######## block 1 ########
## config.mk

```make
export PLATFORM = sky130hd
export DESIGN_NAME = iob_cache_ctrl_master
export DESIGN_NICKNAME = d
export VERILOG_FILES = /design/src/rtl/iob_cache_ctrl_pkg.sv /design/src/rtl/iob_cache_ctrl_wdog.sv /design/src/rtl/iob_cache_ctrl_master.sv
export SDC_FILE = /design/constraint.sdc
export NUM_CORES = 1
export LEC_CHECK = 0
export ABC_AREA = 1
export CAP_MARGIN = 15
export CELL_PAD_IN_SITES_DETAIL_PLACEMENT = 1
export CELL_PAD_IN_SITES_GLOBAL_PLACEMENT = 1
export CORE_ASPECT_RATIO = 1.75
export CORE_MARGIN = 2
export CORE_UTILIZATION = 35
export CTS_CLUSTER_DIAMETER = 80
export DETAILED_ROUTE_END_ITERATION = 7
export GPL_TIMING_DRIVEN = 0
export PLACE_DENSITY = 0.66
export RECOVER_POWER = 25
export SYNTH_ARGS = -nofsm -noshare
export SYNTH_HDL_FRONTEND = slang
export SYNTH_SLANG_ARGS = --single-unit
```

## constraint.sdc

```tcl
create_clock -name clk_i -period 4.9 [get_ports clk_i]
set_input_delay 0.98 -clock clk_i [delete_from_list [all_inputs] [get_ports clk_i]]
set_output_delay 0.98 -clock clk_i [all_outputs]
set_load 0.01 [all_outputs]
```

## src/rtl/iob_cache_ctrl_pkg.sv

```systemverilog
// ----------------------------------------------------------------------------
// iob_cache_ctrl_pkg
// Shared definitions for the cache control-port initiator:
//   - command op encodings (op_t)
//   - status codes reported on err_o (err_t)
//   - FSM state encoding (state_t)
//   - register addresses for every step, taken from the IOB_CACHE_*_ADDR
//     definitions (defaults below apply when the cache build does not
//     provide them)
//   - step_addr(): maps (op, step index) to the register address
// No ports (package).
// ----------------------------------------------------------------------------
`ifndef IOB_CACHE_SWREG_ADDR_W
`define IOB_CACHE_SWREG_ADDR_W 5
`endif
`ifndef IOB_CACHE_WTB_EMPTY_ADDR
`define IOB_CACHE_WTB_EMPTY_ADDR 1
`endif
`ifndef IOB_CACHE_RST_CNTRS_ADDR
`define IOB_CACHE_RST_CNTRS_ADDR 2
`endif
`ifndef IOB_CACHE_READ_HIT_ADDR
`define IOB_CACHE_READ_HIT_ADDR 3
`endif
`ifndef IOB_CACHE_READ_MISS_ADDR
`define IOB_CACHE_READ_MISS_ADDR 4
`endif
`ifndef IOB_CACHE_WRITE_HIT_ADDR
`define IOB_CACHE_WRITE_HIT_ADDR 5
`endif
`ifndef IOB_CACHE_WRITE_MISS_ADDR
`define IOB_CACHE_WRITE_MISS_ADDR 6
`endif
`ifndef IOB_CACHE_INVALIDATE_ADDR
`define IOB_CACHE_INVALIDATE_ADDR 7
`endif
`ifndef IOB_CACHE_VERSION_ADDR
`define IOB_CACHE_VERSION_ADDR 8
`endif

package iob_cache_ctrl_pkg;

    localparam int SWREG_ADDR_W = `IOB_CACHE_SWREG_ADDR_W;

    typedef enum logic [1:0] {
        OP_SNAPSHOT  = 2'd0,
        OP_CLEAR     = 2'd1,
        OP_FLUSH_INV = 2'd2,
        OP_VERSION   = 2'd3
    } op_t;

    typedef enum logic [1:0] {
        ERR_OK      = 2'd0,
        ERR_POLL    = 2'd1,
        ERR_TIMEOUT = 2'd2
    } err_t;

    typedef enum logic [2:0] {
        ST_IDLE  = 3'd0,
        ST_ISSUE = 3'd1,
        ST_WAIT  = 3'd2,
        ST_NEXT  = 3'd3,
        ST_DONE  = 3'd4
    } state_t;

    localparam int ADDR_WTB_EMPTY  = `IOB_CACHE_WTB_EMPTY_ADDR;
    localparam int ADDR_RST_CNTRS  = `IOB_CACHE_RST_CNTRS_ADDR;
    localparam int ADDR_READ_HIT   = `IOB_CACHE_READ_HIT_ADDR;
    localparam int ADDR_READ_MISS  = `IOB_CACHE_READ_MISS_ADDR;
    localparam int ADDR_WRITE_HIT  = `IOB_CACHE_WRITE_HIT_ADDR;
    localparam int ADDR_WRITE_MISS = `IOB_CACHE_WRITE_MISS_ADDR;
    localparam int ADDR_INVALIDATE = `IOB_CACHE_INVALIDATE_ADDR;
    localparam int ADDR_VERSION    = `IOB_CACHE_VERSION_ADDR;

    // FLUSH_INV uses step 0 for the WTB_EMPTY poll and step 1 for INVALIDATE.
    function automatic int step_addr(op_t op, logic [1:0] step);
        int a;
        a = ADDR_VERSION;
        case (op)
            OP_SNAPSHOT: begin
                case (step)
                    2'd0:    a = ADDR_READ_HIT;
                    2'd1:    a = ADDR_READ_MISS;
                    2'd2:    a = ADDR_WRITE_HIT;
                    default: a = ADDR_WRITE_MISS;
                endcase
            end
            OP_CLEAR:     a = ADDR_RST_CNTRS;
            OP_FLUSH_INV: a = (step == 2'd0) ? ADDR_WTB_EMPTY : ADDR_INVALIDATE;
            default:      a = ADDR_VERSION;
        endcase
        return a;
    endfunction

endpackage

```

## src/rtl/iob_cache_ctrl_wdog.sv

```systemverilog
// ----------------------------------------------------------------------------
// iob_cache_ctrl_wdog
// Response watchdog: loadable down-counter with an expire flag. Exists only
// when IOB_CACHE_CTRL_WDOG_EN is defined.
//   clk_i      clock
//   reset_n_i  asynchronous active-low reset
//   load_i     reload the counter with LIMIT-1
//   en_i       count down while high
//   expired_o  high while enabled and the counter has reached zero, i.e. on
//              the LIMIT-th enabled cycle after a load
// ----------------------------------------------------------------------------
`ifdef IOB_CACHE_CTRL_WDOG_EN
module iob_cache_ctrl_wdog #(
    parameter int LIMIT = 16
) (
    input  logic clk_i,
    input  logic reset_n_i,
    input  logic load_i,
    input  logic en_i,
    output logic expired_o
);

    localparam int CNT_W = $clog2(LIMIT + 1);

    logic [CNT_W-1:0] cnt;

    always_ff @(posedge clk_i or negedge reset_n_i) begin
        if (!reset_n_i) begin
            cnt <= '0;
        end else if (load_i) begin
            cnt <= CNT_W'(LIMIT - 1);
        end else if (en_i && (cnt != '0)) begin
            cnt <= cnt - 1'b1;
        end
    end

    assign expired_o = en_i && (cnt == '0);

endmodule
`endif

```

## src/rtl/iob_cache_ctrl_master.sv

```systemverilog
// ----------------------------------------------------------------------------
// iob_cache_ctrl_master
// Turns single host commands (counter snapshot, counter clear, write-through
// buffer drain + invalidate, version readout) into register request
// sequences on the cache control port.
// Optional feature: IOB_CACHE_CTRL_WDOG_EN enables a response watchdog that
// aborts a command when a WAIT lasts RESP_TO cycles (err_o = 2).
// Ports:
//   clk_i, reset_n_i          clock, asynchronous active-low reset
//   cmd_valid_i/cmd_op_i      command request; accepted when cmd_ready_o
//   cmd_ready_o               high only while idle
//   ctrl_valid_o/ctrl_addr_o  one-cycle register request toward the cache
//   ctrl_ready_i/ctrl_rdata_i response strobe and data (data valid with strobe)
//   read_hit_o .. write_miss_o last committed counter snapshot
//   version_o                 last version read
//   busy_o, done_o, err_o     status; err_o held until the next command
// Handshake: a command transfers on a clock edge where cmd_valid_i and
// cmd_ready_o are both high; the requester holds cmd_valid_i until then.
// A request is the single cycle ctrl_valid_o is high; its response is the
// first cycle ctrl_ready_i is high while waiting; strobes at other times are
// ignored.
// ----------------------------------------------------------------------------
module iob_cache_ctrl_master
    import iob_cache_ctrl_pkg::*;
#(
    parameter int DATA_W   = 32,
    parameter int ADDR_W   = SWREG_ADDR_W,
    parameter int POLL_MAX = 1024,
    parameter int RESP_TO  = 16
) (
    input  logic              clk_i,
    input  logic              reset_n_i,
    input  logic              cmd_valid_i,
    input  logic [1:0]        cmd_op_i,
    output logic              cmd_ready_o,
    output logic              ctrl_valid_o,
    output logic [ADDR_W-1:0] ctrl_addr_o,
    input  logic              ctrl_ready_i,
    input  logic [DATA_W-1:0] ctrl_rdata_i,
    output logic [DATA_W-1:0] read_hit_o,
    output logic [DATA_W-1:0] read_miss_o,
    output logic [DATA_W-1:0] write_hit_o,
    output logic [DATA_W-1:0] write_miss_o,
    output logic [DATA_W-1:0] version_o,
    output logic              busy_o,
    output logic              done_o,
    output logic [1:0]        err_o
);

    localparam int PCNT_W = $clog2(POLL_MAX + 1);

    if (POLL_MAX < 1) begin : g_bad_poll_max
        $error("POLL_MAX must be at least 1");
    end
    if (RESP_TO < 2) begin : g_bad_resp_to
        $error("RESP_TO must be at least 2");
    end

    state_t            state;
    op_t               op;
    logic [1:0]        step;
    logic [PCNT_W-1:0] poll_cnt;
    logic [DATA_W-1:0] shadow [4];

    logic              nxt_issue;
    logic [1:0]        nxt_step;
    logic              poll_fail;
    logic              wdog_expired;

`ifdef IOB_CACHE_CTRL_WDOG_EN
    iob_cache_ctrl_wdog #(
        .LIMIT(RESP_TO)
    ) u_wdog (
        .clk_i    (clk_i),
        .reset_n_i(reset_n_i),
        .load_i   (state == ST_ISSUE),
        .en_i     (state == ST_WAIT),
        .expired_o(wdog_expired)
    );
`else
    assign wdog_expired = 1'b0;
`endif

    assign cmd_ready_o = (state == ST_IDLE);

    // Decision taken in NEXT: another request, or finish.
    always_comb begin
        nxt_issue = 1'b0;
        nxt_step  = step;
        poll_fail = 1'b0;
        case (op)
            OP_SNAPSHOT: begin
                if (step != 2'd3) begin
                    nxt_issue = 1'b1;
                    nxt_step  = step + 2'd1;
                end
            end
            OP_FLUSH_INV: begin
                if (step == 2'd0) begin
                    if (shadow[0][0]) begin
                        nxt_issue = 1'b1;
                        nxt_step  = 2'd1;
                    end else if (poll_cnt < PCNT_W'(POLL_MAX)) begin
                        nxt_issue = 1'b1;
                        nxt_step  = 2'd0;
                    end else begin
                        poll_fail = 1'b1;
                    end
                end
            end
            default: ;
        endcase
    end

    always_ff @(posedge clk_i or negedge reset_n_i) begin
        if (!reset_n_i) begin
            state        <= ST_IDLE;
            op           <= OP_SNAPSHOT;
            step         <= 2'd0;
            poll_cnt     <= '0;
            for (int i = 0; i < 4; i++) shadow[i] <= '0;
            ctrl_valid_o <= 1'b0;
            ctrl_addr_o  <= '0;
            read_hit_o   <= '0;
            read_miss_o  <= '0;
            write_hit_o  <= '0;
            write_miss_o <= '0;
            version_o    <= '0;
            busy_o       <= 1'b0;
            done_o       <= 1'b0;
            err_o        <= ERR_OK;
        end else begin
            ctrl_valid_o <= 1'b0;
            done_o       <= 1'b0;
            case (state)
                ST_IDLE: begin
                    if (cmd_valid_i) begin
                        op           <= op_t'(cmd_op_i);
                        err_o        <= ERR_OK;
                        step         <= 2'd0;
                        poll_cnt     <= '0;
                        // Request is raised on the accept edge so it is
                        // visible during the ISSUE cycle.
                        ctrl_valid_o <= 1'b1;
                        ctrl_addr_o  <= ADDR_W'(step_addr(op_t'(cmd_op_i), 2'd0));
                        busy_o       <= 1'b1;
                        state        <= ST_ISSUE;
                    end
                end
                ST_ISSUE: state <= ST_WAIT;
                ST_WAIT: begin
                    if (ctrl_ready_i) begin
                        shadow[step] <= ctrl_rdata_i;
                        if ((op == OP_FLUSH_INV) && (step == 2'd0) &&
                            (poll_cnt != PCNT_W'(POLL_MAX))) begin
                            poll_cnt <= poll_cnt + 1'b1;
                        end
                        state <= ST_NEXT;
                    end else if (wdog_expired) begin
                        err_o  <= ERR_TIMEOUT;
                        done_o <= 1'b1;
                        state  <= ST_DONE;
                    end
                end
                ST_NEXT: begin
                    if (nxt_issue) begin
                        step         <= nxt_step;
                        ctrl_valid_o <= 1'b1;
                        ctrl_addr_o  <= ADDR_W'(step_addr(op, nxt_step));
                        state        <= ST_ISSUE;
                    end else begin
                        // Outputs commit on the same edge that raises done_o.
                        if (op == OP_SNAPSHOT) begin
                            read_hit_o   <= shadow[0];
                            read_miss_o  <= shadow[1];
                            write_hit_o  <= shadow[2];
                            write_miss_o <= shadow[3];
                        end
                        if (op == OP_VERSION) version_o <= shadow[0];
                        if (poll_fail) err_o <= ERR_POLL;
                        done_o <= 1'b1;
                        state  <= ST_DONE;
                    end
                end
                ST_DONE: begin
                    busy_o <= 1'b0;
                    state  <= ST_IDLE;
                end
                default: state <= ST_IDLE;
            endcase
        end
    end

endmodule

```

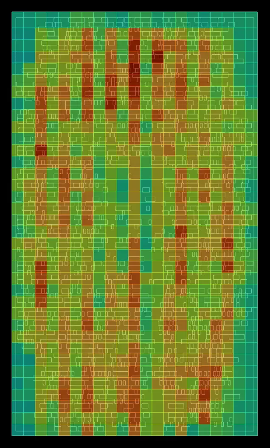
*Congestion heat map, block 1*
GRT met1 Usage: 21.96%
Most Crowded Layer GR: met2

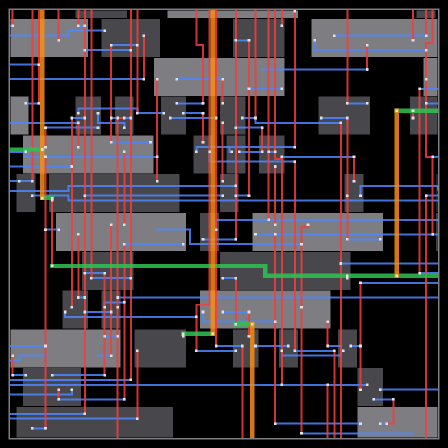
*Zoomed window, block 1*
Window x 58 to 88, y 161 to 191 um. Cells in grey, sequential cells in the stronger grey; small squares are vias.
Key: orange = met4; blue = met1; green = met3; red = met2
Netlist names of flops here include shadow (3), read_miss_o (2), version_o (2). Sequential cells in the window: 9. Most frequent: dfrtp_1 (9), o21ai_0 (6), nand2_1 (5). 35 logic cells have their middle in the window.

==> impl_metrics.yaml <==
# synthesis and place-and-route metrics
outcome:
  failed_checks: "capacitance limit, slew limit"
  outcome: "finished, violations left"
yosys:
  netlist_logic_family_top: "simple AND/OR/NAND/NOR gates"
  synth_top_cell_by_area: "dfrtp_1"
  syn_inst: 1113
  synth-main-ff-cell: "dfrtp_1"
  numSynthFlops: 314
  edf_count: 0
  synth_area_um2: 12200
  top_cells_by_area: "dfrtp_1 (64%), nand2_1 (7.2%), o21ai_0 (6.7%)"
worst_setup_path:
  required_ps: 3920
  crit_path_end_kind: "output port"
  cp_max_fo: 4
  cp-endpoint: "cmd_ready_o"
  cp-startpoint: "state[0]$_DFFE_PN0P_"
  critPathArrivalTime_ps: 1840
power_and_ir_drop:
  switching_share_pct: 31.55
  power_frac_seq_pct: 44.8
  power_density_nw_per_um2: 551.5
  p_clk_mw: 2.45
cells_and_area:
  nFillCells: 3840
  nets: 1396
  nClkBuffers: 43
  layout_top_cell: "dfrtp_1"
  inverters: 92
  post-route-util_pct: 46.21
  seq_area_um2: 7858
  seqAreaFraction_pct: 49.35
  comb.multi_input.count: 652
place:
  place_area_um2: 14900
  dp.cells: 1782
route:
  avgViaCountPerCell: 4.786
  dr.pass1.iters: 4
timing:
  fmax_mhz: 354.5
  drv_slew: 83
  layout_setup_ws_ps: 2079
flow_run:
  max-cap-violations: 1
global_route:
  grt_max_degree: 122
floorplan:
  die_y_um: 251.0
  die_x_um: 145.1
clock_network:
  clk_path_buf_depth: 3
  clock-sinks: 314

######## block 2 ########
### Congestion heat map, block 2

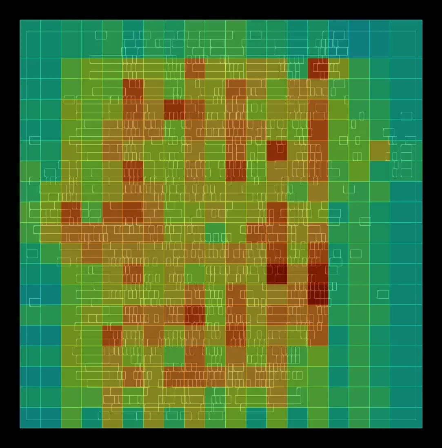
===== config.mk =====
export PLATFORM = sky130hd
export DESIGN_NAME = store_buffer
export DESIGN_NICKNAME = d
export VERILOG_FILES = /design/src/rtl/store_buffer_pkg.sv /design/src/rtl/sb_match.sv /design/src/rtl/store_buffer.sv
export SDC_FILE = /design/constraint.sdc
export NUM_CORES = 1
export LEC_CHECK = 0
export ABC_AREA = 1
export CORE_AREA = 2 2 133 135
export CTS_BUF_LIST = sky130_fd_sc_hd__clkbuf_4 sky130_fd_sc_hd__clkbuf_8 sky130_fd_sc_hd__clkbuf_16
export DETAILED_ROUTE_END_ITERATION = 16
export DIE_AREA = 0 0 135 137
export HOLD_SLACK_MARGIN = 0.06
export MAX_ROUTING_LAYER = met4
export SETUP_SLACK_MARGIN = 0.3
export SYNTH_ARGS = -nofsm -noshare
export SYNTH_HDL_FRONTEND = slang
export SYNTH_HIERARCHICAL = 1
export SYNTH_SLANG_ARGS = --single-unit

===== constraint.sdc =====
create_clock -name clock -period 5.9 [get_ports clock]
set_clock_uncertainty 0.05 [all_clocks]
set_input_delay 1.18 -clock clock [delete_from_list [all_inputs] [get_ports clock]]
set_output_delay 1.18 -clock clock [all_outputs]
set_load 0.02 [all_outputs]

===== src/rtl/store_buffer_pkg.sv =====
// rtl/store_buffer_pkg.sv - shared widths, pointer sizes and entry type for store_buffer
package store_buffer_pkg;
  localparam int DEPTH  = 4;
  localparam int ADDR_W = 8;
  localparam int DATA_W = 8;
  localparam int PTR_W  = $clog2(DEPTH);
  localparam int CNT_W  = PTR_W + 1;

  typedef struct packed {
    logic [ADDR_W-1:0] addr;
    logic [DATA_W-1:0] data;
  } sb_entry_t;
endpackage


===== src/rtl/sb_match.sv =====
// rtl/sb_match.sv - youngest-first address match over the buffered stores
module sb_match
  import store_buffer_pkg::*;
(
  input  sb_entry_t         entries [DEPTH],
  input  logic [DEPTH-1:0]  valid,
  input  logic [PTR_W-1:0]  rd_ptr,
  input  logic [ADDR_W-1:0] ld_addr,
  output logic              hit,
  output logic [DATA_W-1:0] hit_data
);
  logic [PTR_W-1:0] idx;

  // Walk oldest to youngest so the last match seen is the youngest one.
  always_comb begin
    hit      = 1'b0;
    hit_data = '0;
    idx      = '0;
    for (int i = 0; i < DEPTH; i++) begin
      idx = rd_ptr + PTR_W'(i);
      if (valid[idx] && entries[idx].addr == ld_addr) begin
        hit      = 1'b1;
        hit_data = entries[idx].data;
      end
    end
  end
endmodule


===== src/rtl/store_buffer.sv =====
// rtl/store_buffer.sv - posted-write store buffer in front of the data memory
// STORE_BUF_FWD_EN: forward loads from buffered stores; otherwise stall and drain on a match.
module store_buffer
  import store_buffer_pkg::*;
(
  input  logic              clock,
  input  logic              reset,
  input  logic              st_valid,
  output logic              st_ready,
  input  logic [ADDR_W-1:0] st_addr,
  input  logic [DATA_W-1:0] st_data,
  input  logic              ld_req,
  input  logic [ADDR_W-1:0] ld_addr,
  output logic [DATA_W-1:0] ld_data,
  output logic              ld_stall,
  output logic              mem_write,
  output logic              mem_read,
  output logic [ADDR_W-1:0] mem_address,
  output logic [DATA_W-1:0] mem_data,
  input  logic [DATA_W-1:0] mem_rdata,
  output logic              empty
);
  sb_entry_t        entries_q [DEPTH];
  sb_entry_t        entries_d [DEPTH];
  logic [PTR_W-1:0] wr_ptr_q, wr_ptr_d;
  logic [PTR_W-1:0] rd_ptr_q, rd_ptr_d;
  logic [CNT_W-1:0] count_q, count_d;

  logic              push;
  logic              pop;
  logic              hit;
  logic [DATA_W-1:0] hit_data;
  logic [DEPTH-1:0]  valid;
  logic [PTR_W-1:0]  off;
  sb_entry_t         head;

  assign empty    = (count_q == '0);
  assign st_ready = (count_q != CNT_W'(DEPTH));
  assign push     = st_valid && st_ready;
  assign head     = entries_q[rd_ptr_q];

  // An entry is live when its distance from the head is below the fill count.
  always_comb begin
    valid = '0;
    off   = '0;
    for (int j = 0; j < DEPTH; j++) begin
      off      = PTR_W'(j) - rd_ptr_q;
      valid[j] = ({1'b0, off} < count_q);
    end
  end

  sb_match u_match (
    .entries  (entries_q),
    .valid    (valid),
    .rd_ptr   (rd_ptr_q),
    .ld_addr  (ld_addr),
    .hit      (hit),
    .hit_data (hit_data)
  );

  always_comb begin
    pop         = 1'b0;
    mem_read    = 1'b0;
    mem_address = empty ? '0 : head.addr;
    mem_data    = empty ? '0 : head.data;
    ld_data     = mem_rdata;
    ld_stall    = 1'b0;
`ifdef STORE_BUF_FWD_EN
    pop      = !empty && !ld_req;
    mem_read = ld_req;
    if (ld_req) mem_address = ld_addr;
    if (ld_req && hit) ld_data = hit_data;
`else
    // A matching load waits while the drain runs, so memory ends up holding the youngest data.
    ld_stall = ld_req && hit;
    pop      = !empty && (!ld_req || hit);
    mem_read = ld_req && !hit;
    if (mem_read) mem_address = ld_addr;
    if (ld_stall) ld_data = hit_data;
`endif
    mem_write = pop;
  end

  always_comb begin
    entries_d = entries_q;
    wr_ptr_d  = wr_ptr_q;
    rd_ptr_d  = rd_ptr_q;
    count_d   = count_q;
    if (push) begin
      entries_d[wr_ptr_q] = '{addr: st_addr, data: st_data};
      wr_ptr_d            = wr_ptr_q + 1'b1;
    end
    if (pop) rd_ptr_d = rd_ptr_q + 1'b1;
    case ({push, pop})
      2'b10:   count_d = count_q + 1'b1;
      2'b01:   count_d = count_q - 1'b1;
      default: count_d = count_q;
    endcase
  end

  always_ff @(posedge clock or posedge reset) begin
    if (reset) begin
      wr_ptr_q <= '0;
      rd_ptr_q <= '0;
      count_q  <= '0;
    end else begin
      wr_ptr_q <= wr_ptr_d;
      rd_ptr_q <= rd_ptr_d;
      count_q  <= count_d;
    end
  end

  always_ff @(posedge clock) begin
    entries_q <= entries_d;
  end
endmodule


==> impl_metrics.yaml <==
# synthesis and place-and-route metrics
power_and_ir_drop:
  power_frac_comb_pct: 65.2
global_route:
  antenna_found_initial: 0
  met3_usage_pct: 2.519
cells_and_area:
  nets: 976
  comb_area_um2: 3304
  layout_top_cell: "nand2_1"
  buffers: 84
worst_setup_path:
  cp-startpoint: "rd_ptr_q[1]$_DFFE_PP0P_"
  cp_max_fo: 13
  critPathArrivalTime_ps: 4090
  r2r_end: "count_q[2]$_DFFE_PP0P_"
yosys:
  top_cells_by_area: "edfxtp_1 (33%), nand2_1 (26%), nand3_1 (7.3%)"
  ys_warn_count: 6
  numSynthFlops: 71
  synth_area_um2: 5881
timing:
  hold_viol_final: 0
  whs_ps: 442.8
  fmax_mhz: 188.1
  drv_slew: 0
outcome:
  outcome: "finished clean"
place:
  place_area_um2: 6659
  place_congestion: 0.9079
route:
  m1WireLength_um: 8414
hold_path:
  hp-class: "reg -> reg"
floorplan:
  row_count: 48
Notes on 'Congestion heat map' of block 2 above:
gr usage total: 18.89%
Wirelength per Cell: 14.60 um
met2 Use GR: 27.16%
GRT met1 Usage: 27.80%
Most Crowded Layer GR: met1


######## block 3 ########
**src/rtl/inst_mem_arbiter.sv**
```systemverilog
// Instruction memory arbiter: shares the single instruction BRAM port
// between the boot loader (writes), instruction fetch and the debug
// reader (reads). It also sequences boot: LOAD -> RUN -> DRAIN -> LOAD.
module inst_mem_arbiter #(
    parameter int ADDR_W     = 17,
    parameter int DATA_W     = 32,
    parameter int STARVE_MAX = 15
) (
    input  logic              clk,
    input  logic              rstn,
    // fetch unit
    input  logic              fetch_req,
    input  logic [ADDR_W-1:0] fetch_addr,
    output logic              fetch_grant,
    output logic              fetch_rvalid,
    output logic [DATA_W-1:0] fetch_rdata,
    // program loader
    input  logic              ld_req,
    input  logic [ADDR_W-1:0] ld_addr,
    input  logic [DATA_W-1:0] ld_wdata,
    input  logic              ld_last,
    output logic              ld_ack,
    // debug reader
    input  logic              dbg_req,
    input  logic [ADDR_W-1:0] dbg_addr,
    output logic              dbg_ack,
    output logic [DATA_W-1:0] dbg_rdata,
    // control
    input  logic              reload,
    // instruction BRAM port
    output logic              mem_en,
    output logic              mem_we,
    output logic [ADDR_W-1:0] mem_addr,
    output logic [DATA_W-1:0] mem_wdata,
    input  logic [DATA_W-1:0] mem_rdata,
    // status
    output logic              run,
    output logic [ADDR_W:0]   load_count
);

    localparam int SW = (STARVE_MAX < 1) ? 1 : $clog2(STARVE_MAX + 1);
    localparam logic [SW-1:0]   STARVE_LIM = SW'(STARVE_MAX);
    localparam logic [ADDR_W:0] LOAD_MAX   = {1'b1, {ADDR_W{1'b0}}};

    typedef enum logic [1:0] {
        ST_LOAD  = 2'd0,
        ST_RUN   = 2'd1,
        ST_DRAIN = 2'd2
    } state_t;

    typedef enum logic [1:0] {
        TAG_NONE  = 2'd0,
        TAG_FETCH = 2'd1,
        TAG_DBG   = 2'd2
    } tag_t;

    state_t          state_reg, state_next;
    tag_t            tag_reg;
    logic [SW-1:0]   starve_reg;
    logic [ADDR_W:0] load_count_reg;
    logic            dbg_busy_reg;

    logic ld_grant;
    logic dbg_grant;
    logic dbg_pending;
    logic starve_force;

    // A debug request still waiting in its ack cycle must not be granted again
    assign dbg_pending  = dbg_req & ~dbg_busy_reg;
    assign starve_force = dbg_pending && (starve_reg == STARVE_LIM);

    // State register
    always_ff @(posedge clk or negedge rstn) begin
        if (!rstn) begin
            state_reg <= ST_LOAD;
        end else begin
            state_reg <= state_next;
        end
    end

    // Next-state: last loader word starts the core, reload drains back to LOAD
    always_comb begin
        state_next = state_reg;
        case (state_reg)
            ST_LOAD:  if (ld_grant && ld_last) state_next = ST_RUN;
            ST_RUN:   if (reload) state_next = ST_DRAIN;
            ST_DRAIN: state_next = ST_LOAD;
            default:  state_next = ST_LOAD;
        endcase
    end

    // Grant selection: one requester per cycle, nothing while in reset or DRAIN
    always_comb begin
        fetch_grant = 1'b0;
        ld_grant    = 1'b0;
        dbg_grant   = 1'b0;
        if (rstn) begin
            case (state_reg)
                ST_LOAD: begin
                    ld_grant  = ld_req;
                    dbg_grant = dbg_pending & ~ld_req;
                end
                ST_RUN: begin
                    // fetch normally wins; a starved debug read is forced through
                    fetch_grant = fetch_req & ~starve_force;
                    dbg_grant   = dbg_pending & (starve_force | ~fetch_req);
                end
                default: ;
            endcase
        end
    end

    // BRAM port mux follows whichever requester holds the grant
    always_comb begin
        mem_en    = fetch_grant | ld_grant | dbg_grant;
        mem_we    = ld_grant;
        mem_wdata = ld_grant ? ld_wdata : '0;
        if (ld_grant) begin
            mem_addr = ld_addr;
        end else if (dbg_grant) begin
            mem_addr = dbg_addr;
        end else if (fetch_grant) begin
            mem_addr = fetch_addr;
        end else begin
            mem_addr = '0;
        end
    end

    // Return-path tag and debug busy flag, captured on the grant edge
    always_ff @(posedge clk or negedge rstn) begin
        if (!rstn) begin
            tag_reg      <= TAG_NONE;
            dbg_busy_reg <= 1'b0;
        end else begin
            dbg_busy_reg <= dbg_grant;
            if (fetch_grant) begin
                tag_reg <= TAG_FETCH;
            end else if (dbg_grant) begin
                tag_reg <= TAG_DBG;
            end else begin
                tag_reg <= TAG_NONE;
            end
        end
    end

    // Starvation counter: counts lost debug cycles in RUN, saturating
    always_ff @(posedge clk or negedge rstn) begin
        if (!rstn) begin
            starve_reg <= '0;
        end else if (state_next != ST_RUN || dbg_grant) begin
            starve_reg <= '0;
        end else if (dbg_pending && starve_reg != STARVE_LIM) begin
            starve_reg <= starve_reg + 1'b1;
        end
    end

    // Loader word counter, cleared while draining so LOAD starts from zero
    always_ff @(posedge clk or negedge rstn) begin
        if (!rstn) begin
            load_count_reg <= '0;
        end else if (state_reg == ST_DRAIN) begin
            load_count_reg <= '0;
        end else if (ld_grant && load_count_reg != LOAD_MAX) begin
            load_count_reg <= load_count_reg + 1'b1;
        end
    end

    // Outputs derived from registered state
    always_comb begin
        ld_ack       = ld_grant;
        fetch_rvalid = (tag_reg == TAG_FETCH);
        dbg_ack      = (tag_reg == TAG_DBG);
        fetch_rdata  = mem_rdata;
        dbg_rdata    = mem_rdata;
        run          = (state_reg == ST_RUN);
        load_count   = load_count_reg;
    end

endmodule

```
**config.mk**
```make
export PLATFORM = sky130hd
export DESIGN_NAME = inst_mem_arbiter
export DESIGN_NICKNAME = d
export VERILOG_FILES = /design/src/rtl/inst_mem_arbiter.sv
export SDC_FILE = /design/constraint.sdc
export NUM_CORES = 1
export LEC_CHECK = 0
export CORE_AREA = 2 2 100 102
export CTS_BUF_LIST = sky130_fd_sc_hd__clkbuf_2
export DETAILED_ROUTE_END_ITERATION = 10
export DIE_AREA = 0 0 102 104
export MAX_ROUTING_LAYER = met4
export PLACE_DENSITY_LB_ADDON = 0.05
export SYNTH_ARGS = -nofsm -noshare
export SYNTH_HDL_FRONTEND = slang
export SYNTH_SLANG_ARGS = --single-unit
```
**constraint.sdc**
```tcl
create_clock -name clk -period 2.4 [get_ports clk]
set_input_delay 0.48 -clock clk [delete_from_list [all_inputs] [get_ports clk]]
set_output_delay 0.48 -clock clk [all_outputs]
set_load 0.02 [all_outputs]
```
==> impl_metrics.yaml <==
# synthesis and place-and-route metrics
place:
  place_area_um2: 3887
  io_buffers: 163
route:
  ant_nets: 0
  dr_wl_met3_um: 773
  drtIter0Drc: 103
outcome:
  outcome: "finished, violations left"
  failed_checks: "setup timing"
worst_setup_path:
  critPathArrivalTime_ps: 2070
  r2r-start: "state_reg[0]$_DFF_PN0_"
  path_buffers: 3
yosys:
  yosys_area_um2: 2406
  numSynthFlops: 27
  ys_sh_simple_pct: 27.35
  top_area_share_pct: 28.08
  ys_warn_count: 0
  synthMostInstantiatedCell: "buf_4"
  top_cells_by_area: "dfrtp_1 (28%), buf_4 (20%), and2_1 (8.6%)"
  synth_top_cell_by_area: "dfrtp_1"
  syn_inst: 289
flow_run:
  max-cap-violations: 0
timing:
  rsz0062_at_grt: "yes"
  finalClockPeriodUsage_pct: 106.2
  setup_viol: 33
  drv_slew: 0
  layout_setup_ws_ps: -148.0
  slew_headroom_pct: 65.98
power_and_ir_drop:
  p_comb_mw: 0.954
  peakVddDrop_uv: 216.2
floorplan:
  fp_util_pct: 25.20
cells_and_area:
  num_antenna_cells: 0
  comb.multi_input.count: 164
  nets: 551
global_route:
  grt_pass1_wl_um: 13190
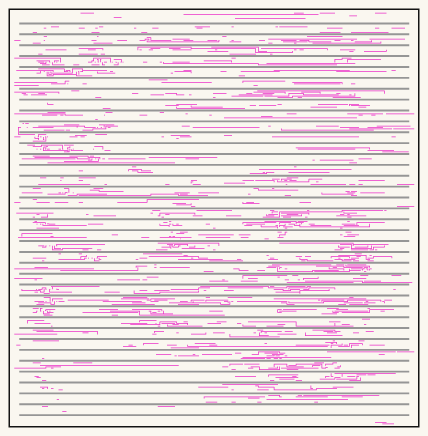
*Metal 1, block 3*
Scale: 4 px per um. Supply wires on this layer in grey.
The layer carries 3710 um of wire. 436 nets have wire on it. The longest straight run is 35.0 um.

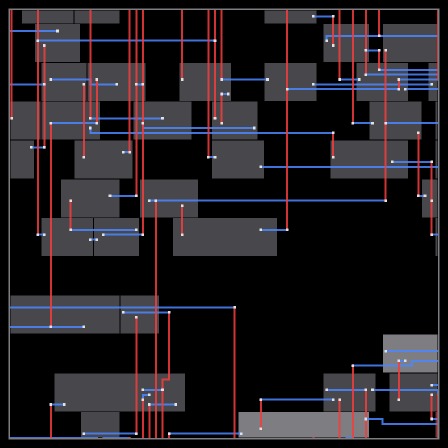
*Zoomed window, block 3*
Window x 36 to 66, y 58 to 88 um. Cells in grey, sequential cells in the stronger grey; small squares are vias.
Key: red = met2; blue = met1
27 logic cells have their middle in the window. Most frequent: buf_6 (7), clkdlybuf4s50_1 (6), and2_4 (5). Netlist names of flops here include load_count (1). Sequential cells in the window: 1.


######## block 4 ########
### Metal 1, block 4

Scale: 4 px per um. Supply wires on this layer in grey.
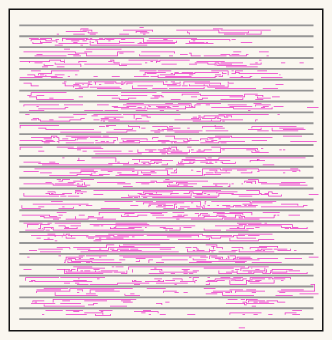
### Gate families picked out, block 4

Scale: 6 px per um.
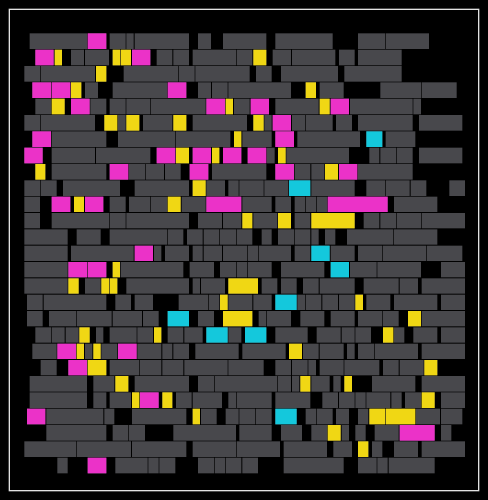
==> src/rtl/mips_ctrl_pkg.sv <==
// Purpose: shared encodings for the multi-cycle mini-MIPS controller (states, opcodes, mux selects, trap causes).
// Latency: n/a (declarations and pure combinational helpers only).
// Backpressure: n/a.
package mips_ctrl_pkg;

    typedef enum logic [3:0] {
        S_IDLE     = 4'd0,
        S_FETCH    = 4'd1,
        S_DECODE   = 4'd2,
        S_MEM_ADDR = 4'd3,
        S_MEM_RD   = 4'd4,
        S_MEM_WB   = 4'd5,
        S_MEM_WR   = 4'd6,
        S_EXEC_R   = 4'd7,
        S_R_WB     = 4'd8,
        S_EXEC_I   = 4'd9,
        S_I_WB     = 4'd10,
        S_BRANCH   = 4'd11,
        S_JUMP     = 4'd12,
        S_TRAP     = 4'd15
    } state_t;

    // Opcodes, IR[31:26]
    localparam logic [5:0] OP_RTYPE = 6'b000000;
    localparam logic [5:0] OP_LW    = 6'b100011;
    localparam logic [5:0] OP_SW    = 6'b101011;
    localparam logic [5:0] OP_BEQ   = 6'b000100;
    localparam logic [5:0] OP_BNE   = 6'b000101;
    localparam logic [5:0] OP_J     = 6'b000010;
    localparam logic [5:0] OP_ADDI  = 6'b001000;
    localparam logic [5:0] OP_SLTI  = 6'b001010;
    localparam logic [5:0] OP_SLTIU = 6'b001011;
    localparam logic [5:0] OP_ANDI  = 6'b001100;
    localparam logic [5:0] OP_ORI   = 6'b001101;
    localparam logic [5:0] OP_XORI  = 6'b001110;
    localparam logic [5:0] OP_LUI   = 6'b001111;

    // ALU operation select
    localparam logic [1:0] ALU_ADD   = 2'b00;
    localparam logic [1:0] ALU_SUB   = 2'b01;
    localparam logic [1:0] ALU_FUNCT = 2'b10;
    localparam logic [1:0] ALU_IOP   = 2'b11;

    // ALU B operand select
    localparam logic [1:0] SRCB_RT      = 2'b00;
    localparam logic [1:0] SRCB_FOUR    = 2'b01;
    localparam logic [1:0] SRCB_IMM     = 2'b10;
    localparam logic [1:0] SRCB_IMM_SH2 = 2'b11;

    // PC source select
    localparam logic [1:0] PCSRC_ALU    = 2'b00;
    localparam logic [1:0] PCSRC_ALUOUT = 2'b01;
    localparam logic [1:0] PCSRC_JUMP   = 2'b10;

    // Trap causes
    localparam logic [1:0] CAUSE_NONE    = 2'b00;
    localparam logic [1:0] CAUSE_ILLEGAL = 2'b01;
    localparam logic [1:0] CAUSE_TIMEOUT = 2'b10;

    function automatic logic is_itype_alu(input logic [5:0] op);
        return (op == OP_ADDI) || (op == OP_SLTI) || (op == OP_SLTIU) ||
               (op == OP_ANDI) || (op == OP_ORI)  || (op == OP_XORI)  ||
               (op == OP_LUI);
    endfunction

    // States that wait on mem_ready and are therefore covered by the wait timer.
    function automatic logic is_wait_state(input state_t s);
        return (s == S_FETCH) || (s == S_MEM_RD) || (s == S_MEM_WR);
    endfunction

endpackage

==> src/rtl/mips_multicycle_ctrl_if.sv <==
// Purpose: controller <-> datapath/memory bundle: run/opcode/zero/mem_ready in, strobes, mux selects and status out.
// Latency: n/a (wiring only).
// Backpressure: mem_ready is the only stall input; the controller holds its memory strobes until it is seen.
interface mips_multicycle_ctrl_if #(
    parameter int CNT_W = 32
);
    logic             run;
    logic [5:0]       opcode;
    logic             zero;
    logic             mem_ready;

    logic             pc_write;
    logic             ir_write;
    logic             iord;
    logic             mem_read;
    logic             mem_write;
    logic             reg_write;
    logic             reg_dst;
    logic             mem_to_reg;
    logic             alu_src_a;
    logic [1:0]       alu_src_b;
    logic [1:0]       alu_op;
    logic [1:0]       pc_src;
    logic [3:0]       state;
    logic             trap;
    logic [1:0]       trap_cause;
    logic [CNT_W-1:0] retired;

    // Controller side
    modport master (
        input  run, opcode, zero, mem_ready,
        output pc_write, ir_write, iord, mem_read, mem_write, reg_write,
               reg_dst, mem_to_reg, alu_src_a, alu_src_b, alu_op, pc_src,
               state, trap, trap_cause, retired
    );

    // Datapath / memory side
    modport slave (
        output run, opcode, zero, mem_ready,
        input  pc_write, ir_write, iord, mem_read, mem_write, reg_write,
               reg_dst, mem_to_reg, alu_src_a, alu_src_b, alu_op, pc_src,
               state, trap, trap_cause, retired
    );
endinterface

==> src/rtl/mips_mem_wait_timer.sv <==
// Purpose: counts consecutive cycles spent waiting on mem_ready; flags the cycle that would exceed the limit.
// Latency: timeout is combinational from the current count and the waiting input.
// Backpressure: n/a; clr has priority over counting. Ports: clk, rst_n, clr, waiting in; timeout out.
module mips_mem_wait_timer #(
    parameter int TIMEOUT_CYCLES = 16
) (
    input  logic clk,
    input  logic rst_n,
    input  logic clr,
    input  logic waiting,
    output logic timeout
);
    // Count only needs to reach TIMEOUT_CYCLES-1: the next waiting cycle traps.
    localparam int CW     = (TIMEOUT_CYCLES > 1) ? $clog2(TIMEOUT_CYCLES) : 1;
    localparam int LAST_I = (TIMEOUT_CYCLES > 0) ? TIMEOUT_CYCLES - 1 : 0;
    localparam logic [CW-1:0] LAST = LAST_I[CW-1:0];

    logic [CW-1:0] count_q;

    always_ff @(posedge clk or negedge rst_n) begin
        if (!rst_n) begin
            count_q <= '0;
        end else if (clr) begin
            count_q <= '0;
        end else if (waiting) begin
            count_q <= count_q + CW'(1);
        end
    end

    // A limit of zero disables the timeout entirely; the counter then wraps harmlessly.
    assign timeout = (TIMEOUT_CYCLES != 0) && waiting && (count_q == LAST);

endmodule

==> src/rtl/mips_multicycle_ctrl.sv <==
// Purpose: multi-cycle mini-MIPS sequencer: steps fetch/decode/execute/memory/writeback, traps on illegal op or memory timeout.
// Latency: one state per cycle; memory states stall until mem_ready or until the wait timer expires.
// Backpressure: memory strobes held while mem_ready=0. Ports: clk, rst_n, bus (mips_multicycle_ctrl_if.master).
module mips_multicycle_ctrl
    import mips_ctrl_pkg::*;
#(
    parameter int TIMEOUT_CYCLES = 16,
    parameter int CNT_W          = 32
) (
    input  logic                   clk,
    input  logic                   rst_n,
    mips_multicycle_ctrl_if.master bus
);

    state_t           state_q;
    state_t           state_d;
    logic [1:0]       cause_q;
    logic [1:0]       cause_d;
    logic [CNT_W-1:0] retired_q;

    logic waiting;
    logic timer_clr;
    logic timeout;
    logic instr_end;
    logic take_branch;

    logic       pc_write;
    logic       ir_write;
    logic       iord;
    logic       mem_read;
    logic       mem_write;
    logic       reg_write;
    logic       reg_dst;
    logic       mem_to_reg;
    logic       alu_src_a;
    logic [1:0] alu_src_b;
    logic [1:0] alu_op;
    logic [1:0] pc_src;

    assign waiting     = is_wait_state(state_q) && !bus.mem_ready;
    // Clear on entry only, so back-to-back wait states (e.g. MEM_WR -> FETCH) restart the count.
    assign timer_clr   = is_wait_state(state_d) && (state_d != state_q);
    assign take_branch = ((bus.opcode == OP_BEQ) &&  bus.zero) ||
                         ((bus.opcode == OP_BNE) && !bus.zero);

    mips_mem_wait_timer #(
        .TIMEOUT_CYCLES(TIMEOUT_CYCLES)
    ) u_wait_timer (
        .clk    (clk),
        .rst_n  (rst_n),
        .clr    (timer_clr),
        .waiting(waiting),
        .timeout(timeout)
    );

    // Next-state logic
    always_comb begin
        state_d   = state_q;
        cause_d   = cause_q;
        instr_end = 1'b0;
        case (state_q)
            S_IDLE: begin
                if (bus.run) state_d = S_FETCH;
            end
            S_FETCH: begin
                if (timeout) begin
                    state_d = S_TRAP;
                    cause_d = CAUSE_TIMEOUT;
                end else if (bus.mem_ready) begin
                    state_d = S_DECODE;
                end
            end
            S_DECODE: begin
                if (bus.opcode == OP_RTYPE) begin
                    state_d = S_EXEC_R;
                end else if ((bus.opcode == OP_LW) || (bus.opcode == OP_SW)) begin
                    state_d = S_MEM_ADDR;
                end else if ((bus.opcode == OP_BEQ) || (bus.opcode == OP_BNE)) begin
                    state_d = S_BRANCH;
                end else if (bus.opcode == OP_J) begin
                    state_d = S_JUMP;
                end else if (is_itype_alu(bus.opcode)) begin
                    state_d = S_EXEC_I;
                end else begin
                    state_d = S_TRAP;
                    cause_d = CAUSE_ILLEGAL;
                end
            end
            S_MEM_ADDR: begin
                // opcode is stable, so anything but lw/sw here means IR was corrupted.
                if (bus.opcode == OP_LW) begin
                    state_d = S_MEM_RD;
                end else if (bus.opcode == OP_SW) begin
                    state_d = S_MEM_WR;
                end else begin
                    state_d = S_TRAP;
                    cause_d = CAUSE_ILLEGAL;
                end
            end
            S_MEM_RD: begin
                if (timeout) begin
                    state_d = S_TRAP;
                    cause_d = CAUSE_TIMEOUT;
                end else if (bus.mem_ready) begin
                    state_d = S_MEM_WB;
                end
            end
            S_MEM_WR: begin
                if (timeout) begin
                    state_d = S_TRAP;
                    cause_d = CAUSE_TIMEOUT;
                end else if (bus.mem_ready) begin
                    instr_end = 1'b1;
                end
            end
            S_MEM_WB: instr_end = 1'b1;
            S_EXEC_R: state_d   = S_R_WB;
            S_R_WB:   instr_end = 1'b1;
            S_EXEC_I: state_d   = S_I_WB;
            S_I_WB:   instr_end = 1'b1;
            S_BRANCH: instr_end = 1'b1;
            S_JUMP:   instr_end = 1'b1;
            S_TRAP:   state_d   = S_TRAP;
            default:  state_d   = S_IDLE;
        endcase
        // run is only consulted at instruction boundaries, never mid-instruction.
        if (instr_end) state_d = bus.run ? S_FETCH : S_IDLE;
    end

    always_ff @(posedge clk or negedge rst_n) begin
        if (!rst_n) begin
            state_q   <= S_IDLE;
            cause_q   <= CAUSE_NONE;
            retired_q <= '0;
        end else begin
            state_q <= state_d;
            cause_q <= cause_d;
            if (instr_end) retired_q <= retired_q + CNT_W'(1);
        end
    end

    // Moore decode of the state register; only FETCH writes (mem_ready) and BRANCH pc_write are qualified.
    always_comb begin
        pc_write   = 1'b0;
        ir_write   = 1'b0;
        iord       = 1'b0;
        mem_read   = 1'b0;
        mem_write  = 1'b0;
        reg_write  = 1'b0;
        reg_dst    = 1'b0;
        mem_to_reg = 1'b0;
        alu_src_a  = 1'b0;
        alu_src_b  = SRCB_RT;
        alu_op     = ALU_ADD;
        pc_src     = PCSRC_ALU;
        case (state_q)
            S_FETCH: begin
                // On the timeout cycle nothing is requested; the FSM heads to TRAP.
                mem_read  = !timeout;
                alu_src_b = SRCB_FOUR;
                ir_write  = bus.mem_ready;
                pc_write  = bus.mem_ready;
            end
            S_DECODE: begin
                alu_src_b = SRCB_IMM_SH2;
            end
            S_MEM_ADDR: begin
                alu_src_a = 1'b1;
                alu_src_b = SRCB_IMM;
            end
            S_MEM_RD: begin
                iord     = 1'b1;
                mem_read = !timeout;
            end
            S_MEM_WB: begin
                reg_write  = 1'b1;
                mem_to_reg = 1'b1;
            end
            S_MEM_WR: begin
                iord      = 1'b1;
                mem_write = !timeout;
            end
            S_EXEC_R: begin
                alu_src_a = 1'b1;
                alu_op    = ALU_FUNCT;
            end
            S_R_WB: begin
                reg_write = 1'b1;
                reg_dst   = 1'b1;
            end
            S_EXEC_I: begin
                alu_src_a = 1'b1;
                alu_src_b = SRCB_IMM;
                alu_op    = ALU_IOP;
            end
            S_I_WB: begin
                reg_write = 1'b1;
            end
            S_BRANCH: begin
                alu_src_a = 1'b1;
                alu_op    = ALU_SUB;
                pc_src    = PCSRC_ALUOUT;
                pc_write  = take_branch;
            end
            S_JUMP: begin
                pc_src   = PCSRC_JUMP;
                pc_write = 1'b1;
            end
            default: ;
        endcase
    end

    assign bus.pc_write   = pc_write;
    assign bus.ir_write   = ir_write;
    assign bus.iord       = iord;
    assign bus.mem_read   = mem_read;
    assign bus.mem_write  = mem_write;
    assign bus.reg_write  = reg_write;
    assign bus.reg_dst    = reg_dst;
    assign bus.mem_to_reg = mem_to_reg;
    assign bus.alu_src_a  = alu_src_a;
    assign bus.alu_src_b  = alu_src_b;
    assign bus.alu_op     = alu_op;
    assign bus.pc_src     = pc_src;
    assign bus.state      = state_q;
    assign bus.trap       = (state_q == S_TRAP);
    assign bus.trap_cause = cause_q;
    assign bus.retired    = retired_q;

endmodule

==> src/flat_wrapper.sv <==
// flat-port wrapper written by rule: the top's interface ports become plain ports
module mips_multicycle_ctrl_flat import mips_ctrl_pkg::*;
#(
    parameter int TIMEOUT_CYCLES = 16,
    parameter int CNT_W          = 32
)
  (clk, rst_n, bus_run, bus_opcode, bus_zero, bus_mem_ready, bus_pc_write, bus_ir_write, bus_iord, bus_mem_read, bus_mem_write, bus_reg_write, bus_reg_dst, bus_mem_to_reg, bus_alu_src_a, bus_alu_src_b, bus_alu_op, bus_pc_src, bus_state, bus_trap, bus_trap_cause, bus_retired);
  mips_multicycle_ctrl_if #(.CNT_W(CNT_W)) bus_i ();
  input  logic clk;
  input  logic rst_n;
  input wire logic [$bits(bus_i.run)-1:0] bus_run;
  input wire logic [$bits(bus_i.opcode)-1:0] bus_opcode;
  input wire logic [$bits(bus_i.zero)-1:0] bus_zero;
  input wire logic [$bits(bus_i.mem_ready)-1:0] bus_mem_ready;
  output wire logic [$bits(bus_i.pc_write)-1:0] bus_pc_write;
  output wire logic [$bits(bus_i.ir_write)-1:0] bus_ir_write;
  output wire logic [$bits(bus_i.iord)-1:0] bus_iord;
  output wire logic [$bits(bus_i.mem_read)-1:0] bus_mem_read;
  output wire logic [$bits(bus_i.mem_write)-1:0] bus_mem_write;
  output wire logic [$bits(bus_i.reg_write)-1:0] bus_reg_write;
  output wire logic [$bits(bus_i.reg_dst)-1:0] bus_reg_dst;
  output wire logic [$bits(bus_i.mem_to_reg)-1:0] bus_mem_to_reg;
  output wire logic [$bits(bus_i.alu_src_a)-1:0] bus_alu_src_a;
  output wire logic [$bits(bus_i.alu_src_b)-1:0] bus_alu_src_b;
  output wire logic [$bits(bus_i.alu_op)-1:0] bus_alu_op;
  output wire logic [$bits(bus_i.pc_src)-1:0] bus_pc_src;
  output wire logic [$bits(bus_i.state)-1:0] bus_state;
  output wire logic [$bits(bus_i.trap)-1:0] bus_trap;
  output wire logic [$bits(bus_i.trap_cause)-1:0] bus_trap_cause;
  output wire logic [$bits(bus_i.retired)-1:0] bus_retired;
  assign bus_i.run = bus_run;
  assign bus_i.opcode = bus_opcode;
  assign bus_i.zero = bus_zero;
  assign bus_i.mem_ready = bus_mem_ready;
  assign bus_pc_write = bus_i.pc_write;
  assign bus_ir_write = bus_i.ir_write;
  assign bus_iord = bus_i.iord;
  assign bus_mem_read = bus_i.mem_read;
  assign bus_mem_write = bus_i.mem_write;
  assign bus_reg_write = bus_i.reg_write;
  assign bus_reg_dst = bus_i.reg_dst;
  assign bus_mem_to_reg = bus_i.mem_to_reg;
  assign bus_alu_src_a = bus_i.alu_src_a;
  assign bus_alu_src_b = bus_i.alu_src_b;
  assign bus_alu_op = bus_i.alu_op;
  assign bus_pc_src = bus_i.pc_src;
  assign bus_state = bus_i.state;
  assign bus_trap = bus_i.trap;
  assign bus_trap_cause = bus_i.trap_cause;
  assign bus_retired = bus_i.retired;
  mips_multicycle_ctrl #(.TIMEOUT_CYCLES(TIMEOUT_CYCLES), .CNT_W(CNT_W)) u_core (.clk(clk), .rst_n(rst_n), .bus(bus_i));
endmodule
==> config.mk <==
export PLATFORM = sky130hd
export DESIGN_NAME = mips_multicycle_ctrl_flat
export DESIGN_NICKNAME = d
export VERILOG_FILES = /design/src/rtl/mips_ctrl_pkg.sv /design/src/rtl/mips_multicycle_ctrl_if.sv /design/src/rtl/mips_mem_wait_timer.sv /design/src/rtl/mips_multicycle_ctrl.sv /design/src/flat_wrapper.sv
export SDC_FILE = /design/constraint.sdc
export NUM_CORES = 1
export LEC_CHECK = 0
export CAP_MARGIN = 40
export CORE_AREA = 2 2 76 78
export DETAILED_ROUTE_END_ITERATION = 10
export DIE_AREA = 0 0 78 80
export PLACE_DENSITY = 0.77
export SYNTH_ARGS = -nofsm -noshare
export SYNTH_HDL_FRONTEND = slang
export SYNTH_SLANG_ARGS = --single-unit
==> constraint.sdc <==
create_clock -name clk -period 2.1 [get_ports clk]
set_input_delay 0.525 -clock clk [delete_from_list [all_inputs] [get_ports clk]]
set_output_delay 0.525 -clock clk [all_outputs]
set_load 0.1 [all_outputs]
==> impl_metrics.yaml <==
# synthesis and place-and-route metrics
timing:
  setup_viol: 18
  finalClockPeriodUsage_pct: 111.2
  fmax_mhz: 428.0
  drv_slew: 0
  rsz0062_at_grt: "yes"
  whs_ps: 194.6
  layout_setup_ws_ps: -236.2
cells_and_area:
  fin_area_um2: 4673
  layout_top_cells: "buf_4 (76), buf_12 (34), xnor2_1 (24)"
  nets: 418
  post-route-util_pct: 86.46
  seq_area_um2: 1106
  largest_register_ffs: 32
hold_path:
  hp-class: "in -> async"
outcome:
  failed_checks: "setup timing"
  outcome: "finished, violations left"
power_and_ir_drop:
  power_frac_comb_pct: 75.1
  p_int_mw: 3.360
  p_comb_mw: 5.23
  power_density_nw_per_um2: 1491
clock_network:
  clk_latency_ps: 300
  cts.htree.levels: 2
  clk_path_buf_depth: 2
route:
  wl_per_cell_um: 20.39
  wl_met2_um: 5173
  dr.pass1.iters: 4
floorplan:
  nWellTaps: 72
  fp_util_pct: 47.11
  num_io_pins: 65
yosys:
  synthMostInstantiatedCell: "dfrtp_1"
  ys_top_cells_by_count: "dfrtp_1 (42), xnor2_1 (27), nand2_1 (20), nor2_1 (20), nand3_1 (15)"
  compound_area_share_pct: 14.50
  syn_nets: 282
  yosys_area_um2: 2546
global_route:
  grt_use_met1_pct: 33.02
  grtUsageMet2_pct: 49.57
  antenna_found_initial: 0
  met3_usage_pct: 4.072
worst_setup_path:
  cp-startpoint: "u_core.bus.state[2]$_DFF_PN0_"
  cpPeakStageDelay_ps: 550
  r2r-start: "u_core.bus.state[2]$_DFF_PN0_"
  path_buffers: 3
  path_cells: "buf_8, buf_4, nor3b_2, nor2_1, nor3_1, buf_4, nand4_1, xor2_1, nor3_1"
## Picture notes: 'Metal 1' of block 4
362 nets have wire on it. The layer holds 39% of the routed length. The layer carries 3810 um of wire. The longest straight run is 31.7 um.

## Picture notes: 'Gate families picked out' of block 4
Key: cyan = AND-OR and OR-AND gates [cells 9]; yellow = NAND gates [cells 54, where widely spread]; magenta = XOR/XNOR gates [cells 36]


######## block 5 ########
### Zoomed window, block 5

Window x 15 to 45, y 27 to 57 um. Cells in grey, sequential cells in the stronger grey; small squares are vias.
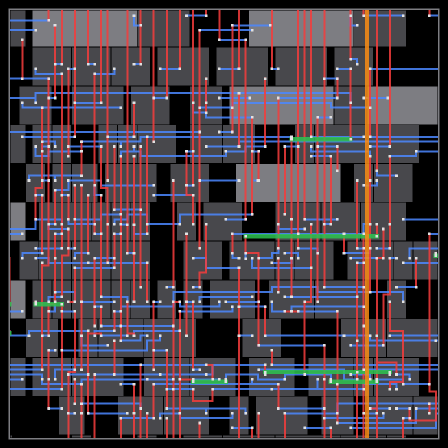
### Metal layers overlaid, block 5

Scale: 6 px per um. Two of the layers only.
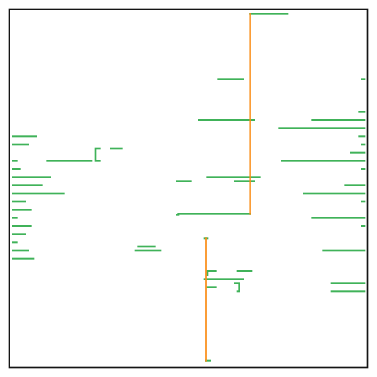
### Gate families picked out, block 5

Scale: 8 px per um.
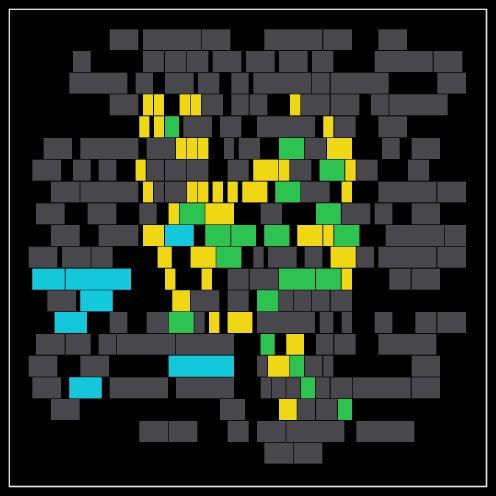
===== config.mk =====
export PLATFORM = sky130hd
export DESIGN_NAME = avr_flow_ctl
export DESIGN_NICKNAME = d
export VERILOG_FILES = /design/src/rtl/avr_pkg.sv /design/src/rtl/avr_instr_class.sv /design/src/rtl/avr_flow_ctl.sv
export SDC_FILE = /design/constraint.sdc
export NUM_CORES = 1
export LEC_CHECK = 0
export ABC_CLOCK_PERIOD_IN_PS = 2700
export CAP_MARGIN = 20
export CORE_MARGIN = 2
export CORE_UTILIZATION = 44
export DETAILED_ROUTE_END_ITERATION = 8
export PLACE_DENSITY = 0.86
export SLEW_MARGIN = 20
export SYNTH_ARGS = -nofsm -noshare
export SYNTH_HDL_FRONTEND = slang
export SYNTH_HIERARCHICAL = 1
export SYNTH_SLANG_ARGS = --single-unit
export TNS_END_PERCENT = 20

===== constraint.sdc =====
create_clock -name CLK -period 2.7 [get_ports CLK]
set_input_delay 0.27 -clock CLK [delete_from_list [all_inputs] [get_ports CLK]]
set_output_delay 0.27 -clock CLK [all_outputs]
set_load 0.03 [all_outputs]

===== src/rtl/avr_pkg.sv =====
// Shared definitions for the AVR control-flow slice: PC select codes,
// opcode mask/match pairs and the flow-control state encoding.
package avr_pkg;

  localparam int unsigned INSTR_W = 16;
  localparam int unsigned PC_SRC_W = 3;

  localparam logic [PC_SRC_W-1:0] PC_SRC_INC  = 3'b000;
  localparam logic [PC_SRC_W-1:0] PC_SRC_HOLD = 3'b010;
  localparam logic [PC_SRC_W-1:0] PC_SRC_REL  = 3'b100;
  localparam logic [PC_SRC_W-1:0] PC_SRC_ABS  = 3'b101;

  localparam logic [INSTR_W-1:0] RJMP_MASK  = 16'hF000;
  localparam logic [INSTR_W-1:0] RJMP_MATCH = 16'hC000;
  localparam logic [INSTR_W-1:0] BRBX_MASK  = 16'hF800;
  localparam logic [INSTR_W-1:0] BRBX_MATCH = 16'hF000;
  localparam logic [INSTR_W-1:0] JMP_MASK   = 16'hFE0E;
  localparam logic [INSTR_W-1:0] JMP_MATCH  = 16'h940C;
  localparam logic [INSTR_W-1:0] CALL_MATCH = 16'h940E;
  localparam logic [INSTR_W-1:0] LDS_MASK   = 16'hFE0F;
  localparam logic [INSTR_W-1:0] LDS_MATCH  = 16'h9000;
  localparam logic [INSTR_W-1:0] STS_MATCH  = 16'h9200;

  typedef enum logic [1:0] {
    ST_RUN   = 2'd0,
    ST_JMP2  = 2'd1,
    ST_SKIP2 = 2'd2,
    ST_FLUSH = 2'd3
  } flow_state_e;

endpackage


===== src/rtl/avr_instr_class.sv =====
// Combinational classifier: flags the control-flow relevant opcode groups
// and extracts the branch offset / status-bit fields.
module avr_instr_class
  import avr_pkg::*;
(
  input  logic [15:0] instr,
  output logic        is_rjmp,
  output logic        is_brbx,
  output logic        is_jmp_call,
  output logic        is_two_word,
  output logic [11:0] k12,
  output logic [6:0]  k7,
  output logic [2:0]  s,
  output logic        x
);

  logic is_lds_sts;

  always_comb begin
    is_rjmp     = (instr & RJMP_MASK) == RJMP_MATCH;
    is_brbx     = (instr & BRBX_MASK) == BRBX_MATCH;
    is_jmp_call = ((instr & JMP_MASK) == JMP_MATCH) || ((instr & JMP_MASK) == CALL_MATCH);
    is_lds_sts  = ((instr & LDS_MASK) == LDS_MATCH) || ((instr & LDS_MASK) == STS_MATCH);
    is_two_word = is_jmp_call || is_lds_sts;
    k12         = instr[11:0];
    k7          = instr[9:3];
    s           = instr[2:0];
    x           = instr[10];
  end

endmodule


===== src/rtl/avr_flow_ctl.sv =====
// Consumer-side control-flow unit: picks the next PC source for fetch and
// forwards a registered, validated instruction stream to execute.
module avr_flow_ctl
  import avr_pkg::*;
#(
  parameter int unsigned PC_W   = 16,
  parameter int unsigned SREG_W = 8
) (
  input  logic              CLK,
  input  logic              RST,
  input  logic [15:0]       cur_instr,
  input  logic [SREG_W-1:0] sreg,
  input  logic              stall_req,
  input  logic              skip_req,
  output logic [2:0]        pc_src,
  output logic [PC_W-1:0]   jmp,
  output logic [15:0]       exec_instr,
  output logic              exec_valid,
  output logic              exec_word2
);

  flow_state_e state_q, state_d;
  logic        word2_pend_q, word2_pend_d;
  logic [15:0] exec_instr_d;
  logic        exec_valid_d, exec_word2_d;

  logic        is_rjmp, is_brbx, is_jmp_call, is_two_word, x;
  logic [11:0] k12;
  logic [6:0]  k7;
  logic [2:0]  s;
  logic        br_taken;

  avr_instr_class u_class (
    .instr       (cur_instr),
    .is_rjmp     (is_rjmp),
    .is_brbx     (is_brbx),
    .is_jmp_call (is_jmp_call),
    .is_two_word (is_two_word),
    .k12         (k12),
    .k7          (k7),
    .s           (s),
    .x           (x)
  );

  assign br_taken = is_brbx && (sreg[s] == ~x);

  // Next state, PC select and exec pipeline inputs; priority RST > stall > skip > decode.
  always_comb begin
    state_d      = state_q;
    word2_pend_d = word2_pend_q;
    pc_src       = PC_SRC_INC;
    jmp          = '0;
    exec_instr_d = cur_instr;
    exec_valid_d = 1'b0;
    exec_word2_d = 1'b0;

    if (RST) begin
      pc_src       = PC_SRC_HOLD;
      state_d      = ST_RUN;
      word2_pend_d = 1'b0;
      exec_instr_d = '0;
    end else if (stall_req) begin
      pc_src = PC_SRC_HOLD;
    end else begin
      case (state_q)
        ST_RUN: begin
          if (skip_req) begin
            word2_pend_d = 1'b0;
            state_d      = is_two_word ? ST_SKIP2 : ST_RUN;
          end else if (word2_pend_q) begin
            // LDS/STS address word: pass through untouched, never decoded
            exec_valid_d = 1'b1;
            exec_word2_d = 1'b1;
            word2_pend_d = 1'b0;
          end else begin
            exec_valid_d = 1'b1;
            if (is_rjmp) begin
              pc_src  = PC_SRC_REL;
              jmp     = {{(PC_W-12){k12[11]}}, k12};
              state_d = ST_FLUSH;
            end else if (br_taken) begin
              pc_src  = PC_SRC_REL;
              jmp     = {{(PC_W-7){k7[6]}}, k7};
              state_d = ST_FLUSH;
            end else if (is_jmp_call) begin
              state_d = ST_JMP2;
            end else if (is_two_word) begin
              word2_pend_d = 1'b1;
            end
          end
        end
        ST_JMP2: begin
          pc_src       = PC_SRC_ABS;
          jmp          = PC_W'(cur_instr);
          exec_valid_d = 1'b1;
          exec_word2_d = 1'b1;
          state_d      = ST_FLUSH;
        end
        ST_SKIP2: state_d = ST_RUN;
        ST_FLUSH: state_d = ST_RUN;
        default:  state_d = ST_RUN;
      endcase
    end
  end

  always_ff @(posedge CLK) begin
    if (RST) begin
      state_q      <= ST_RUN;
      word2_pend_q <= 1'b0;
      exec_instr   <= '0;
      exec_valid   <= 1'b0;
      exec_word2   <= 1'b0;
    end else begin
      state_q      <= state_d;
      word2_pend_q <= word2_pend_d;
      exec_instr   <= exec_instr_d;
      exec_valid   <= exec_valid_d;
      exec_word2   <= exec_word2_d;
    end
  end

endmodule


==> impl_metrics.yaml <==
# synthesis and place-and-route metrics
outcome:
  outcome: "finished clean"
timing:
  layout_setup_ws_ps: 194.2
  slew_headroom_pct: 71.16
global_route:
  grt_use_met1_pct: 22.53
yosys:
  top_cells_by_area: "dfxtp_1 (31%), buf_4 (13%), nor2b_1 (8.3%)"
  yosys_area_um2: 1354
  syn_nets: 191
  syn_avg_cell_area_um2: 8.306
cells_and_area:
  top_regs: "exec_instr x16, state_q x2"
  nFillCells: 267
  drive_gt1_share_pct: 20.98
  comb.multi_input.count: 108
  comb_area_um2: 720.7
worst_setup_path:
  cpPeakStageDelay_ps: 540
  cp-endpoint: "pc_src[2]"
  critPathKind: "in -> out"
route:
  wirelength_um: 3320
place:
  dp.cells: 233
  place_congestion: 0.7521
  hpwl_um: 2548
floorplan:
  num_io_pins: 65
power_and_ir_drop:
  pwr-share-clk_pct: 23.3
## Picture notes: 'Zoomed window' of block 5
Key: red = met2; blue = met1; green = met3; orange = met4
Netlist names of flops here include exec_instr (5). 90 logic cells have their middle in the window. Most frequent: nand2_1 (22), buf_4 (15), clkdlybuf4s50_1 (12). Sequential cells in the window: 5.

## Picture notes: 'Metal layers overlaid' of block 5
Key: green = met3 [wire length 209 um]; orange = met4 [wire length 53.7 um]

## Picture notes: 'Gate families picked out' of block 5
Key: green = inverting AOI/OAI gates [cells 19]; yellow = NAND gates [cells 40]; cyan = multiplexers [cells 7, where west]
Comb area share: 38.43%
post-route insts no fill: 238
Top cell excl fill/tap: clkdlybuf4s50_1


######## block 6 ########
$ cat config.mk
export PLATFORM = sky130hd
export DESIGN_NAME = uart_rx_core
export DESIGN_NICKNAME = d
export VERILOG_FILES = /design/src/rtl/uart_rx_core.sv
export SDC_FILE = /design/constraint.sdc
export NUM_CORES = 1
export LEC_CHECK = 0
export CORE_UTILIZATION = 50
export CTS_CLUSTER_SIZE = 12
export DETAILED_ROUTE_END_ITERATION = 6
export PLACE_DENSITY_LB_ADDON = 0.15
export SYNTH_ARGS = -nofsm -noshare
export SYNTH_HDL_FRONTEND = slang
export SYNTH_SLANG_ARGS = --single-unit
$ cat constraint.sdc
create_clock -name clk -period 3.8 [get_ports clk]
set_input_delay 0.76 -clock clk [delete_from_list [all_inputs] [get_ports clk]]
set_output_delay 0.76 -clock clk [all_outputs]
set_load 0.05 [all_outputs]
$ cat src/rtl/uart_rx_core.sv
// UART receive core: 2-flop synchroniser plus a 16x-oversampled start/data/stop FSM.
// Emits the received word, a stop-bit error flag and a one-clock completion strobe.
module uart_rx_core #(
   parameter int unsigned DBIT    = 8,
   parameter int unsigned SB_TICK = 16
) (
   input  logic            clk,
   input  logic            rst,
   input  logic            s_tick,
   input  logic            rx,
   output logic [DBIT-1:0] rx_dout,
   output logic            rx_done_tick,
   output logic            frame_err
);

   localparam int unsigned NW = (DBIT > 1) ? $clog2(DBIT) : 1;
   localparam logic [NW-1:0] NLast = NW'(DBIT - 1);
   localparam logic [4:0]    SLast = 5'(SB_TICK - 1);

   typedef enum logic [1:0] {StIdle, StStart, StData, StStop} state_e;

   state_e            state_q, state_d;
   logic [4:0]        s_q, s_d;
   logic [NW-1:0]     n_q, n_d;
   logic [DBIT-1:0]   b_q, b_d;
   logic [DBIT-1:0]   dout_q, dout_d;
   logic              done_q, done_d;
   logic              ferr_q, ferr_d;
   logic              rx_meta_q, rx_s_q;

   always_ff @(posedge clk) begin
      if (rst) begin
         rx_meta_q <= 1'b1;
         rx_s_q    <= 1'b1;
         state_q   <= StIdle;
         s_q       <= '0;
         n_q       <= '0;
         b_q       <= '0;
         dout_q    <= '0;
         done_q    <= 1'b0;
         ferr_q    <= 1'b0;
      end else begin
         rx_meta_q <= rx;
         rx_s_q    <= rx_meta_q;
         state_q   <= state_d;
         s_q       <= s_d;
         n_q       <= n_d;
         b_q       <= b_d;
         dout_q    <= dout_d;
         done_q    <= done_d;
         ferr_q    <= ferr_d;
      end
   end

   always_comb begin
      state_d = state_q;
      s_d     = s_q;
      n_d     = n_q;
      b_d     = b_q;
      dout_d  = dout_q;
      done_d  = 1'b0;
      ferr_d  = ferr_q;
      unique case (state_q)
         StIdle: begin
            // Start edge is taken immediately so the mid-start count begins from the edge.
            if (!rx_s_q) begin
               state_d = StStart;
               s_d     = '0;
            end
         end
         StStart: begin
            if (s_tick) begin
               if (s_q == 5'd7) begin
                  s_d = '0;
                  if (!rx_s_q) begin
                     state_d = StData;
                     n_d     = '0;
                  end else begin
                     state_d = StIdle;
                  end
               end else begin
                  s_d = s_q + 5'd1;
               end
            end
         end
         StData: begin
            if (s_tick) begin
               if (s_q == 5'd15) begin
                  s_d = '0;
                  b_d = {rx_s_q, b_q[DBIT-1:1]};
                  if (n_q == NLast) begin
                     state_d = StStop;
                  end else begin
                     n_d = n_q + 1'b1;
                  end
               end else begin
                  s_d = s_q + 5'd1;
               end
            end
         end
         StStop: begin
            if (s_tick) begin
               if (s_q == SLast) begin
                  s_d     = '0;
                  state_d = StIdle;
                  dout_d  = b_q;
                  ferr_d  = ~rx_s_q;
                  done_d  = 1'b1;
               end else begin
                  s_d = s_q + 5'd1;
               end
            end
         end
         default: state_d = StIdle;
      endcase
   end

   assign rx_dout      = dout_q;
   assign rx_done_tick = done_q;
   assign frame_err    = ferr_q;

endmodule
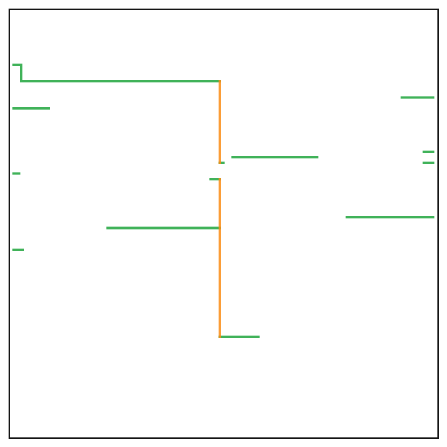
*Metal layers overlaid, block 6*
Scale: 8 px per um. Two of the layers only.
Key: green = met3 [wire length 81.8 um]; orange = met4 [wire length 29.9 um]

==> impl_metrics.yaml <==
# synthesis and place-and-route metrics
place:
  hpwl_um: 1613
  place_congestion: 0.7571
floorplan:
  die_x_um: 53.43
  chipArea_um2: 2855
  die_y_um: 53.43
route:
  num_vias: 994
  wl_per_cell_um: 12.47
  ant_nets: 0
  wl_met2_um: 1034
worst_setup_path:
  cp_max_fo: 2
  cpPeakStageDelay_ps: 830
  crit_path_end_kind: "output port"
  startpoint_type: "flip-flop"
  cp-endpoint: "rx_dout[0]"
  critPathArrivalTime_ps: 1510
  worst-path-stages: 1
  r2r-start: "s_q[0]$_SDFFE_PP0P_"
timing:
  drv_slew: 0
  hold_viol_final: 0
  worst_pin_slew_ps: 679.4
  min_period_ps: 2269
  slew_headroom_pct: 54.57
hold_path:
  hold_start: "rx_meta_q$_SDFF_PP1_"
clock_network:
  post_cts_buffers: 0
  clock-sinks: 30
  clk_latency_ps: 320
cells_and_area:
  inverters: 3
  buffers: 14
  layout_top_cell: "dfxtp_1"
  comb_area_um2: 656.9
power_and_ir_drop:
  power_density_nw_per_um2: 378.7
  power_frac_seq_pct: 55.4
  switching_power_mw: 0.1129
yosys:
  synth-main-ff-cell: "dfxtp_1"
  synthArstFlopShare_pct: 0
outcome:
  outcome: "finished clean"

######## block 7 ########
### Metal layers overlaid, block 7

Scale: 4 px per um. Two of the layers only.
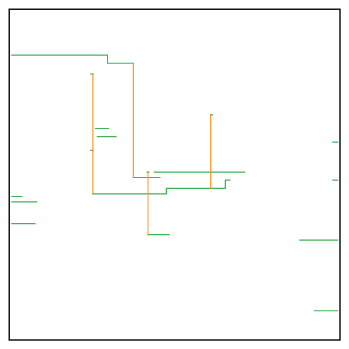
### Metal 1, block 7

Scale: 4 px per um. Supply wires on this layer in grey.
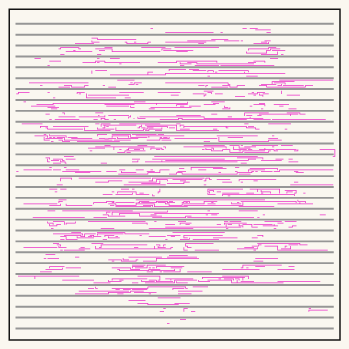
## src/rtl/baud_gen_if.sv

```systemverilog
// -----------------------------------------------------------------------------
// baud_gen_if
//
// Bundles the SPART I/O bus signals that reach the baud-rate generator
// together with the two strobes the generator produces.
//
//   IOCS     chip select, driven by the bus master
//   IORW     1 = read, 0 = write, driven by the bus master
//   IOADDR   register select, driven by the bus master
//   DB       write data byte, driven by the bus master
//   Enable   16x-oversample tick, driven by the generator
//   TxEnable 1x bit-rate tick, driven by the generator
//
// Modports:
//   master : processor / bus side (drives the bus, observes the strobes)
//   slave  : baud_gen side (observes the bus, drives the strobes)
// -----------------------------------------------------------------------------
interface baud_gen_if;
   logic       IOCS;
   logic       IORW;
   logic [1:0] IOADDR;
   logic [7:0] DB;
   logic       Enable;
   logic       TxEnable;

   modport master (
      output IOCS,
      output IORW,
      output IOADDR,
      output DB,
      input  Enable,
      input  TxEnable
   );

   modport slave (
      input  IOCS,
      input  IORW,
      input  IOADDR,
      input  DB,
      output Enable,
      output TxEnable
   );
endinterface

```

## src/rtl/baud_gen.sv

```systemverilog
// -----------------------------------------------------------------------------
// baud_gen
//
// Programmable baud-rate tick generator for the SPART. A 16-bit down counter
// reloaded from the active divisor produces a one-cycle Enable strobe every
// (divisor + 1) clocks for the 16x-oversampling receiver. A 4-bit counter of
// Enable pulses produces TxEnable on every 16th Enable for the transmitter.
//
// The divisor is written as two bytes over the I/O bus: the low byte is only
// staged, and the high-byte write commits {high, staged low} atomically and
// restarts the period from scratch.
//
// Ports:
//   clk  : system clock, rising-edge active
//   rst  : asynchronous, active-high reset
//   bus  : baud_gen_if.slave
//            IOCS/IORW/IOADDR/DB in  -> divisor programming
//            Enable/TxEnable     out -> registered one-cycle strobes
//
// Parameters:
//   DEFAULT_DIV : divisor loaded at reset (162 -> 38400 baud x16 at 100 MHz)
// -----------------------------------------------------------------------------
module baud_gen #(
   parameter logic [15:0] DEFAULT_DIV = 16'd162
) (
   input  logic       clk,
   input  logic       rst,
   baud_gen_if.slave  bus
);

   localparam logic [1:0] ADDR_DIV_LO = 2'b10;
   localparam logic [1:0] ADDR_DIV_HI = 2'b11;

   // Architectural state
   logic [15:0] divisor_q, divisor_d;
   logic [7:0]  div_lo_q,  div_lo_d;
   logic [15:0] count_q,   count_d;
   logic [3:0]  tick_q,    tick_d;
   logic        enable_q,  enable_d;
   logic        tx_en_q,   tx_en_d;

   // Bus decode
   logic        bus_wr;
   logic        wr_lo;
   logic        wr_commit;
   logic        terminal;

   assign bus_wr    = bus.IOCS & ~bus.IORW;
   assign wr_lo     = bus_wr & (bus.IOADDR == ADDR_DIV_LO);
   assign wr_commit = bus_wr & (bus.IOADDR == ADDR_DIV_HI);
   assign terminal  = (count_q == 16'h0000);

   // Next-state logic
   always_comb begin
      divisor_d = divisor_q;
      div_lo_d  = div_lo_q;
      count_d   = count_q;
      tick_d    = tick_q;
      enable_d  = 1'b0;
      tx_en_d   = 1'b0;

      // Staging the low byte never touches the running period, even when it
      // lands on a terminal-count edge.
      if (wr_lo) begin
         div_lo_d = bus.DB;
      end

      if (wr_commit) begin
         // Commit wins over terminal count: the pending pulse is dropped and
         // the new period starts counting from this edge. The staged low
         // byte is the one held before this edge.
         divisor_d = {bus.DB, div_lo_q};
         count_d   = {bus.DB, div_lo_q};
         tick_d    = 4'h0;
      end else if (terminal) begin
         enable_d  = 1'b1;
         count_d   = divisor_q;
         tick_d    = tick_q + 4'd1;
         // TxEnable marks the Enable whose pre-increment tick was 15, i.e.
         // the 16th Enable after reset or commit.
         tx_en_d   = (tick_q == 4'hF);
      end else begin
         count_d   = count_q - 16'd1;
      end
   end

   // State registers
   always_ff @(posedge clk or posedge rst) begin
      if (rst) begin
         divisor_q <= DEFAULT_DIV;
         div_lo_q  <= 8'h00;
         count_q   <= DEFAULT_DIV;
         tick_q    <= 4'h0;
         enable_q  <= 1'b0;
         tx_en_q   <= 1'b0;
      end else begin
         divisor_q <= divisor_d;
         div_lo_q  <= div_lo_d;
         count_q   <= count_d;
         tick_q    <= tick_d;
         enable_q  <= enable_d;
         tx_en_q   <= tx_en_d;
      end
   end

   // Strobes come straight from flops: no input-to-output combinational path.
   assign bus.Enable   = enable_q;
   assign bus.TxEnable = tx_en_q;

endmodule

```

## src/flat_wrapper.sv

```systemverilog
// flat-port wrapper written by rule: the top's interface ports become plain ports
module baud_gen_flat 
#(
   parameter logic [15:0] DEFAULT_DIV = 16'd162
)
  (clk, rst, bus_IOCS, bus_IORW, bus_IOADDR, bus_DB, bus_Enable, bus_TxEnable);
  baud_gen_if bus_i ();
  input  logic clk;
  input  logic rst;
  input wire logic [$bits(bus_i.IOCS)-1:0] bus_IOCS;
  input wire logic [$bits(bus_i.IORW)-1:0] bus_IORW;
  input wire logic [$bits(bus_i.IOADDR)-1:0] bus_IOADDR;
  input wire logic [$bits(bus_i.DB)-1:0] bus_DB;
  output wire logic [$bits(bus_i.Enable)-1:0] bus_Enable;
  output wire logic [$bits(bus_i.TxEnable)-1:0] bus_TxEnable;
  assign bus_i.IOCS = bus_IOCS;
  assign bus_i.IORW = bus_IORW;
  assign bus_i.IOADDR = bus_IOADDR;
  assign bus_i.DB = bus_DB;
  assign bus_Enable = bus_i.Enable;
  assign bus_TxEnable = bus_i.TxEnable;
  baud_gen #(.DEFAULT_DIV(DEFAULT_DIV)) u_core (.clk(clk), .rst(rst), .bus(bus_i));
endmodule
```

## config.mk

```make
export PLATFORM = sky130hd
export DESIGN_NAME = baud_gen_flat
export DESIGN_NICKNAME = d
export VERILOG_FILES = /design/src/rtl/baud_gen_if.sv /design/src/rtl/baud_gen.sv /design/src/flat_wrapper.sv
export SDC_FILE = /design/constraint.sdc
export NUM_CORES = 1
export LEC_CHECK = 0
export CORE_MARGIN = 1
export CORE_UTILIZATION = 35
export CTS_BUF_LIST = sky130_fd_sc_hd__clkbuf_4 sky130_fd_sc_hd__clkbuf_8
export DETAILED_ROUTE_END_ITERATION = 16
export PLACE_DENSITY = 0.52
export SLEW_MARGIN = 20
export SYNTH_ARGS = -nofsm -noshare
export SYNTH_HDL_FRONTEND = slang
export SYNTH_SLANG_ARGS = --single-unit
```

## constraint.sdc

```tcl
create_clock -name clk -period 2.1 [get_ports clk]
set_clock_uncertainty 0.15 [all_clocks]
set_input_delay 0.525 -clock clk [delete_from_list [all_inputs] [get_ports clk]]
set_output_delay 0.525 -clock clk [all_outputs]
set_load 0.03 [all_outputs]
```

==> impl_metrics.yaml <==
# synthesis and place-and-route metrics
clock_network:
  clkTransAtPathRegs_ps: 80
  clk_latency_ps: 300
cells_and_area:
  area_delta_synth_final_pct: 28.81
  num_antenna_cells: 0
  nClkBuffers: 8
  nets: 295
  final_cells: 354
worst_setup_path:
  path_buffers: 1
  crit_path_end_kind: "flip-flop"
  crit_path_top_delay_cell: "or4_4"
outcome:
  outcome: "finished clean"
timing:
  setup_viol: 0
yosys:
  netlist-cell-type-count: 44
  netlist_logic_family_top: "simple AND/OR/NAND/NOR gates"
  top_area_share_pct: 44.32
  syn_avg_cell_area_um2: 9.819
  synth-main-ff-cell: "dfrtp_1"
  muxShareOfSynthArea_pct: 4.875
global_route:
  grtUsageMet2_pct: 30.00
  grt_usage_pct: 18.35
  grt_max_degree: 47
  busiest_layer: "met2"
place:
  place_area_um2: 2718
power_and_ir_drop:
  power_density_nw_per_um2: 1141
  static-leakage-power_nw: 1.334
hold_path:
  whs_path_depth: 2
  hp-class: "reg -> reg"
route:
  wl_per_cell_um: 16.23
floorplan:
  row_count: 28
About 'Metal layers overlaid' of block 7:
Key: orange = met4 [wire length 92.5 um]; green = met3 [wire length 146 um]

About 'Metal 1' of block 7:
The longest straight run is 33.6 um. The wires run mostly horizontal. The layer holds 47% of the routed length. 272 nets have wire on it. The layer carries 2710 um of wire.
Post-Route WL: 5746 um
GRT met1 Usage: 24.00%


######## block 8 ########
### Congestion heat map, block 8

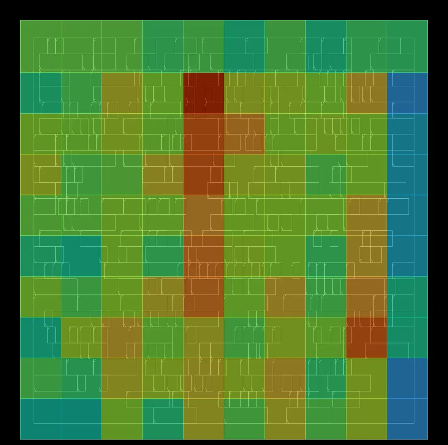
### Zoomed window, block 8

Window x 20 to 50, y 35 to 65 um. Cells in grey, sequential cells in the stronger grey; small squares are vias.
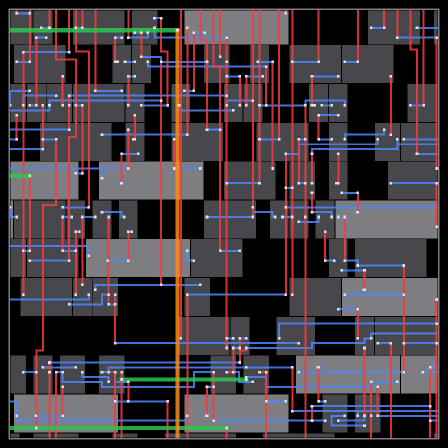
File: src/rtl/pwm_peripheral.sv
// Sixteen-channel PWM generator: prescaled 8-bit period counter, duty shadow
// reloaded at period boundaries, and a registered per-channel output mux.
module pwm_peripheral #(
  parameter int PRESCALE = 13
) (
  input  logic        clk,
  input  logic        rst,
  input  logic [7:0]  en_reg_out_7_0,
  input  logic [7:0]  en_reg_out_15_8,
  input  logic [7:0]  en_reg_pwm_7_0,
  input  logic [7:0]  en_reg_pwm_15_8,
  input  logic [7:0]  pwm_duty_cycle,
  output logic [15:0] pwm_out,
  output logic        period_start
);

  localparam int PRE_W = (PRESCALE > 1) ? $clog2(PRESCALE) : 1;
  localparam logic [PRE_W-1:0] PRE_MAX = PRE_W'(PRESCALE - 1);

  logic [PRE_W-1:0] r_pre_cnt;
  logic [7:0]       r_pwm_cnt;
  logic [7:0]       r_duty_sh;
  logic             r_load_pending;

  logic        w_tick;
  logic        w_wrap;
  logic        w_pwm_hi;
  logic [15:0] w_en_out;
  logic [15:0] w_en_pwm;
  logic [15:0] w_chan;

  // The counters hold during the post-reset load cycle so that the first
  // period_start pulse is followed by a full-length period like every other.
  assign w_tick   = !r_load_pending && (r_pre_cnt == PRE_MAX);
  assign w_wrap   = w_tick && (r_pwm_cnt == 8'hFF);
  assign w_pwm_hi = (r_duty_sh == 8'hFF) | (r_pwm_cnt < r_duty_sh);
  assign w_en_out = {en_reg_out_15_8, en_reg_out_7_0};
  assign w_en_pwm = {en_reg_pwm_15_8, en_reg_pwm_7_0};
  assign w_chan   = w_en_out & (~w_en_pwm | {16{w_pwm_hi}});

  always_ff @(posedge clk) begin
    if (rst) begin
      r_pre_cnt      <= '0;
      r_pwm_cnt      <= '0;
      r_duty_sh      <= '0;
      r_load_pending <= 1'b1;
      pwm_out        <= '0;
      period_start   <= 1'b0;
    end else begin
      if (r_load_pending || (r_pre_cnt == PRE_MAX)) begin
        r_pre_cnt <= '0;
      end else begin
        r_pre_cnt <= r_pre_cnt + PRE_W'(1);
      end
      if (w_tick) begin
        r_pwm_cnt <= r_pwm_cnt + 8'd1;
      end
      if (w_wrap || r_load_pending) begin
        r_duty_sh <= pwm_duty_cycle;
      end
      r_load_pending <= 1'b0;
      pwm_out        <= w_chan;
      period_start   <= w_wrap || r_load_pending;
    end
  end

endmodule

File: config.mk
export PLATFORM = sky130hd
export DESIGN_NAME = pwm_peripheral
export DESIGN_NICKNAME = d
export VERILOG_FILES = /design/src/rtl/pwm_peripheral.sv
export SDC_FILE = /design/constraint.sdc
export NUM_CORES = 1
export LEC_CHECK = 0
export ABC_AREA = 1
export CORE_AREA = 2 2 67 69
export CTS_CLUSTER_DIAMETER = 200
export DETAILED_ROUTE_END_ITERATION = 12
export DIE_AREA = 0 0 69 71
export GPL_TIMING_DRIVEN = 0
export HOLD_SLACK_MARGIN = 0.06
export PLACE_DENSITY_LB_ADDON = 0.05
export SLEW_MARGIN = 20
export SYNTH_ARGS = -nofsm -noshare
export SYNTH_HDL_FRONTEND = slang
export SYNTH_SLANG_ARGS = --single-unit
File: constraint.sdc
create_clock -name clk -period 2.4 [get_ports clk]
set_clock_uncertainty 0.2 [all_clocks]
set_input_delay 0.48 -clock clk [delete_from_list [all_inputs] [get_ports clk]]
set_output_delay 0.48 -clock clk [all_outputs]
set_load 0.01 [all_outputs]
==> impl_metrics.yaml <==
# synthesis and place-and-route metrics
power_and_ir_drop:
  p_clk_mw: 0.448
cells_and_area:
  num_antenna_cells: 0
  area_dominant_class: "combinational gates"
  nFillCells: 421
clock_network:
  clock-sinks: 38
  clk_latency_ps: 280
timing:
  min_period_ps: 1946
  drv_slew: 0
  slew_headroom_pct: 67.05
place:
  dp_slack_ps: 159.5
  place_area_um2: 2455
  io_buffers: 58
  dp.cells: 362
route:
  dr.pass1.iters: 4
  drcViolationCount: 0
  wirelength_um: 3974
yosys:
  syn_nets: 304
  yosys_area_um2: 1809
  numSynthFlops: 38
  xor_share_pct: 0.4841
worst_setup_path:
  critPathKind: "in -> reg"
  crit_path_end_kind: "flip-flop"
  worst-path-stages: 4
  required_ps: 2350
  cp_max_fo: 10
floorplan:
  row_count: 24
  core-area_um2: 4204
  die_y_um: 71
global_route:
  grt_usage_pct: 17.17
flow_run:
  warnings: 27
outcome:
  outcome: "finished clean"
About 'Congestion heat map' of block 8:
Wirelength per Cell: 10.74 um
Final Core Density: 60.57%
GRT met1 Usage: 20.69%
met3 GRT Util: 5.983%
Most Crowded Layer GR: met2

About 'Zoomed window' of block 8:
Key: blue = met1; green = met3; orange = met4; red = met2
Sequential cells in the window: 9. Most frequent: clkdlybuf4s50_1 (19), inv_1 (11). 71 logic cells have their middle in the window. Netlist names of flops here include pwm_out (6), r_duty_sh (3).


######## block 9 ########
### Zoomed window, block 9

Window x 45 to 75, y 69 to 99 um. Cells in grey, sequential cells in the stronger grey; small squares are vias.
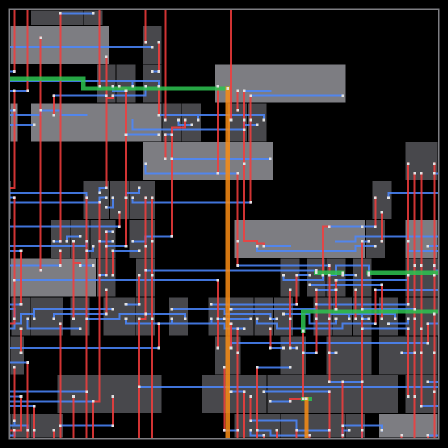
### Congestion heat map, block 9

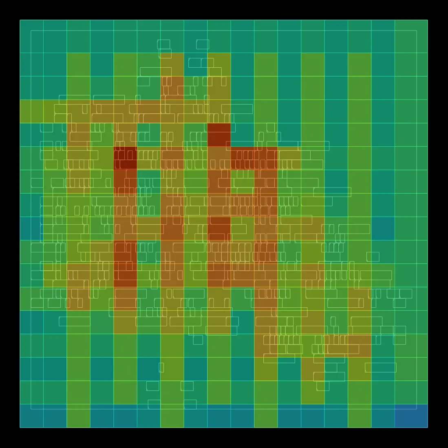
### config.mk
export PLATFORM = sky130hd
export DESIGN_NAME = guess_scorer_flat
export DESIGN_NICKNAME = d
export VERILOG_FILES = /design/src/rtl/guess_scorer_if.sv /design/src/rtl/guess_scorer.sv /design/src/flat_wrapper.sv
export SDC_FILE = /design/constraint.sdc
export NUM_CORES = 1
export LEC_CHECK = 0
export ABC_AREA = 1
export CORE_MARGIN = 3
export CORE_UTILIZATION = 25
export CTS_BUF_LIST = sky130_fd_sc_hd__clkbuf_16
export DETAILED_ROUTE_END_ITERATION = 16
export SLEW_MARGIN = 20
export SYNTH_ARGS = -nofsm -noshare
export SYNTH_HDL_FRONTEND = slang
export SYNTH_SLANG_ARGS = --single-unit
export TNS_END_PERCENT = 50
### constraint.sdc
create_clock -name DIV_CLOCK -period 4 [get_ports DIV_CLOCK]
set_input_delay 1 -clock DIV_CLOCK [delete_from_list [all_inputs] [get_ports DIV_CLOCK]]
set_output_delay 1 -clock DIV_CLOCK [all_outputs]
set_load 0.01 [all_outputs]
### src/rtl/guess_scorer_if.sv
// Request/result bundle between a game controller and the guess scorer.
// The master drives the request; the slave (the scorer) returns the result.
interface guess_scorer_if;
    logic        START;
    logic        ABORT;
    logic [15:0] SECRET;
    logic [15:0] GUESS;
    logic        BUSY;
    logic        DONE;
    logic [2:0]  EXACT;
    logic [2:0]  MISPLACED;
    logic        MATCH;

    modport master (
        output START, ABORT, SECRET, GUESS,
        input  BUSY, DONE, EXACT, MISPLACED, MATCH
    );

    modport slave (
        input  START, ABORT, SECRET, GUESS,
        output BUSY, DONE, EXACT, MISPLACED, MATCH
    );
endinterface

### src/rtl/guess_scorer.sv
// Sequential Mastermind-style scorer: 4 exact-position cycles, then 16 pairwise
// misplaced-digit cycles, then a one-cycle DONE with the registered result.
module guess_scorer (
    input  logic          DIV_CLOCK,
    input  logic          RST,
    guess_scorer_if.slave bus
);

    localparam int unsigned NIB_W  = 4;
    localparam int unsigned DIGITS = 4;
    localparam int unsigned CODE_W = NIB_W * DIGITS;
    localparam int unsigned CNT_W  = 3;
    localparam int unsigned IDX_W  = 4;

    typedef enum logic [1:0] {
        S_IDLE,
        S_EXACT,
        S_MISP,
        S_DONE
    } state_t;

    state_t              state_q, state_d;
    logic [CODE_W-1:0]   secret_q, secret_d;
    logic [CODE_W-1:0]   guess_q, guess_d;
    logic [DIGITS-1:0]   s_used_q, s_used_d;
    logic [DIGITS-1:0]   g_used_q, g_used_d;
    logic [IDX_W-1:0]    idx_q, idx_d;
    logic [CNT_W-1:0]    exact_cnt_q, exact_cnt_d;
    logic [CNT_W-1:0]    misp_cnt_q, misp_cnt_d;
    logic [CNT_W-1:0]    exact_q, exact_d;
    logic [CNT_W-1:0]    misp_q, misp_d;
    logic                match_q, match_d;
    logic                busy_q, busy_d;
    logic                done_q, done_d;

    // Secret digit is always idx[1:0]; guess digit is idx[1:0] in EXACT, idx[3:2] in MISP.
    logic [1:0]          s_sel_c, g_sel_c;
    logic [NIB_W-1:0]    sec_nib_c, gss_nib_c;
    logic                digit_eq_c;

    assign s_sel_c    = idx_q[1:0];
    assign g_sel_c    = (state_q == S_MISP) ? idx_q[3:2] : idx_q[1:0];
    assign sec_nib_c  = secret_q[{s_sel_c, 2'b00} +: NIB_W];
    assign gss_nib_c  = guess_q[{g_sel_c, 2'b00} +: NIB_W];
    assign digit_eq_c = (sec_nib_c == gss_nib_c);

    always_comb begin
        state_d     = state_q;
        secret_d    = secret_q;
        guess_d     = guess_q;
        s_used_d    = s_used_q;
        g_used_d    = g_used_q;
        idx_d       = idx_q;
        exact_cnt_d = exact_cnt_q;
        misp_cnt_d  = misp_cnt_q;
        exact_d     = exact_q;
        misp_d      = misp_q;
        match_d     = match_q;
        busy_d      = busy_q;
        done_d      = 1'b0;

        if (bus.ABORT) begin
            state_d = S_IDLE;
            busy_d  = 1'b0;
        end else begin
            case (state_q)
                // The DONE->IDLE edge doubles as the first IDLE sampling edge,
                // giving one result every 21 cycles with START held high.
                S_IDLE, S_DONE: begin
                    if (bus.START) begin
                        state_d     = S_EXACT;
                        secret_d    = bus.SECRET;
                        guess_d     = bus.GUESS;
                        s_used_d    = '0;
                        g_used_d    = '0;
                        idx_d       = '0;
                        exact_cnt_d = '0;
                        misp_cnt_d  = '0;
                        busy_d      = 1'b1;
                    end else begin
                        state_d = S_IDLE;
                        busy_d  = 1'b0;
                    end
                end
                S_EXACT: begin
                    if (digit_eq_c) begin
                        exact_cnt_d       = exact_cnt_q + CNT_W'(1);
                        s_used_d[s_sel_c] = 1'b1;
                        g_used_d[g_sel_c] = 1'b1;
                    end
                    if (idx_q[1:0] == 2'd3) begin
                        idx_d   = '0;
                        state_d = S_MISP;
                    end else begin
                        idx_d = idx_q + IDX_W'(1);
                    end
                end
                S_MISP: begin
                    if (digit_eq_c && !g_used_q[g_sel_c] && !s_used_q[s_sel_c]) begin
                        misp_cnt_d        = misp_cnt_q + CNT_W'(1);
                        s_used_d[s_sel_c] = 1'b1;
                        g_used_d[g_sel_c] = 1'b1;
                    end
                    if (idx_q == IDX_W'(DIGITS * DIGITS - 1)) begin
                        state_d = S_DONE;
                        done_d  = 1'b1;
                        exact_d = exact_cnt_q;
                        misp_d  = misp_cnt_d;
                        match_d = (exact_cnt_q == CNT_W'(DIGITS));
                    end else begin
                        idx_d = idx_q + IDX_W'(1);
                    end
                end
                default: begin
                    state_d = S_IDLE;
                    busy_d  = 1'b0;
                end
            endcase
        end
    end

    always_ff @(posedge DIV_CLOCK or posedge RST) begin
        if (RST) begin
            state_q     <= S_IDLE;
            secret_q    <= '0;
            guess_q     <= '0;
            s_used_q    <= '0;
            g_used_q    <= '0;
            idx_q       <= '0;
            exact_cnt_q <= '0;
            misp_cnt_q  <= '0;
            exact_q     <= '0;
            misp_q      <= '0;
            match_q     <= 1'b0;
            busy_q      <= 1'b0;
            done_q      <= 1'b0;
        end else begin
            state_q     <= state_d;
            secret_q    <= secret_d;
            guess_q     <= guess_d;
            s_used_q    <= s_used_d;
            g_used_q    <= g_used_d;
            idx_q       <= idx_d;
            exact_cnt_q <= exact_cnt_d;
            misp_cnt_q  <= misp_cnt_d;
            exact_q     <= exact_d;
            misp_q      <= misp_d;
            match_q     <= match_d;
            busy_q      <= busy_d;
            done_q      <= done_d;
        end
    end

    assign bus.BUSY      = busy_q;
    assign bus.DONE      = done_q;
    assign bus.EXACT     = exact_q;
    assign bus.MISPLACED = misp_q;
    assign bus.MATCH     = match_q;

endmodule

### src/flat_wrapper.sv
// flat-port wrapper written by rule: the top's interface ports become plain ports
module guess_scorer_flat 
  (DIV_CLOCK, RST, bus_START, bus_ABORT, bus_SECRET, bus_GUESS, bus_BUSY, bus_DONE, bus_EXACT, bus_MISPLACED, bus_MATCH);
  guess_scorer_if bus_i ();
  input  logic DIV_CLOCK;
  input  logic RST;
  input wire logic [$bits(bus_i.START)-1:0] bus_START;
  input wire logic [$bits(bus_i.ABORT)-1:0] bus_ABORT;
  input wire logic [$bits(bus_i.SECRET)-1:0] bus_SECRET;
  input wire logic [$bits(bus_i.GUESS)-1:0] bus_GUESS;
  output wire logic [$bits(bus_i.BUSY)-1:0] bus_BUSY;
  output wire logic [$bits(bus_i.DONE)-1:0] bus_DONE;
  output wire logic [$bits(bus_i.EXACT)-1:0] bus_EXACT;
  output wire logic [$bits(bus_i.MISPLACED)-1:0] bus_MISPLACED;
  output wire logic [$bits(bus_i.MATCH)-1:0] bus_MATCH;
  assign bus_i.START = bus_START;
  assign bus_i.ABORT = bus_ABORT;
  assign bus_i.SECRET = bus_SECRET;
  assign bus_i.GUESS = bus_GUESS;
  assign bus_BUSY = bus_i.BUSY;
  assign bus_DONE = bus_i.DONE;
  assign bus_EXACT = bus_i.EXACT;
  assign bus_MISPLACED = bus_i.MISPLACED;
  assign bus_MATCH = bus_i.MATCH;
  guess_scorer u_core (.DIV_CLOCK(DIV_CLOCK), .RST(RST), .bus(bus_i));
endmodule
==> impl_metrics.yaml <==
# synthesis and place-and-route metrics
outcome:
  outcome: "finished clean"
floorplan:
  chipArea_um2: 14420
yosys:
  numSynthFlops: 61
  synth-main-ff-cell: "dfrtp_1"
  syn_inst: 424
  top_cells_by_area: "dfrtp_1 (47%), nand2_1 (21%), ha_1 (3.8%)"
  ys_top_cells_by_count: "nand2_1 (182), dfrtp_1 (61), inv_1 (28), nor2_1 (25), o21ai_0 (25)"
worst_setup_path:
  cp-startpoint: "u_core.idx_q[0]$_DFFE_PP0P_"
  regToRegSetupSlack_ps: 1470
  r2r-start: "u_core.idx_q[0]$_DFFE_PP0P_"
  r2r_end: "u_core.bus.EXACT[0]$_DFFE_PP0P_"
  crit_path_end_kind: "flip-flop"
  critPathKind: "reg -> reg"
  cpPeakStageDelay_ps: 770
  crit_path_top_delay_cell: "dfrtp_1"
place:
  dp.cells: 632
clock_network:
  post_cts_buffers: 0
cells_and_area:
  layout_top_cell: "nand2_1"
  inverters: 37
  ff_count: 61
  top_regs: "u_core.guess_q x16, u_core.secret_q x16"
  layout_top_cells: "nand2_1 (182), dfrtp_1 (61), clkdlybuf4s50_1 (44)"
  num_antenna_cells: 0
  seqAreaFraction_pct: 36.36
  final-clk-cell-share_pct: 7.511
  area_delta_synth_final_pct: 29.04
timing:
  fmax_mhz: 394.5
  layout_setup_ws_ps: 1465
  slew_headroom_pct: 52.46
global_route:
  grt_use_met1_pct: 14.89
  antenna_found_initial: 0
route:
  ant_nets: 0
  wl_per_cell_um: 11.35
About 'Zoomed window' of block 9:
Key: red = met2; green = met3; orange = met4; blue = met1
Netlist names of flops here include u_core.guess_q (5), u_core.g_used_q (1). Sequential cells in the window: 6. Most frequent: nand2_1 (22), nor2_1 (11). 60 logic cells have their middle in the window.

About 'Congestion heat map' of block 9:
Final Core Density: 33.13%
met3 GRT Util: 2.451%
met2 Use GR: 16.58%
Most Crowded Layer GR: met2
gr usage total: 10.76%


######## block 10 ########
### Congestion heat map, block 10

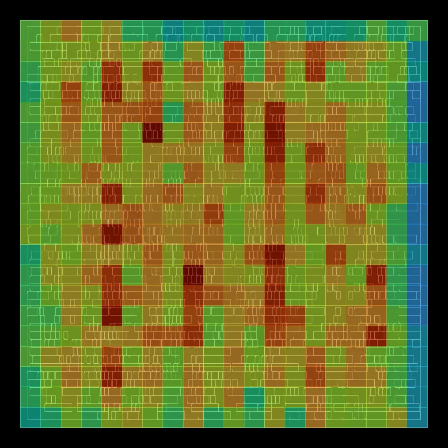
### Gate families picked out, block 10

Scale: 3 px per um.
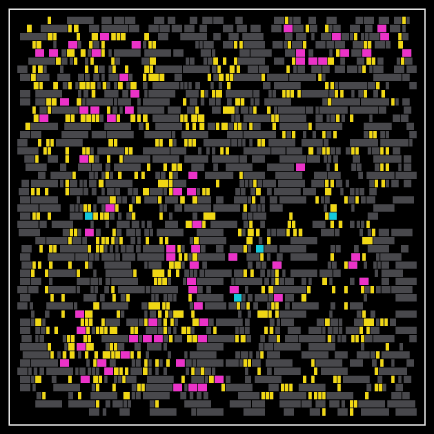
### Metal 1, block 10

Scale: 3 px per um. Supply wires on this layer in grey.
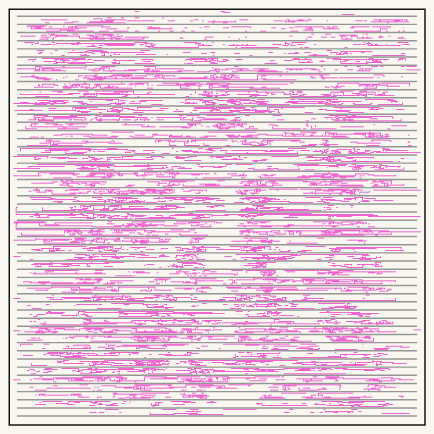
## config.mk

```make
export PLATFORM = sky130hd
export DESIGN_NAME = turbo_mem_xfer
export DESIGN_NICKNAME = d
export VERILOG_FILES = /design/src/rtl/turbo_mem_xfer.sv
export SDC_FILE = /design/constraint.sdc
export NUM_CORES = 1
export LEC_CHECK = 0
export ABC_AREA = 1
export ABC_CLOCK_PERIOD_IN_PS = 3380
export CAP_MARGIN = 20
export CORE_MARGIN = 2
export CORE_UTILIZATION = 48
export CTS_CLUSTER_DIAMETER = 60
export DETAILED_ROUTE_END_ITERATION = 8
export PLACE_DENSITY_LB_ADDON = 0.05
export SYNTH_ARGS = -nofsm -noshare
export SYNTH_HDL_FRONTEND = slang
export SYNTH_SLANG_ARGS = --single-unit
```

## constraint.sdc

```tcl
create_clock -name clk -period 3.38 [get_ports clk]
set_input_delay 0.507 -clock clk [delete_from_list [all_inputs] [get_ports clk]]
set_output_delay 0.507 -clock clk [all_outputs]
set_load 0.1 [all_outputs]
```

## src/rtl/turbo_mem_xfer.sv

```systemverilog
// turbo_mem_xfer: ROM->RAM block copy engine with optional read-back verify.
// One word per clock; both memories return data RD_LAT clocks after address.
module turbo_mem_xfer #(
  parameter int D_WIDTH = 13,
  parameter int A_WIDTH = 16,
  parameter int RD_LAT  = 1
) (
  input  logic               clk,
  input  logic               rst,
  input  logic               start,
  input  logic [1:0]         mode,
  input  logic [A_WIDTH-1:0] src_base,
  input  logic [A_WIDTH-1:0] dst_base,
  input  logic [A_WIDTH-1:0] len,
  input  logic               abort,
  output logic [A_WIDTH-1:0] rom_addr,
  input  logic [D_WIDTH-1:0] rom_data,
  output logic [A_WIDTH-1:0] ram_waddr,
  output logic               ram_wen,
  output logic [D_WIDTH-1:0] ram_wdata,
  output logic [A_WIDTH-1:0] ram_raddr,
  input  logic [D_WIDTH-1:0] ram_rdata,
  output logic               busy,
  output logic               done,
  output logic               aborted,
  output logic [A_WIDTH-1:0] err_cnt,
  output logic [A_WIDTH-1:0] first_err_off
);

  typedef enum logic [2:0] {
    S_IDLE,
    S_COPY,
    S_CDRAIN,
    S_VERIFY,
    S_VDRAIN,
    S_DONE
  } state_e;

  localparam logic [1:0] DLAST = 2'(RD_LAT - 1);
  localparam logic [A_WIDTH-1:0] ONES = '1;
  localparam logic [A_WIDTH-1:0] ONE = A_WIDTH'(1);

  state_e state_q, state_d;
  logic [A_WIDTH-1:0] off_q, off_d;
  logic [1:0]         dcnt_q, dcnt_d;
  logic [A_WIDTH-1:0] src_q, dst_q, len_q;
  logic               vaft_q, abt_q;
  logic [A_WIDTH-1:0] err_q, ferr_q;

  logic [RD_LAT-1:0]  cv_q, vv_q;
  logic [A_WIDTH-1:0] coff_q [RD_LAT];
  logic [A_WIDTH-1:0] voff_q [RD_LAT];

  logic issue_c, issue_v;
  logic accept, flush, last, mism;
  logic [1:0] cdrain_last;

  assign accept = (state_q == S_IDLE) && start;
  assign flush  = abort && (state_q != S_IDLE);
  assign last   = (off_q == len_q - ONE);
  assign mism   = vv_q[RD_LAT-1] && (rom_data != ram_rdata);

  // one spacer clock before verify lets the final write settle in RAM
  assign cdrain_last = vaft_q ? DLAST + 2'd1 : DLAST;

  always_comb begin
    state_d = state_q;
    off_d   = off_q;
    dcnt_d  = dcnt_q;
    issue_c = 1'b0;
    issue_v = 1'b0;
    unique case (state_q)
      S_IDLE: begin
        if (start) begin
          off_d = '0;
          if (len == '0)
            state_d = S_DONE;
          else if (mode == 2'b01)
            state_d = S_VERIFY;
          else
            state_d = S_COPY;
        end
      end
      S_COPY: begin
        issue_c = 1'b1;
        off_d   = off_q + ONE;
        if (last) begin
          off_d   = '0;
          dcnt_d  = '0;
          state_d = S_CDRAIN;
        end
      end
      S_CDRAIN: begin
        dcnt_d = dcnt_q + 2'd1;
        if (dcnt_q == cdrain_last) begin
          dcnt_d  = '0;
          state_d = vaft_q ? S_VERIFY : S_DONE;
        end
      end
      S_VERIFY: begin
        issue_v = 1'b1;
        off_d   = off_q + ONE;
        if (last) begin
          off_d   = '0;
          dcnt_d  = '0;
          state_d = S_VDRAIN;
        end
      end
      S_VDRAIN: begin
        dcnt_d = dcnt_q + 2'd1;
        if (dcnt_q == DLAST) begin
          dcnt_d  = '0;
          state_d = S_DONE;
        end
      end
      S_DONE:  state_d = S_IDLE;
      default: state_d = S_IDLE;
    endcase
    if (flush) state_d = S_IDLE;
  end

  always_ff @(posedge clk or posedge rst) begin
    if (rst) begin
      state_q <= S_IDLE;
      off_q   <= '0;
      dcnt_q  <= '0;
    end else begin
      state_q <= state_d;
      off_q   <= off_d;
      dcnt_q  <= dcnt_d;
    end
  end

  always_ff @(posedge clk or posedge rst) begin
    if (rst) begin
      src_q  <= '0;
      dst_q  <= '0;
      len_q  <= '0;
      vaft_q <= 1'b0;
      abt_q  <= 1'b0;
      err_q  <= '0;
      ferr_q <= ONES;
    end else if (accept) begin
      src_q  <= src_base;
      dst_q  <= dst_base;
      len_q  <= len;
      vaft_q <= (mode == 2'b10);
      abt_q  <= 1'b0;
      err_q  <= '0;
      ferr_q <= ONES;
    end else begin
      if (flush) abt_q <= 1'b1;
      if (mism) begin
        if (err_q != ONES) err_q <= err_q + ONE;
        if (err_q == '0) ferr_q <= voff_q[RD_LAT-1];
      end
    end
  end

  // abort flushes in-flight reads so no stale write lands afterwards
  always_ff @(posedge clk or posedge rst) begin
    if (rst) begin
      cv_q <= '0;
      vv_q <= '0;
      for (int k = 0; k < RD_LAT; k++) begin
        coff_q[k] <= '0;
        voff_q[k] <= '0;
      end
    end else begin
      cv_q[0]   <= issue_c & ~flush;
      vv_q[0]   <= issue_v & ~flush;
      coff_q[0] <= off_q;
      voff_q[0] <= off_q;
      for (int k = 1; k < RD_LAT; k++) begin
        cv_q[k]   <= cv_q[k-1] & ~flush;
        vv_q[k]   <= vv_q[k-1] & ~flush;
        coff_q[k] <= coff_q[k-1];
        voff_q[k] <= voff_q[k-1];
      end
    end
  end

  assign rom_addr  = (issue_c | issue_v) ? src_q + off_q : '0;
  assign ram_raddr = issue_v ? dst_q + off_q : '0;
  assign ram_wen   = cv_q[RD_LAT-1];
  assign ram_waddr = ram_wen ? dst_q + coff_q[RD_LAT-1] : '0;
  assign ram_wdata = ram_wen ? rom_data : '0;

  assign busy          = (state_q != S_IDLE);
  assign done          = (state_q == S_DONE);
  assign aborted       = abt_q;
  assign err_cnt       = err_q;
  assign first_err_off = ferr_q;

endmodule

```

==> impl_metrics.yaml <==
# synthesis and place-and-route metrics
yosys:
  netlist_logic_family_top: "simple AND/OR/NAND/NOR gates"
  xor_share_pct: 6.699
floorplan:
  nWellTaps: 229
  core-area_um2: 17780
clock_network:
  cts.htree.levels: 4
  postCtsHoldBufs: 0
  cts_tree: "done"
  clock-sinks: 121
timing:
  whs_ps: 485.5
  setup_viol: 0
power_and_ir_drop:
  pg_seq_mw: 2.58
  power_frac_comb_pct: 60.9
  maxPowerGroup: "combinational logic"
  peakVddDrop_uv: 1000
  switching_power_mw: 6.096
global_route:
  grt_pass1_vias: 7852
hold_path:
  whs_path_depth: 2
place:
  dp.cells: 1598
  place_congestion: 0.8840
cells_and_area:
  seq_area_um2: 3049
  nFillCells: 1590
  ff_count: 121
  nets: 1525
worst_setup_path:
  critPathArrivalTime_ps: 2700
  crit_path_end_kind: "output port"
  startpoint_type: "flip-flop"
outcome:
  outcome: "finished clean"
About 'Congestion heat map' of block 10:
Wirelength per Cell: 14.87 um
Most Crowded Layer GR: met2
met3 GRT Util: 4.641%

About 'Gate families picked out' of block 10:
Key: magenta = XOR/XNOR gates [cells 66, where widely spread]; cyan = AND-OR and OR-AND gates [cells 4]; yellow = NAND gates [cells 465, where widely spread]

About 'Metal 1' of block 10:
The longest straight run is 38.6 um. The layer holds 45% of the routed length. The wires run mostly horizontal. The layer carries 10800 um of wire. 1375 nets have wire on it.
vias: 8333
GRT met1 Usage: 33.89%
Post-Route WL: 24290 um


######## block 11 ########
### Metal 1, block 11

Scale: 2 px per um. Supply wires on this layer in grey.
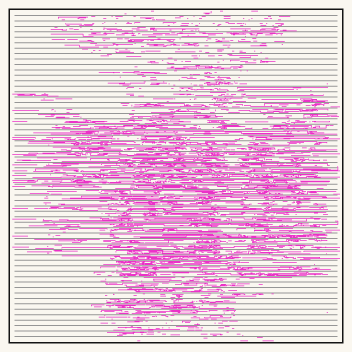
### Gate families picked out, block 11

Scale: 3 px per um.
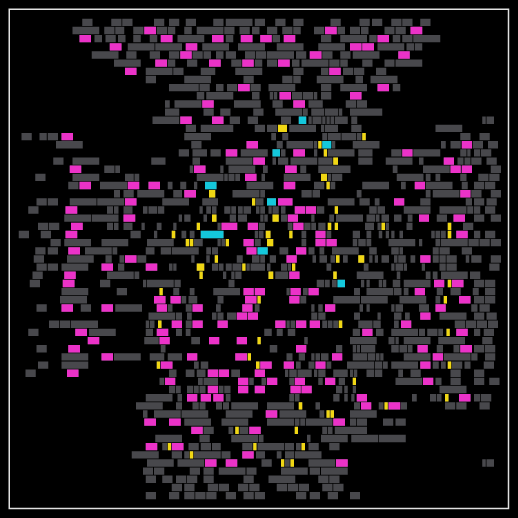
[src/rtl/mips_cpu_lsu.sv]
// Load/store unit between the MIPS datapath and word-addressed data memory.
// Word-granular reads/writes, sub-word RMW for SB/SH, LWL/LWR merge, alignment checks.
module mips_cpu_lsu #(
  parameter int WORD_BITS          = 32,
  parameter bit ERR_ON_UNSUPPORTED = 1'b1
) (
  input  logic                 clk,
  input  logic                 reset,
  input  logic                 req,
  input  logic [3:0]           op,
  input  logic [31:0]          addr,
  input  logic [WORD_BITS-1:0] wdata,
  input  logic [WORD_BITS-1:0] rt_old,
  output logic                 busy,
  output logic                 done,
  output logic [WORD_BITS-1:0] rdata,
  output logic                 err,
  output logic [31:0]          mem_address,
  output logic                 mem_read,
  output logic                 mem_write,
  output logic [WORD_BITS-1:0] mem_writedata,
  input  logic [WORD_BITS-1:0] mem_readdata
);

  localparam logic [3:0] OP_LB  = 4'b0000;
  localparam logic [3:0] OP_LH  = 4'b0001;
  localparam logic [3:0] OP_LWL = 4'b0010;
  localparam logic [3:0] OP_LW  = 4'b0011;
  localparam logic [3:0] OP_LBU = 4'b0100;
  localparam logic [3:0] OP_LHU = 4'b0101;
  localparam logic [3:0] OP_LWR = 4'b0110;
  localparam logic [3:0] OP_SB  = 4'b1000;
  localparam logic [3:0] OP_SH  = 4'b1001;
  localparam logic [3:0] OP_SW  = 4'b1011;

  typedef enum logic [1:0] {IDLE, READ, WRITE, RESP} state_t;

  state_t                 state, state_next;
  logic [3:0]             op_q;
  logic [31:0]            addr_q;
  logic [WORD_BITS-1:0]   rt_q;
  logic [WORD_BITS-1:0]   wbuf;
  logic                   err_q;

  logic                   in_supported;
  logic                   in_misaligned;
  logic                   acc_err;
  logic                   accept;

  logic [4:0]             sh_k;
  logic [4:0]             sh_inv;
  logic [WORD_BITS-1:0]   byte_src;
  logic [7:0]             byte_v;
  logic [15:0]            half_v;
  logic [WORD_BITS-1:0]   load_fmt;
  logic [WORD_BITS-1:0]   merge_mask;
  logic [WORD_BITS-1:0]   merge_data;
  logic [WORD_BITS-1:0]   merged;

  // Handshake: a request is taken on a rising edge where req=1 and busy=0; it is
  // answered by exactly one done pulse, and req seen while busy=1 is ignored.
  assign accept = (state == IDLE) && req;

  always_comb begin
    in_supported  = 1'b1;
    in_misaligned = 1'b0;
    case (op)
      OP_LB, OP_LBU, OP_SB, OP_LWL, OP_LWR: in_misaligned = 1'b0;
      OP_LH, OP_LHU, OP_SH:                 in_misaligned = addr[0];
      OP_LW, OP_SW:                         in_misaligned = |addr[1:0];
      default:                              in_supported  = 1'b0;
    endcase
    acc_err = in_misaligned || (!in_supported && ERR_ON_UNSUPPORTED);
  end

  always_comb begin
    state_next = state;
    case (state)
      IDLE: begin
        if (req) begin
          if (in_misaligned || !in_supported) state_next = RESP;
          else if (op == OP_SW)               state_next = WRITE;
          else                                state_next = READ;
        end
      end
      READ:    state_next = op_q[3] ? WRITE : RESP;
      WRITE:   state_next = RESP;
      RESP:    state_next = IDLE;
      default: state_next = IDLE;
    endcase
  end

  always_ff @(posedge clk or posedge reset) begin
    if (reset) state <= IDLE;
    else       state <= state_next;
  end

  // Big-endian: byte offset k lives at bits 31-8k, so right-shift by 8*(3-k).
  always_comb begin
    sh_k     = {addr_q[1:0], 3'b000};
    sh_inv   = {~addr_q[1:0], 3'b000};
    byte_src = mem_readdata >> sh_inv;
    byte_v   = byte_src[7:0];
    half_v   = addr_q[1] ? mem_readdata[15:0] : mem_readdata[31:16];
    case (op_q[2:0])
      3'b000:  load_fmt = {{24{byte_v[7]}}, byte_v};
      3'b001:  load_fmt = {{16{half_v[15]}}, half_v};
      3'b010:  load_fmt = (mem_readdata << sh_k) | (rt_q & ((32'h1 << sh_k) - 32'h1));
      3'b100:  load_fmt = {24'h0, byte_v};
      3'b101:  load_fmt = {16'h0, half_v};
      3'b110:  load_fmt = (mem_readdata >> sh_inv) | (rt_q & ~(32'hFFFF_FFFF >> sh_inv));
      default: load_fmt = mem_readdata;
    endcase
    // wbuf still holds the latched store data while in READ.
    if (op_q[0]) begin
      merge_mask = addr_q[1] ? 32'h0000_FFFF : 32'hFFFF_0000;
      merge_data = {2{wbuf[15:0]}};
    end else begin
      merge_mask = 32'hFF00_0000 >> sh_k;
      merge_data = {4{wbuf[7:0]}};
    end
    merged = (mem_readdata & ~merge_mask) | (merge_data & merge_mask);
  end

  always_ff @(posedge clk or posedge reset) begin
    if (reset) begin
      op_q   <= 4'h0;
      addr_q <= 32'h0;
      rt_q   <= '0;
      wbuf   <= '0;
      err_q  <= 1'b0;
      rdata  <= '0;
    end else begin
      if (accept) begin
        op_q   <= op;
        addr_q <= addr;
        rt_q   <= rt_old;
        wbuf   <= wdata;
        err_q  <= acc_err;
      end
      if (state == READ) begin
        if (op_q[3]) wbuf  <= merged;
        else         rdata <= load_fmt;
      end
    end
  end

  assign busy          = (state != IDLE);
  assign done          = (state == RESP);
  assign err           = (state == RESP) && err_q;
  assign mem_read      = (state == READ);
  assign mem_write     = (state == WRITE);
  assign mem_writedata = (state == WRITE) ? wbuf : '0;
  assign mem_address   = {2'b00, addr_q[31:2]};

endmodule
[config.mk]
export PLATFORM = sky130hd
export DESIGN_NAME = mips_cpu_lsu
export DESIGN_NICKNAME = d
export VERILOG_FILES = /design/src/rtl/mips_cpu_lsu.sv
export SDC_FILE = /design/constraint.sdc
export NUM_CORES = 1
export LEC_CHECK = 0
export CAP_MARGIN = 10
export CORE_MARGIN = 2
export CORE_UTILIZATION = 30
export CTS_BUF_LIST = sky130_fd_sc_hd__clkbuf_4 sky130_fd_sc_hd__clkbuf_8
export DETAILED_ROUTE_END_ITERATION = 8
export GPL_TIMING_DRIVEN = 0
export PLACE_DENSITY = 0.66
export SYNTH_ARGS = -nofsm -noshare
export SYNTH_HDL_FRONTEND = slang
export SYNTH_SLANG_ARGS = --single-unit
[constraint.sdc]
create_clock -name clk -period 5.9 [get_ports clk]
set_clock_uncertainty 0.05 [all_clocks]
set_input_delay 0.885 -clock clk [delete_from_list [all_inputs] [get_ports clk]]
set_output_delay 0.885 -clock clk [all_outputs]
set_load 0.02 [all_outputs]
==> impl_metrics.yaml <==
# synthesis and place-and-route metrics
worst_setup_path:
  r2r-start: "state[0]$_DFFE_PP0P_"
  critPathArrivalTime_ps: 2630
  cp-startpoint: "state[0]$_DFFE_PP0P_"
  r2r_end: "rt_q[2]$_DFFE_PP0P_"
  cp_top_family: "buffers and inverters"
  path_buffers: 3
  cpPeakStageDelay_ps: 610
cells_and_area:
  num_antenna_cells: 0
  layout_top_cells: "clkdlybuf4s50_1 (233), dfrtp_1 (135), mux2_2 (89)"
  fin_area_um2: 11100
  final-clk-cell-share_pct: 3.958
  comb_area_share_pct: 35.80
  drive_gt1_share_pct: 17.91
  bufAreaShareNonClock_pct: 25.56
flow_run:
  warnings: 30
yosys:
  ys_top_cells_by_count: "dfrtp_1 (135), mux2_2 (89), mux2i_1 (77), o21ai_0 (53), nor2_1 (52)"
  syn_inst: 777
  synth-main-ff-cell: "dfrtp_1"
  ys_cells: 777
  syn_avg_cell_area_um2: 10.13
  netlist-cell-type-count: 47
  muxShareOfSynthArea_pct: 22.90
place:
  dp_slack_ps: 2624
  io_buffers: 233
power_and_ir_drop:
  p_clk_mw: 0.866
  power_density_nw_per_um2: 581.4
  p_comb_mw: 3.83
  power_frac_comb_pct: 59.3
global_route:
  grt_pass1_wl_um: 44790
  met3_usage_pct: 4.647
  grt_max_degree: 86
  grt_use_met1_pct: 29.68
route:
  dr_wl_met3_um: 2475
  wl_per_cell_um: 21.66
floorplan:
  core-area_um2: 25910
  chipArea_um2: 27540
clock_network:
  post_cts_buffers: 0
  root_buffer: "clkbuf_8"
timing:
  fmax_mhz: 280.4
  finalClockPeriodUsage_pct: 60.44
  hold_viol_final: 0
outcome:
  outcome: "finished clean"
About 'Metal 1' of block 11:
1049 nets have wire on it. The longest straight run is 62.6 um. The layer holds 44% of the routed length. The layer carries 13200 um of wire. The wires run mostly horizontal.
vias: 7265
Post-Route WL: 29880 um

About 'Gate families picked out' of block 11:
Key: magenta = multiplexers [cells 168, where widely spread]; yellow = NAND gates [cells 60]; cyan = AND-OR and OR-AND gates [cells 8]


######## block 12 ########
### Gate families picked out, block 12

Scale: 4 px per um.
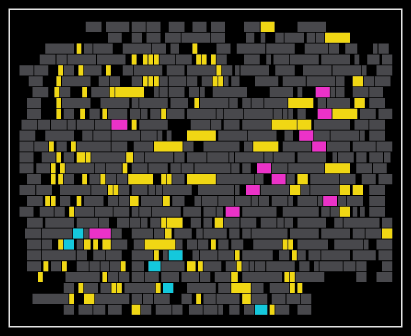
### Congestion heat map, block 12

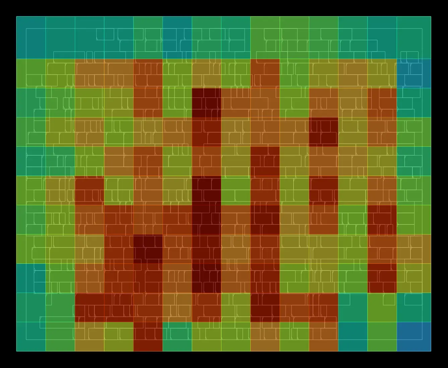
### Metal layers overlaid, block 12

Scale: 4 px per um. Two of the layers only.
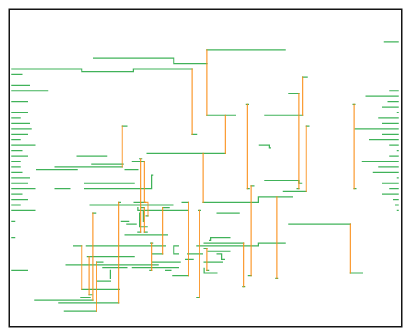
File: src/rtl/lsu_pkg.sv
// rtl/lsu_pkg.sv - shared FSM encoding and data widths for the MEM-stage LSU
package lsu_pkg;

   localparam int BYTE_W = 8;
   localparam int WORD_W = 2 * BYTE_W;

   typedef enum logic [1:0] {
      ST_IDLE = 2'd0,
      ST_HI   = 2'd1,
      ST_LO   = 2'd2,
      ST_DONE = 2'd3
   } lsu_state_e;

endpackage

File: src/rtl/mem_stage_lsu.sv
// rtl/mem_stage_lsu.sv - MEM-stage LSU serialising 8/16-bit big-endian accesses onto a byte memory; LSU_RANGE_CHECK_EN adds a range fault
module mem_stage_lsu
   import lsu_pkg::*;
#(
   parameter int N  = 100,
   parameter int AW = 16
) (
   input  logic              clk,
   input  logic              rst,
   input  logic              req_valid,
   output logic              req_ready,
   input  logic              req_write,
   input  logic              req_word,
   input  logic [AW-1:0]     req_addr,
   input  logic [WORD_W-1:0] req_wdata,
   output logic              rsp_valid,
   output logic [WORD_W-1:0] rsp_rdata,
   output logic              rsp_err,
   output logic              busy,
   output logic [AW-1:0]     mem_addr,
   output logic              mem_re,
   output logic              mem_we,
   output logic [BYTE_W-1:0] mem_wdata,
   input  logic [BYTE_W-1:0] mem_rdata
);

   localparam logic [31:0] N_LIM = 32'(N);

   lsu_state_e        state_q, state_d;
   logic [AW-1:0]     addr_q, addr_d;
   logic [WORD_W-1:0] wdata_q, wdata_d;
   logic              write_q, write_d;
   logic              word_q, word_d;
   logic              err_q, err_d;
   logic [BYTE_W-1:0] hi_q, hi_d;
   logic [WORD_W-1:0] rdata_q, rdata_d;

   logic [AW-1:0]     addr_inc;
   logic [AW-1:0]     req_addr_inc;
   logic              addr_oob;
   logic              req_fault;
   logic [WORD_W-1:0] done_rdata;

   // The second byte of a word sits at A+1, wrapping at the top of the address space
   assign addr_inc     = addr_q + AW'(1);
   assign req_addr_inc = req_addr + AW'(1);

   // Out-of-range test on the incoming request, covering both bytes of a word
   always_comb begin
      addr_oob = (32'(req_addr) >= N_LIM);
      if (req_word && (32'(req_addr_inc) >= N_LIM)) begin
         addr_oob = 1'b1;
      end
   end

`ifdef LSU_RANGE_CHECK_EN
   assign req_fault = addr_oob;
   assign rsp_err   = (state_q == ST_DONE) && err_q;
`else
   logic unused_range;
   assign req_fault    = 1'b0;
   assign rsp_err      = 1'b0;
   assign unused_range = addr_oob;
`endif

   assign req_ready = (state_q == ST_IDLE);
   assign busy      = (state_q != ST_IDLE) || req_valid;
   assign rsp_valid = (state_q == ST_DONE);
   // Low byte of a load arrives during DONE, so the result is shown live then and held afterwards
   assign rsp_rdata = rsp_valid ? done_rdata : rdata_q;

   // Assemble the completed load result; faults and stores report zero
   always_comb begin
      if (err_q || write_q) begin
         done_rdata = '0;
      end else if (word_q) begin
         done_rdata = {hi_q, mem_rdata};
      end else begin
         done_rdata = {{BYTE_W{1'b0}}, mem_rdata};
      end
   end

   // Next-state sequencing: latch the request, walk the byte phases, capture results
   always_comb begin
      state_d = state_q;
      addr_d  = addr_q;
      wdata_d = wdata_q;
      write_d = write_q;
      word_d  = word_q;
      err_d   = err_q;
      hi_d    = hi_q;
      rdata_d = rdata_q;
      case (state_q)
         ST_IDLE: begin
            if (req_valid) begin
               addr_d  = req_addr;
               wdata_d = req_wdata;
               write_d = req_write;
               word_d  = req_word;
               err_d   = req_fault;
               state_d = req_fault ? ST_DONE : ST_HI;
            end
         end
         ST_HI: begin
            state_d = word_q ? ST_LO : ST_DONE;
         end
         ST_LO: begin
            if (!write_q) begin
               hi_d = mem_rdata;
            end
            state_d = ST_DONE;
         end
         ST_DONE: begin
            rdata_d = done_rdata;
            state_d = ST_IDLE;
         end
         default: begin
            state_d = ST_IDLE;
         end
      endcase
   end

   // Memory strobes come from the current state only; quiet in IDLE and DONE
   always_comb begin
      mem_re    = 1'b0;
      mem_we    = 1'b0;
      mem_addr  = '0;
      mem_wdata = '0;
      case (state_q)
         ST_HI: begin
            mem_re   = !write_q;
            mem_we   = write_q;
            mem_addr = addr_q;
            if (write_q) begin
               mem_wdata = word_q ? wdata_q[WORD_W-1:BYTE_W] : wdata_q[BYTE_W-1:0];
            end
         end
         ST_LO: begin
            mem_re   = !write_q;
            mem_we   = write_q;
            mem_addr = addr_inc;
            if (write_q) begin
               mem_wdata = wdata_q[BYTE_W-1:0];
            end
         end
         default: begin
         end
      endcase
   end

   // State and datapath registers with synchronous active-low reset
   always_ff @(posedge clk) begin
      if (!rst) begin
         state_q <= ST_IDLE;
         addr_q  <= '0;
         wdata_q <= '0;
         write_q <= 1'b0;
         word_q  <= 1'b0;
         err_q   <= 1'b0;
         hi_q    <= '0;
         rdata_q <= '0;
      end else begin
         state_q <= state_d;
         addr_q  <= addr_d;
         wdata_q <= wdata_d;
         write_q <= write_d;
         word_q  <= word_d;
         err_q   <= err_d;
         hi_q    <= hi_d;
         rdata_q <= rdata_d;
      end
   end

endmodule

File: config.mk
export PLATFORM = sky130hd
export DESIGN_NAME = mem_stage_lsu
export DESIGN_NICKNAME = d
export VERILOG_FILES = /design/src/rtl/lsu_pkg.sv /design/src/rtl/mem_stage_lsu.sv
export SDC_FILE = /design/constraint.sdc
export NUM_CORES = 1
export LEC_CHECK = 0
export CORE_ASPECT_RATIO = 0.8
export CORE_MARGIN = 2
export CORE_UTILIZATION = 43
export DETAILED_ROUTE_END_ITERATION = 6
export GPL_TIMING_DRIVEN = 0
export PLACE_DENSITY = 0.86
export SLEW_MARGIN = 20
export SYNTH_ARGS = -nofsm -noshare
export SYNTH_HDL_FRONTEND = slang
export SYNTH_SLANG_ARGS = --single-unit
File: constraint.sdc
create_clock -name clk -period 1.7 [get_ports clk]
set_input_delay 0.17 -clock clk [delete_from_list [all_inputs] [get_ports clk]]
set_output_delay 0.17 -clock clk [all_outputs]
set_load 0.02 [all_outputs]
==> impl_metrics.yaml <==
# synthesis and place-and-route metrics
global_route:
  met3_usage_pct: 8.011
  grt.overflow.total: 0
  busiest_layer: "met2"
  grt_use_met1_pct: 32.06
  antenna_found_initial: 0
power_and_ir_drop:
  switching_power_mw: 2.559
  static-leakage-power_nw: 2.067
  power_mw: 6.318
  power_frac_seq_pct: 30.9
route:
  m1WireLength_um: 4365
  dr_wl_met3_um: 752
worst_setup_path:
  cp-startpoint: "addr_q[0]$_SDFFE_PN0P_"
  cpMostUsedCell: "buf_6"
  path_buffers: 3
cells_and_area:
  layout_top_cells: "nand2_1 (75), buf_6 (53), dfxtp_1 (49)"
  seq_area_um2: 1232
  num_antenna_cells: 0
clock_network:
  cts_buffers: 9
  root_buffer: "clkbuf_8"
  clkTransAtPathRegs_ps: 70
  clock-sinks: 60
yosys:
  ys_sh_simple_pct: 27.35
  top_cells_by_area: "dfxtp_1 (40%), nand2_1 (9.8%), a21boi_0 (8.7%)"
  ys_cells: 387
  xor_share_pct: 0.2896
  ys_top_cells_by_count: "nand2_1 (79), dfxtp_1 (60), a21boi_0 (35), inv_1 (23), o21ai_0 (22)"
  netlist_logic_family_top: "simple AND/OR/NAND/NOR gates"
timing:
  setup_viol: 42
  layout_setup_ws_ps: -416.9
  drv_slew: 0
floorplan:
  core-area_um2: 6858
  die_x_um: 97.76
place:
  hpwl_um: 6078
outcome:
  outcome: "finished, violations left"
  failed_checks: "setup timing"
About 'Gate families picked out' of block 12:
Key: magenta = multiplexers [cells 11]; yellow = NAND gates [cells 112, where widely spread]; cyan = AND-OR and OR-AND gates [cells 6]

About 'Congestion heat map' of block 12:
met2 Use GR: 51.24%
Final Core Density: 80.64%

About 'Metal layers overlaid' of block 12:
Key: orange = met4 [wire length 405 um]; green = met3 [wire length 753 um]
Wirelength per Cell: 18.18 um
Post-Route WL: 11340 um
vias: 3507
gr usage total: 28.35%



==> layout pictures side by side <==
Gate families picked out.
panel A
Scale: 6 px per um.
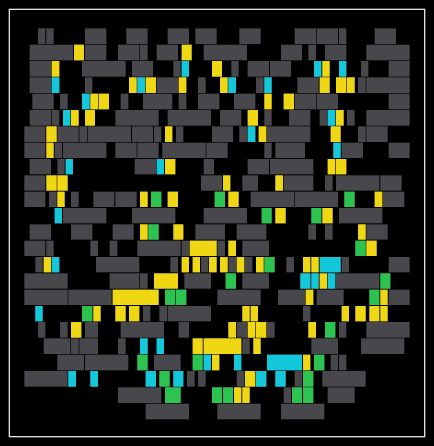
panel B
Scale: 10 px per um.
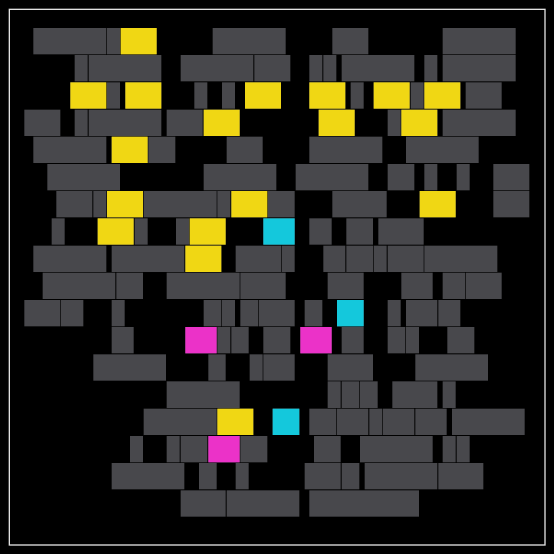
panel C
Scale: 3 px per um.
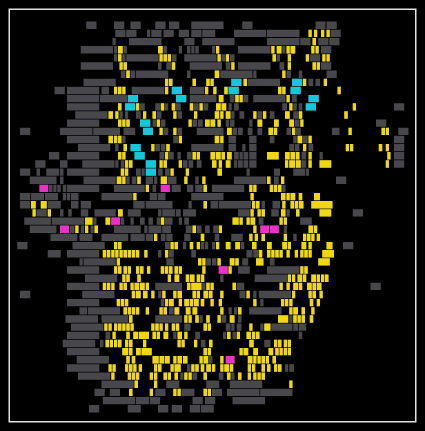
panel D
Scale: 2 px per um.
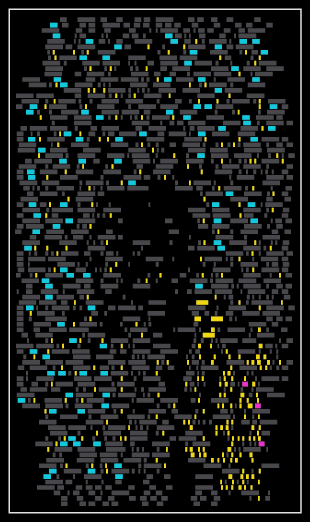
panel E
Scale: 4 px per um.
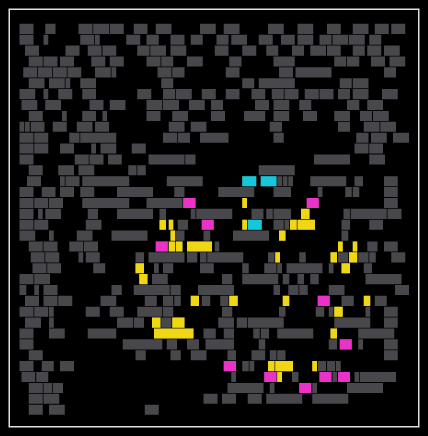
panel F
Scale: 4 px per um.
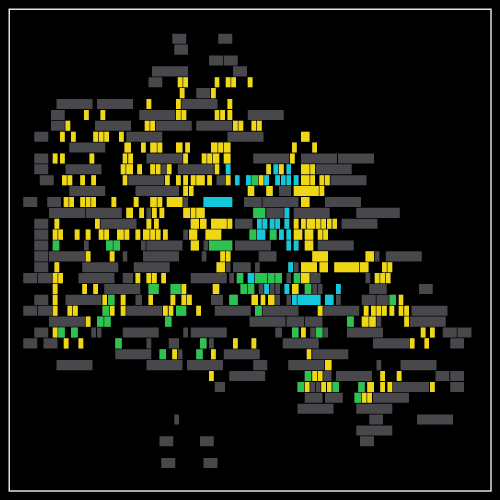
For block 1, see panel D.
For block 6, see panel B.
For block 8, see panel A.
For block 3, see panel E.
For block 2, see panel C.
For block 9, see panel F.

Key to panel F:
Key: green = inverting AOI/OAI gates [cells 41]; cyan = NOR gates [cells 30, where centre]; yellow = NAND gates [cells 231]


==> gallery <==
Zoomed window.
(a)
Window x 52 to 82, y 81 to 111 um. Cells in grey, sequential cells in the stronger grey; small squares are vias.
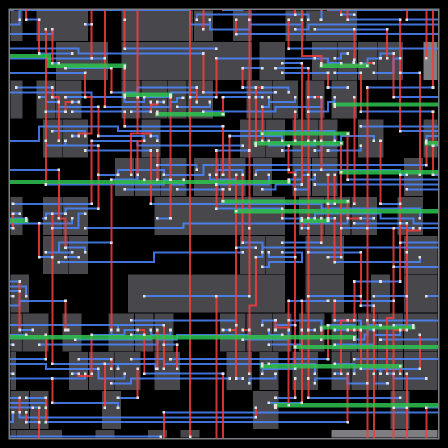
(b)
Window x 54 to 84, y 82 to 112 um. Cells in grey, sequential cells in the stronger grey; small squares are vias.
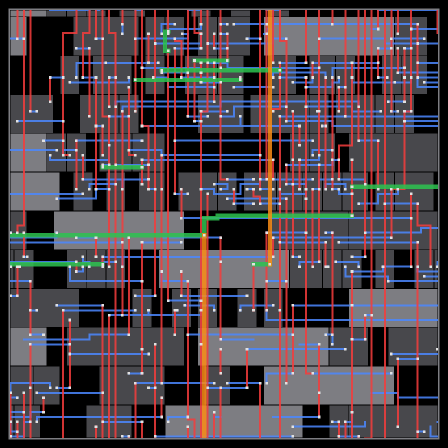
(c)
Window x 26 to 56, y 43 to 73 um. Cells in grey, sequential cells in the stronger grey; small squares are vias.
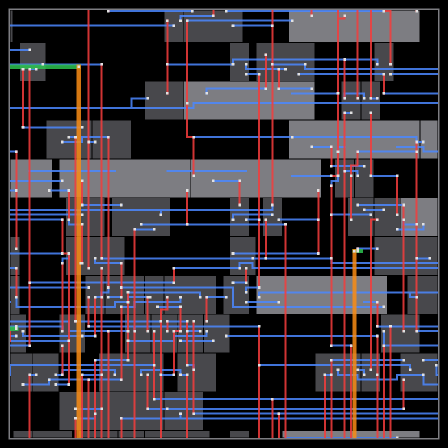
(d)
Window x 68 to 98, y 101 to 131 um. Cells in grey, sequential cells in the stronger grey; small squares are vias.
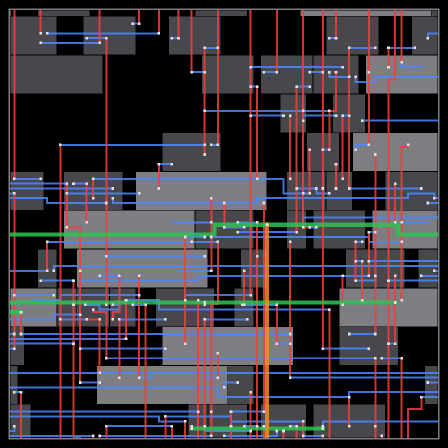
(e)
Window x 34 to 64, y 40 to 70 um. Cells in grey, sequential cells in the stronger grey; small squares are vias.
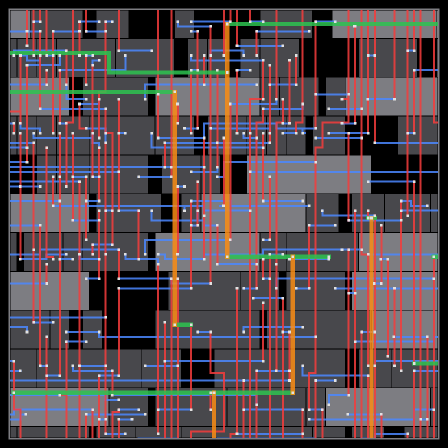
(f)
Window x 12 to 42, y 22 to 52 um. Cells in grey, sequential cells in the stronger grey; small squares are vias.
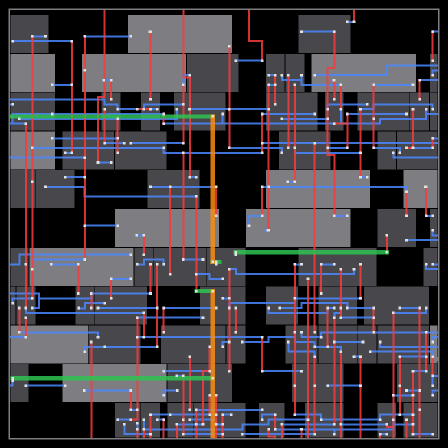
(b) is block 10.
(e) is block 12.
(d) is block 11.
(c) is block 7.
(f) is block 6.
(a) is block 2.

Key to (e):
Key: orange = met4; green = met3; blue = met1; red = met2
Sequential cells in the window: 14. 73 logic cells have their middle in the window. Most frequent: nand2_1 (13), dfxtp_1 (13), clkbuf_1 (7). Netlist names of flops here include wdata_q (6), hi_q (3), rdata_q (3).

Power is estimated from default activity; no workload was simulated.
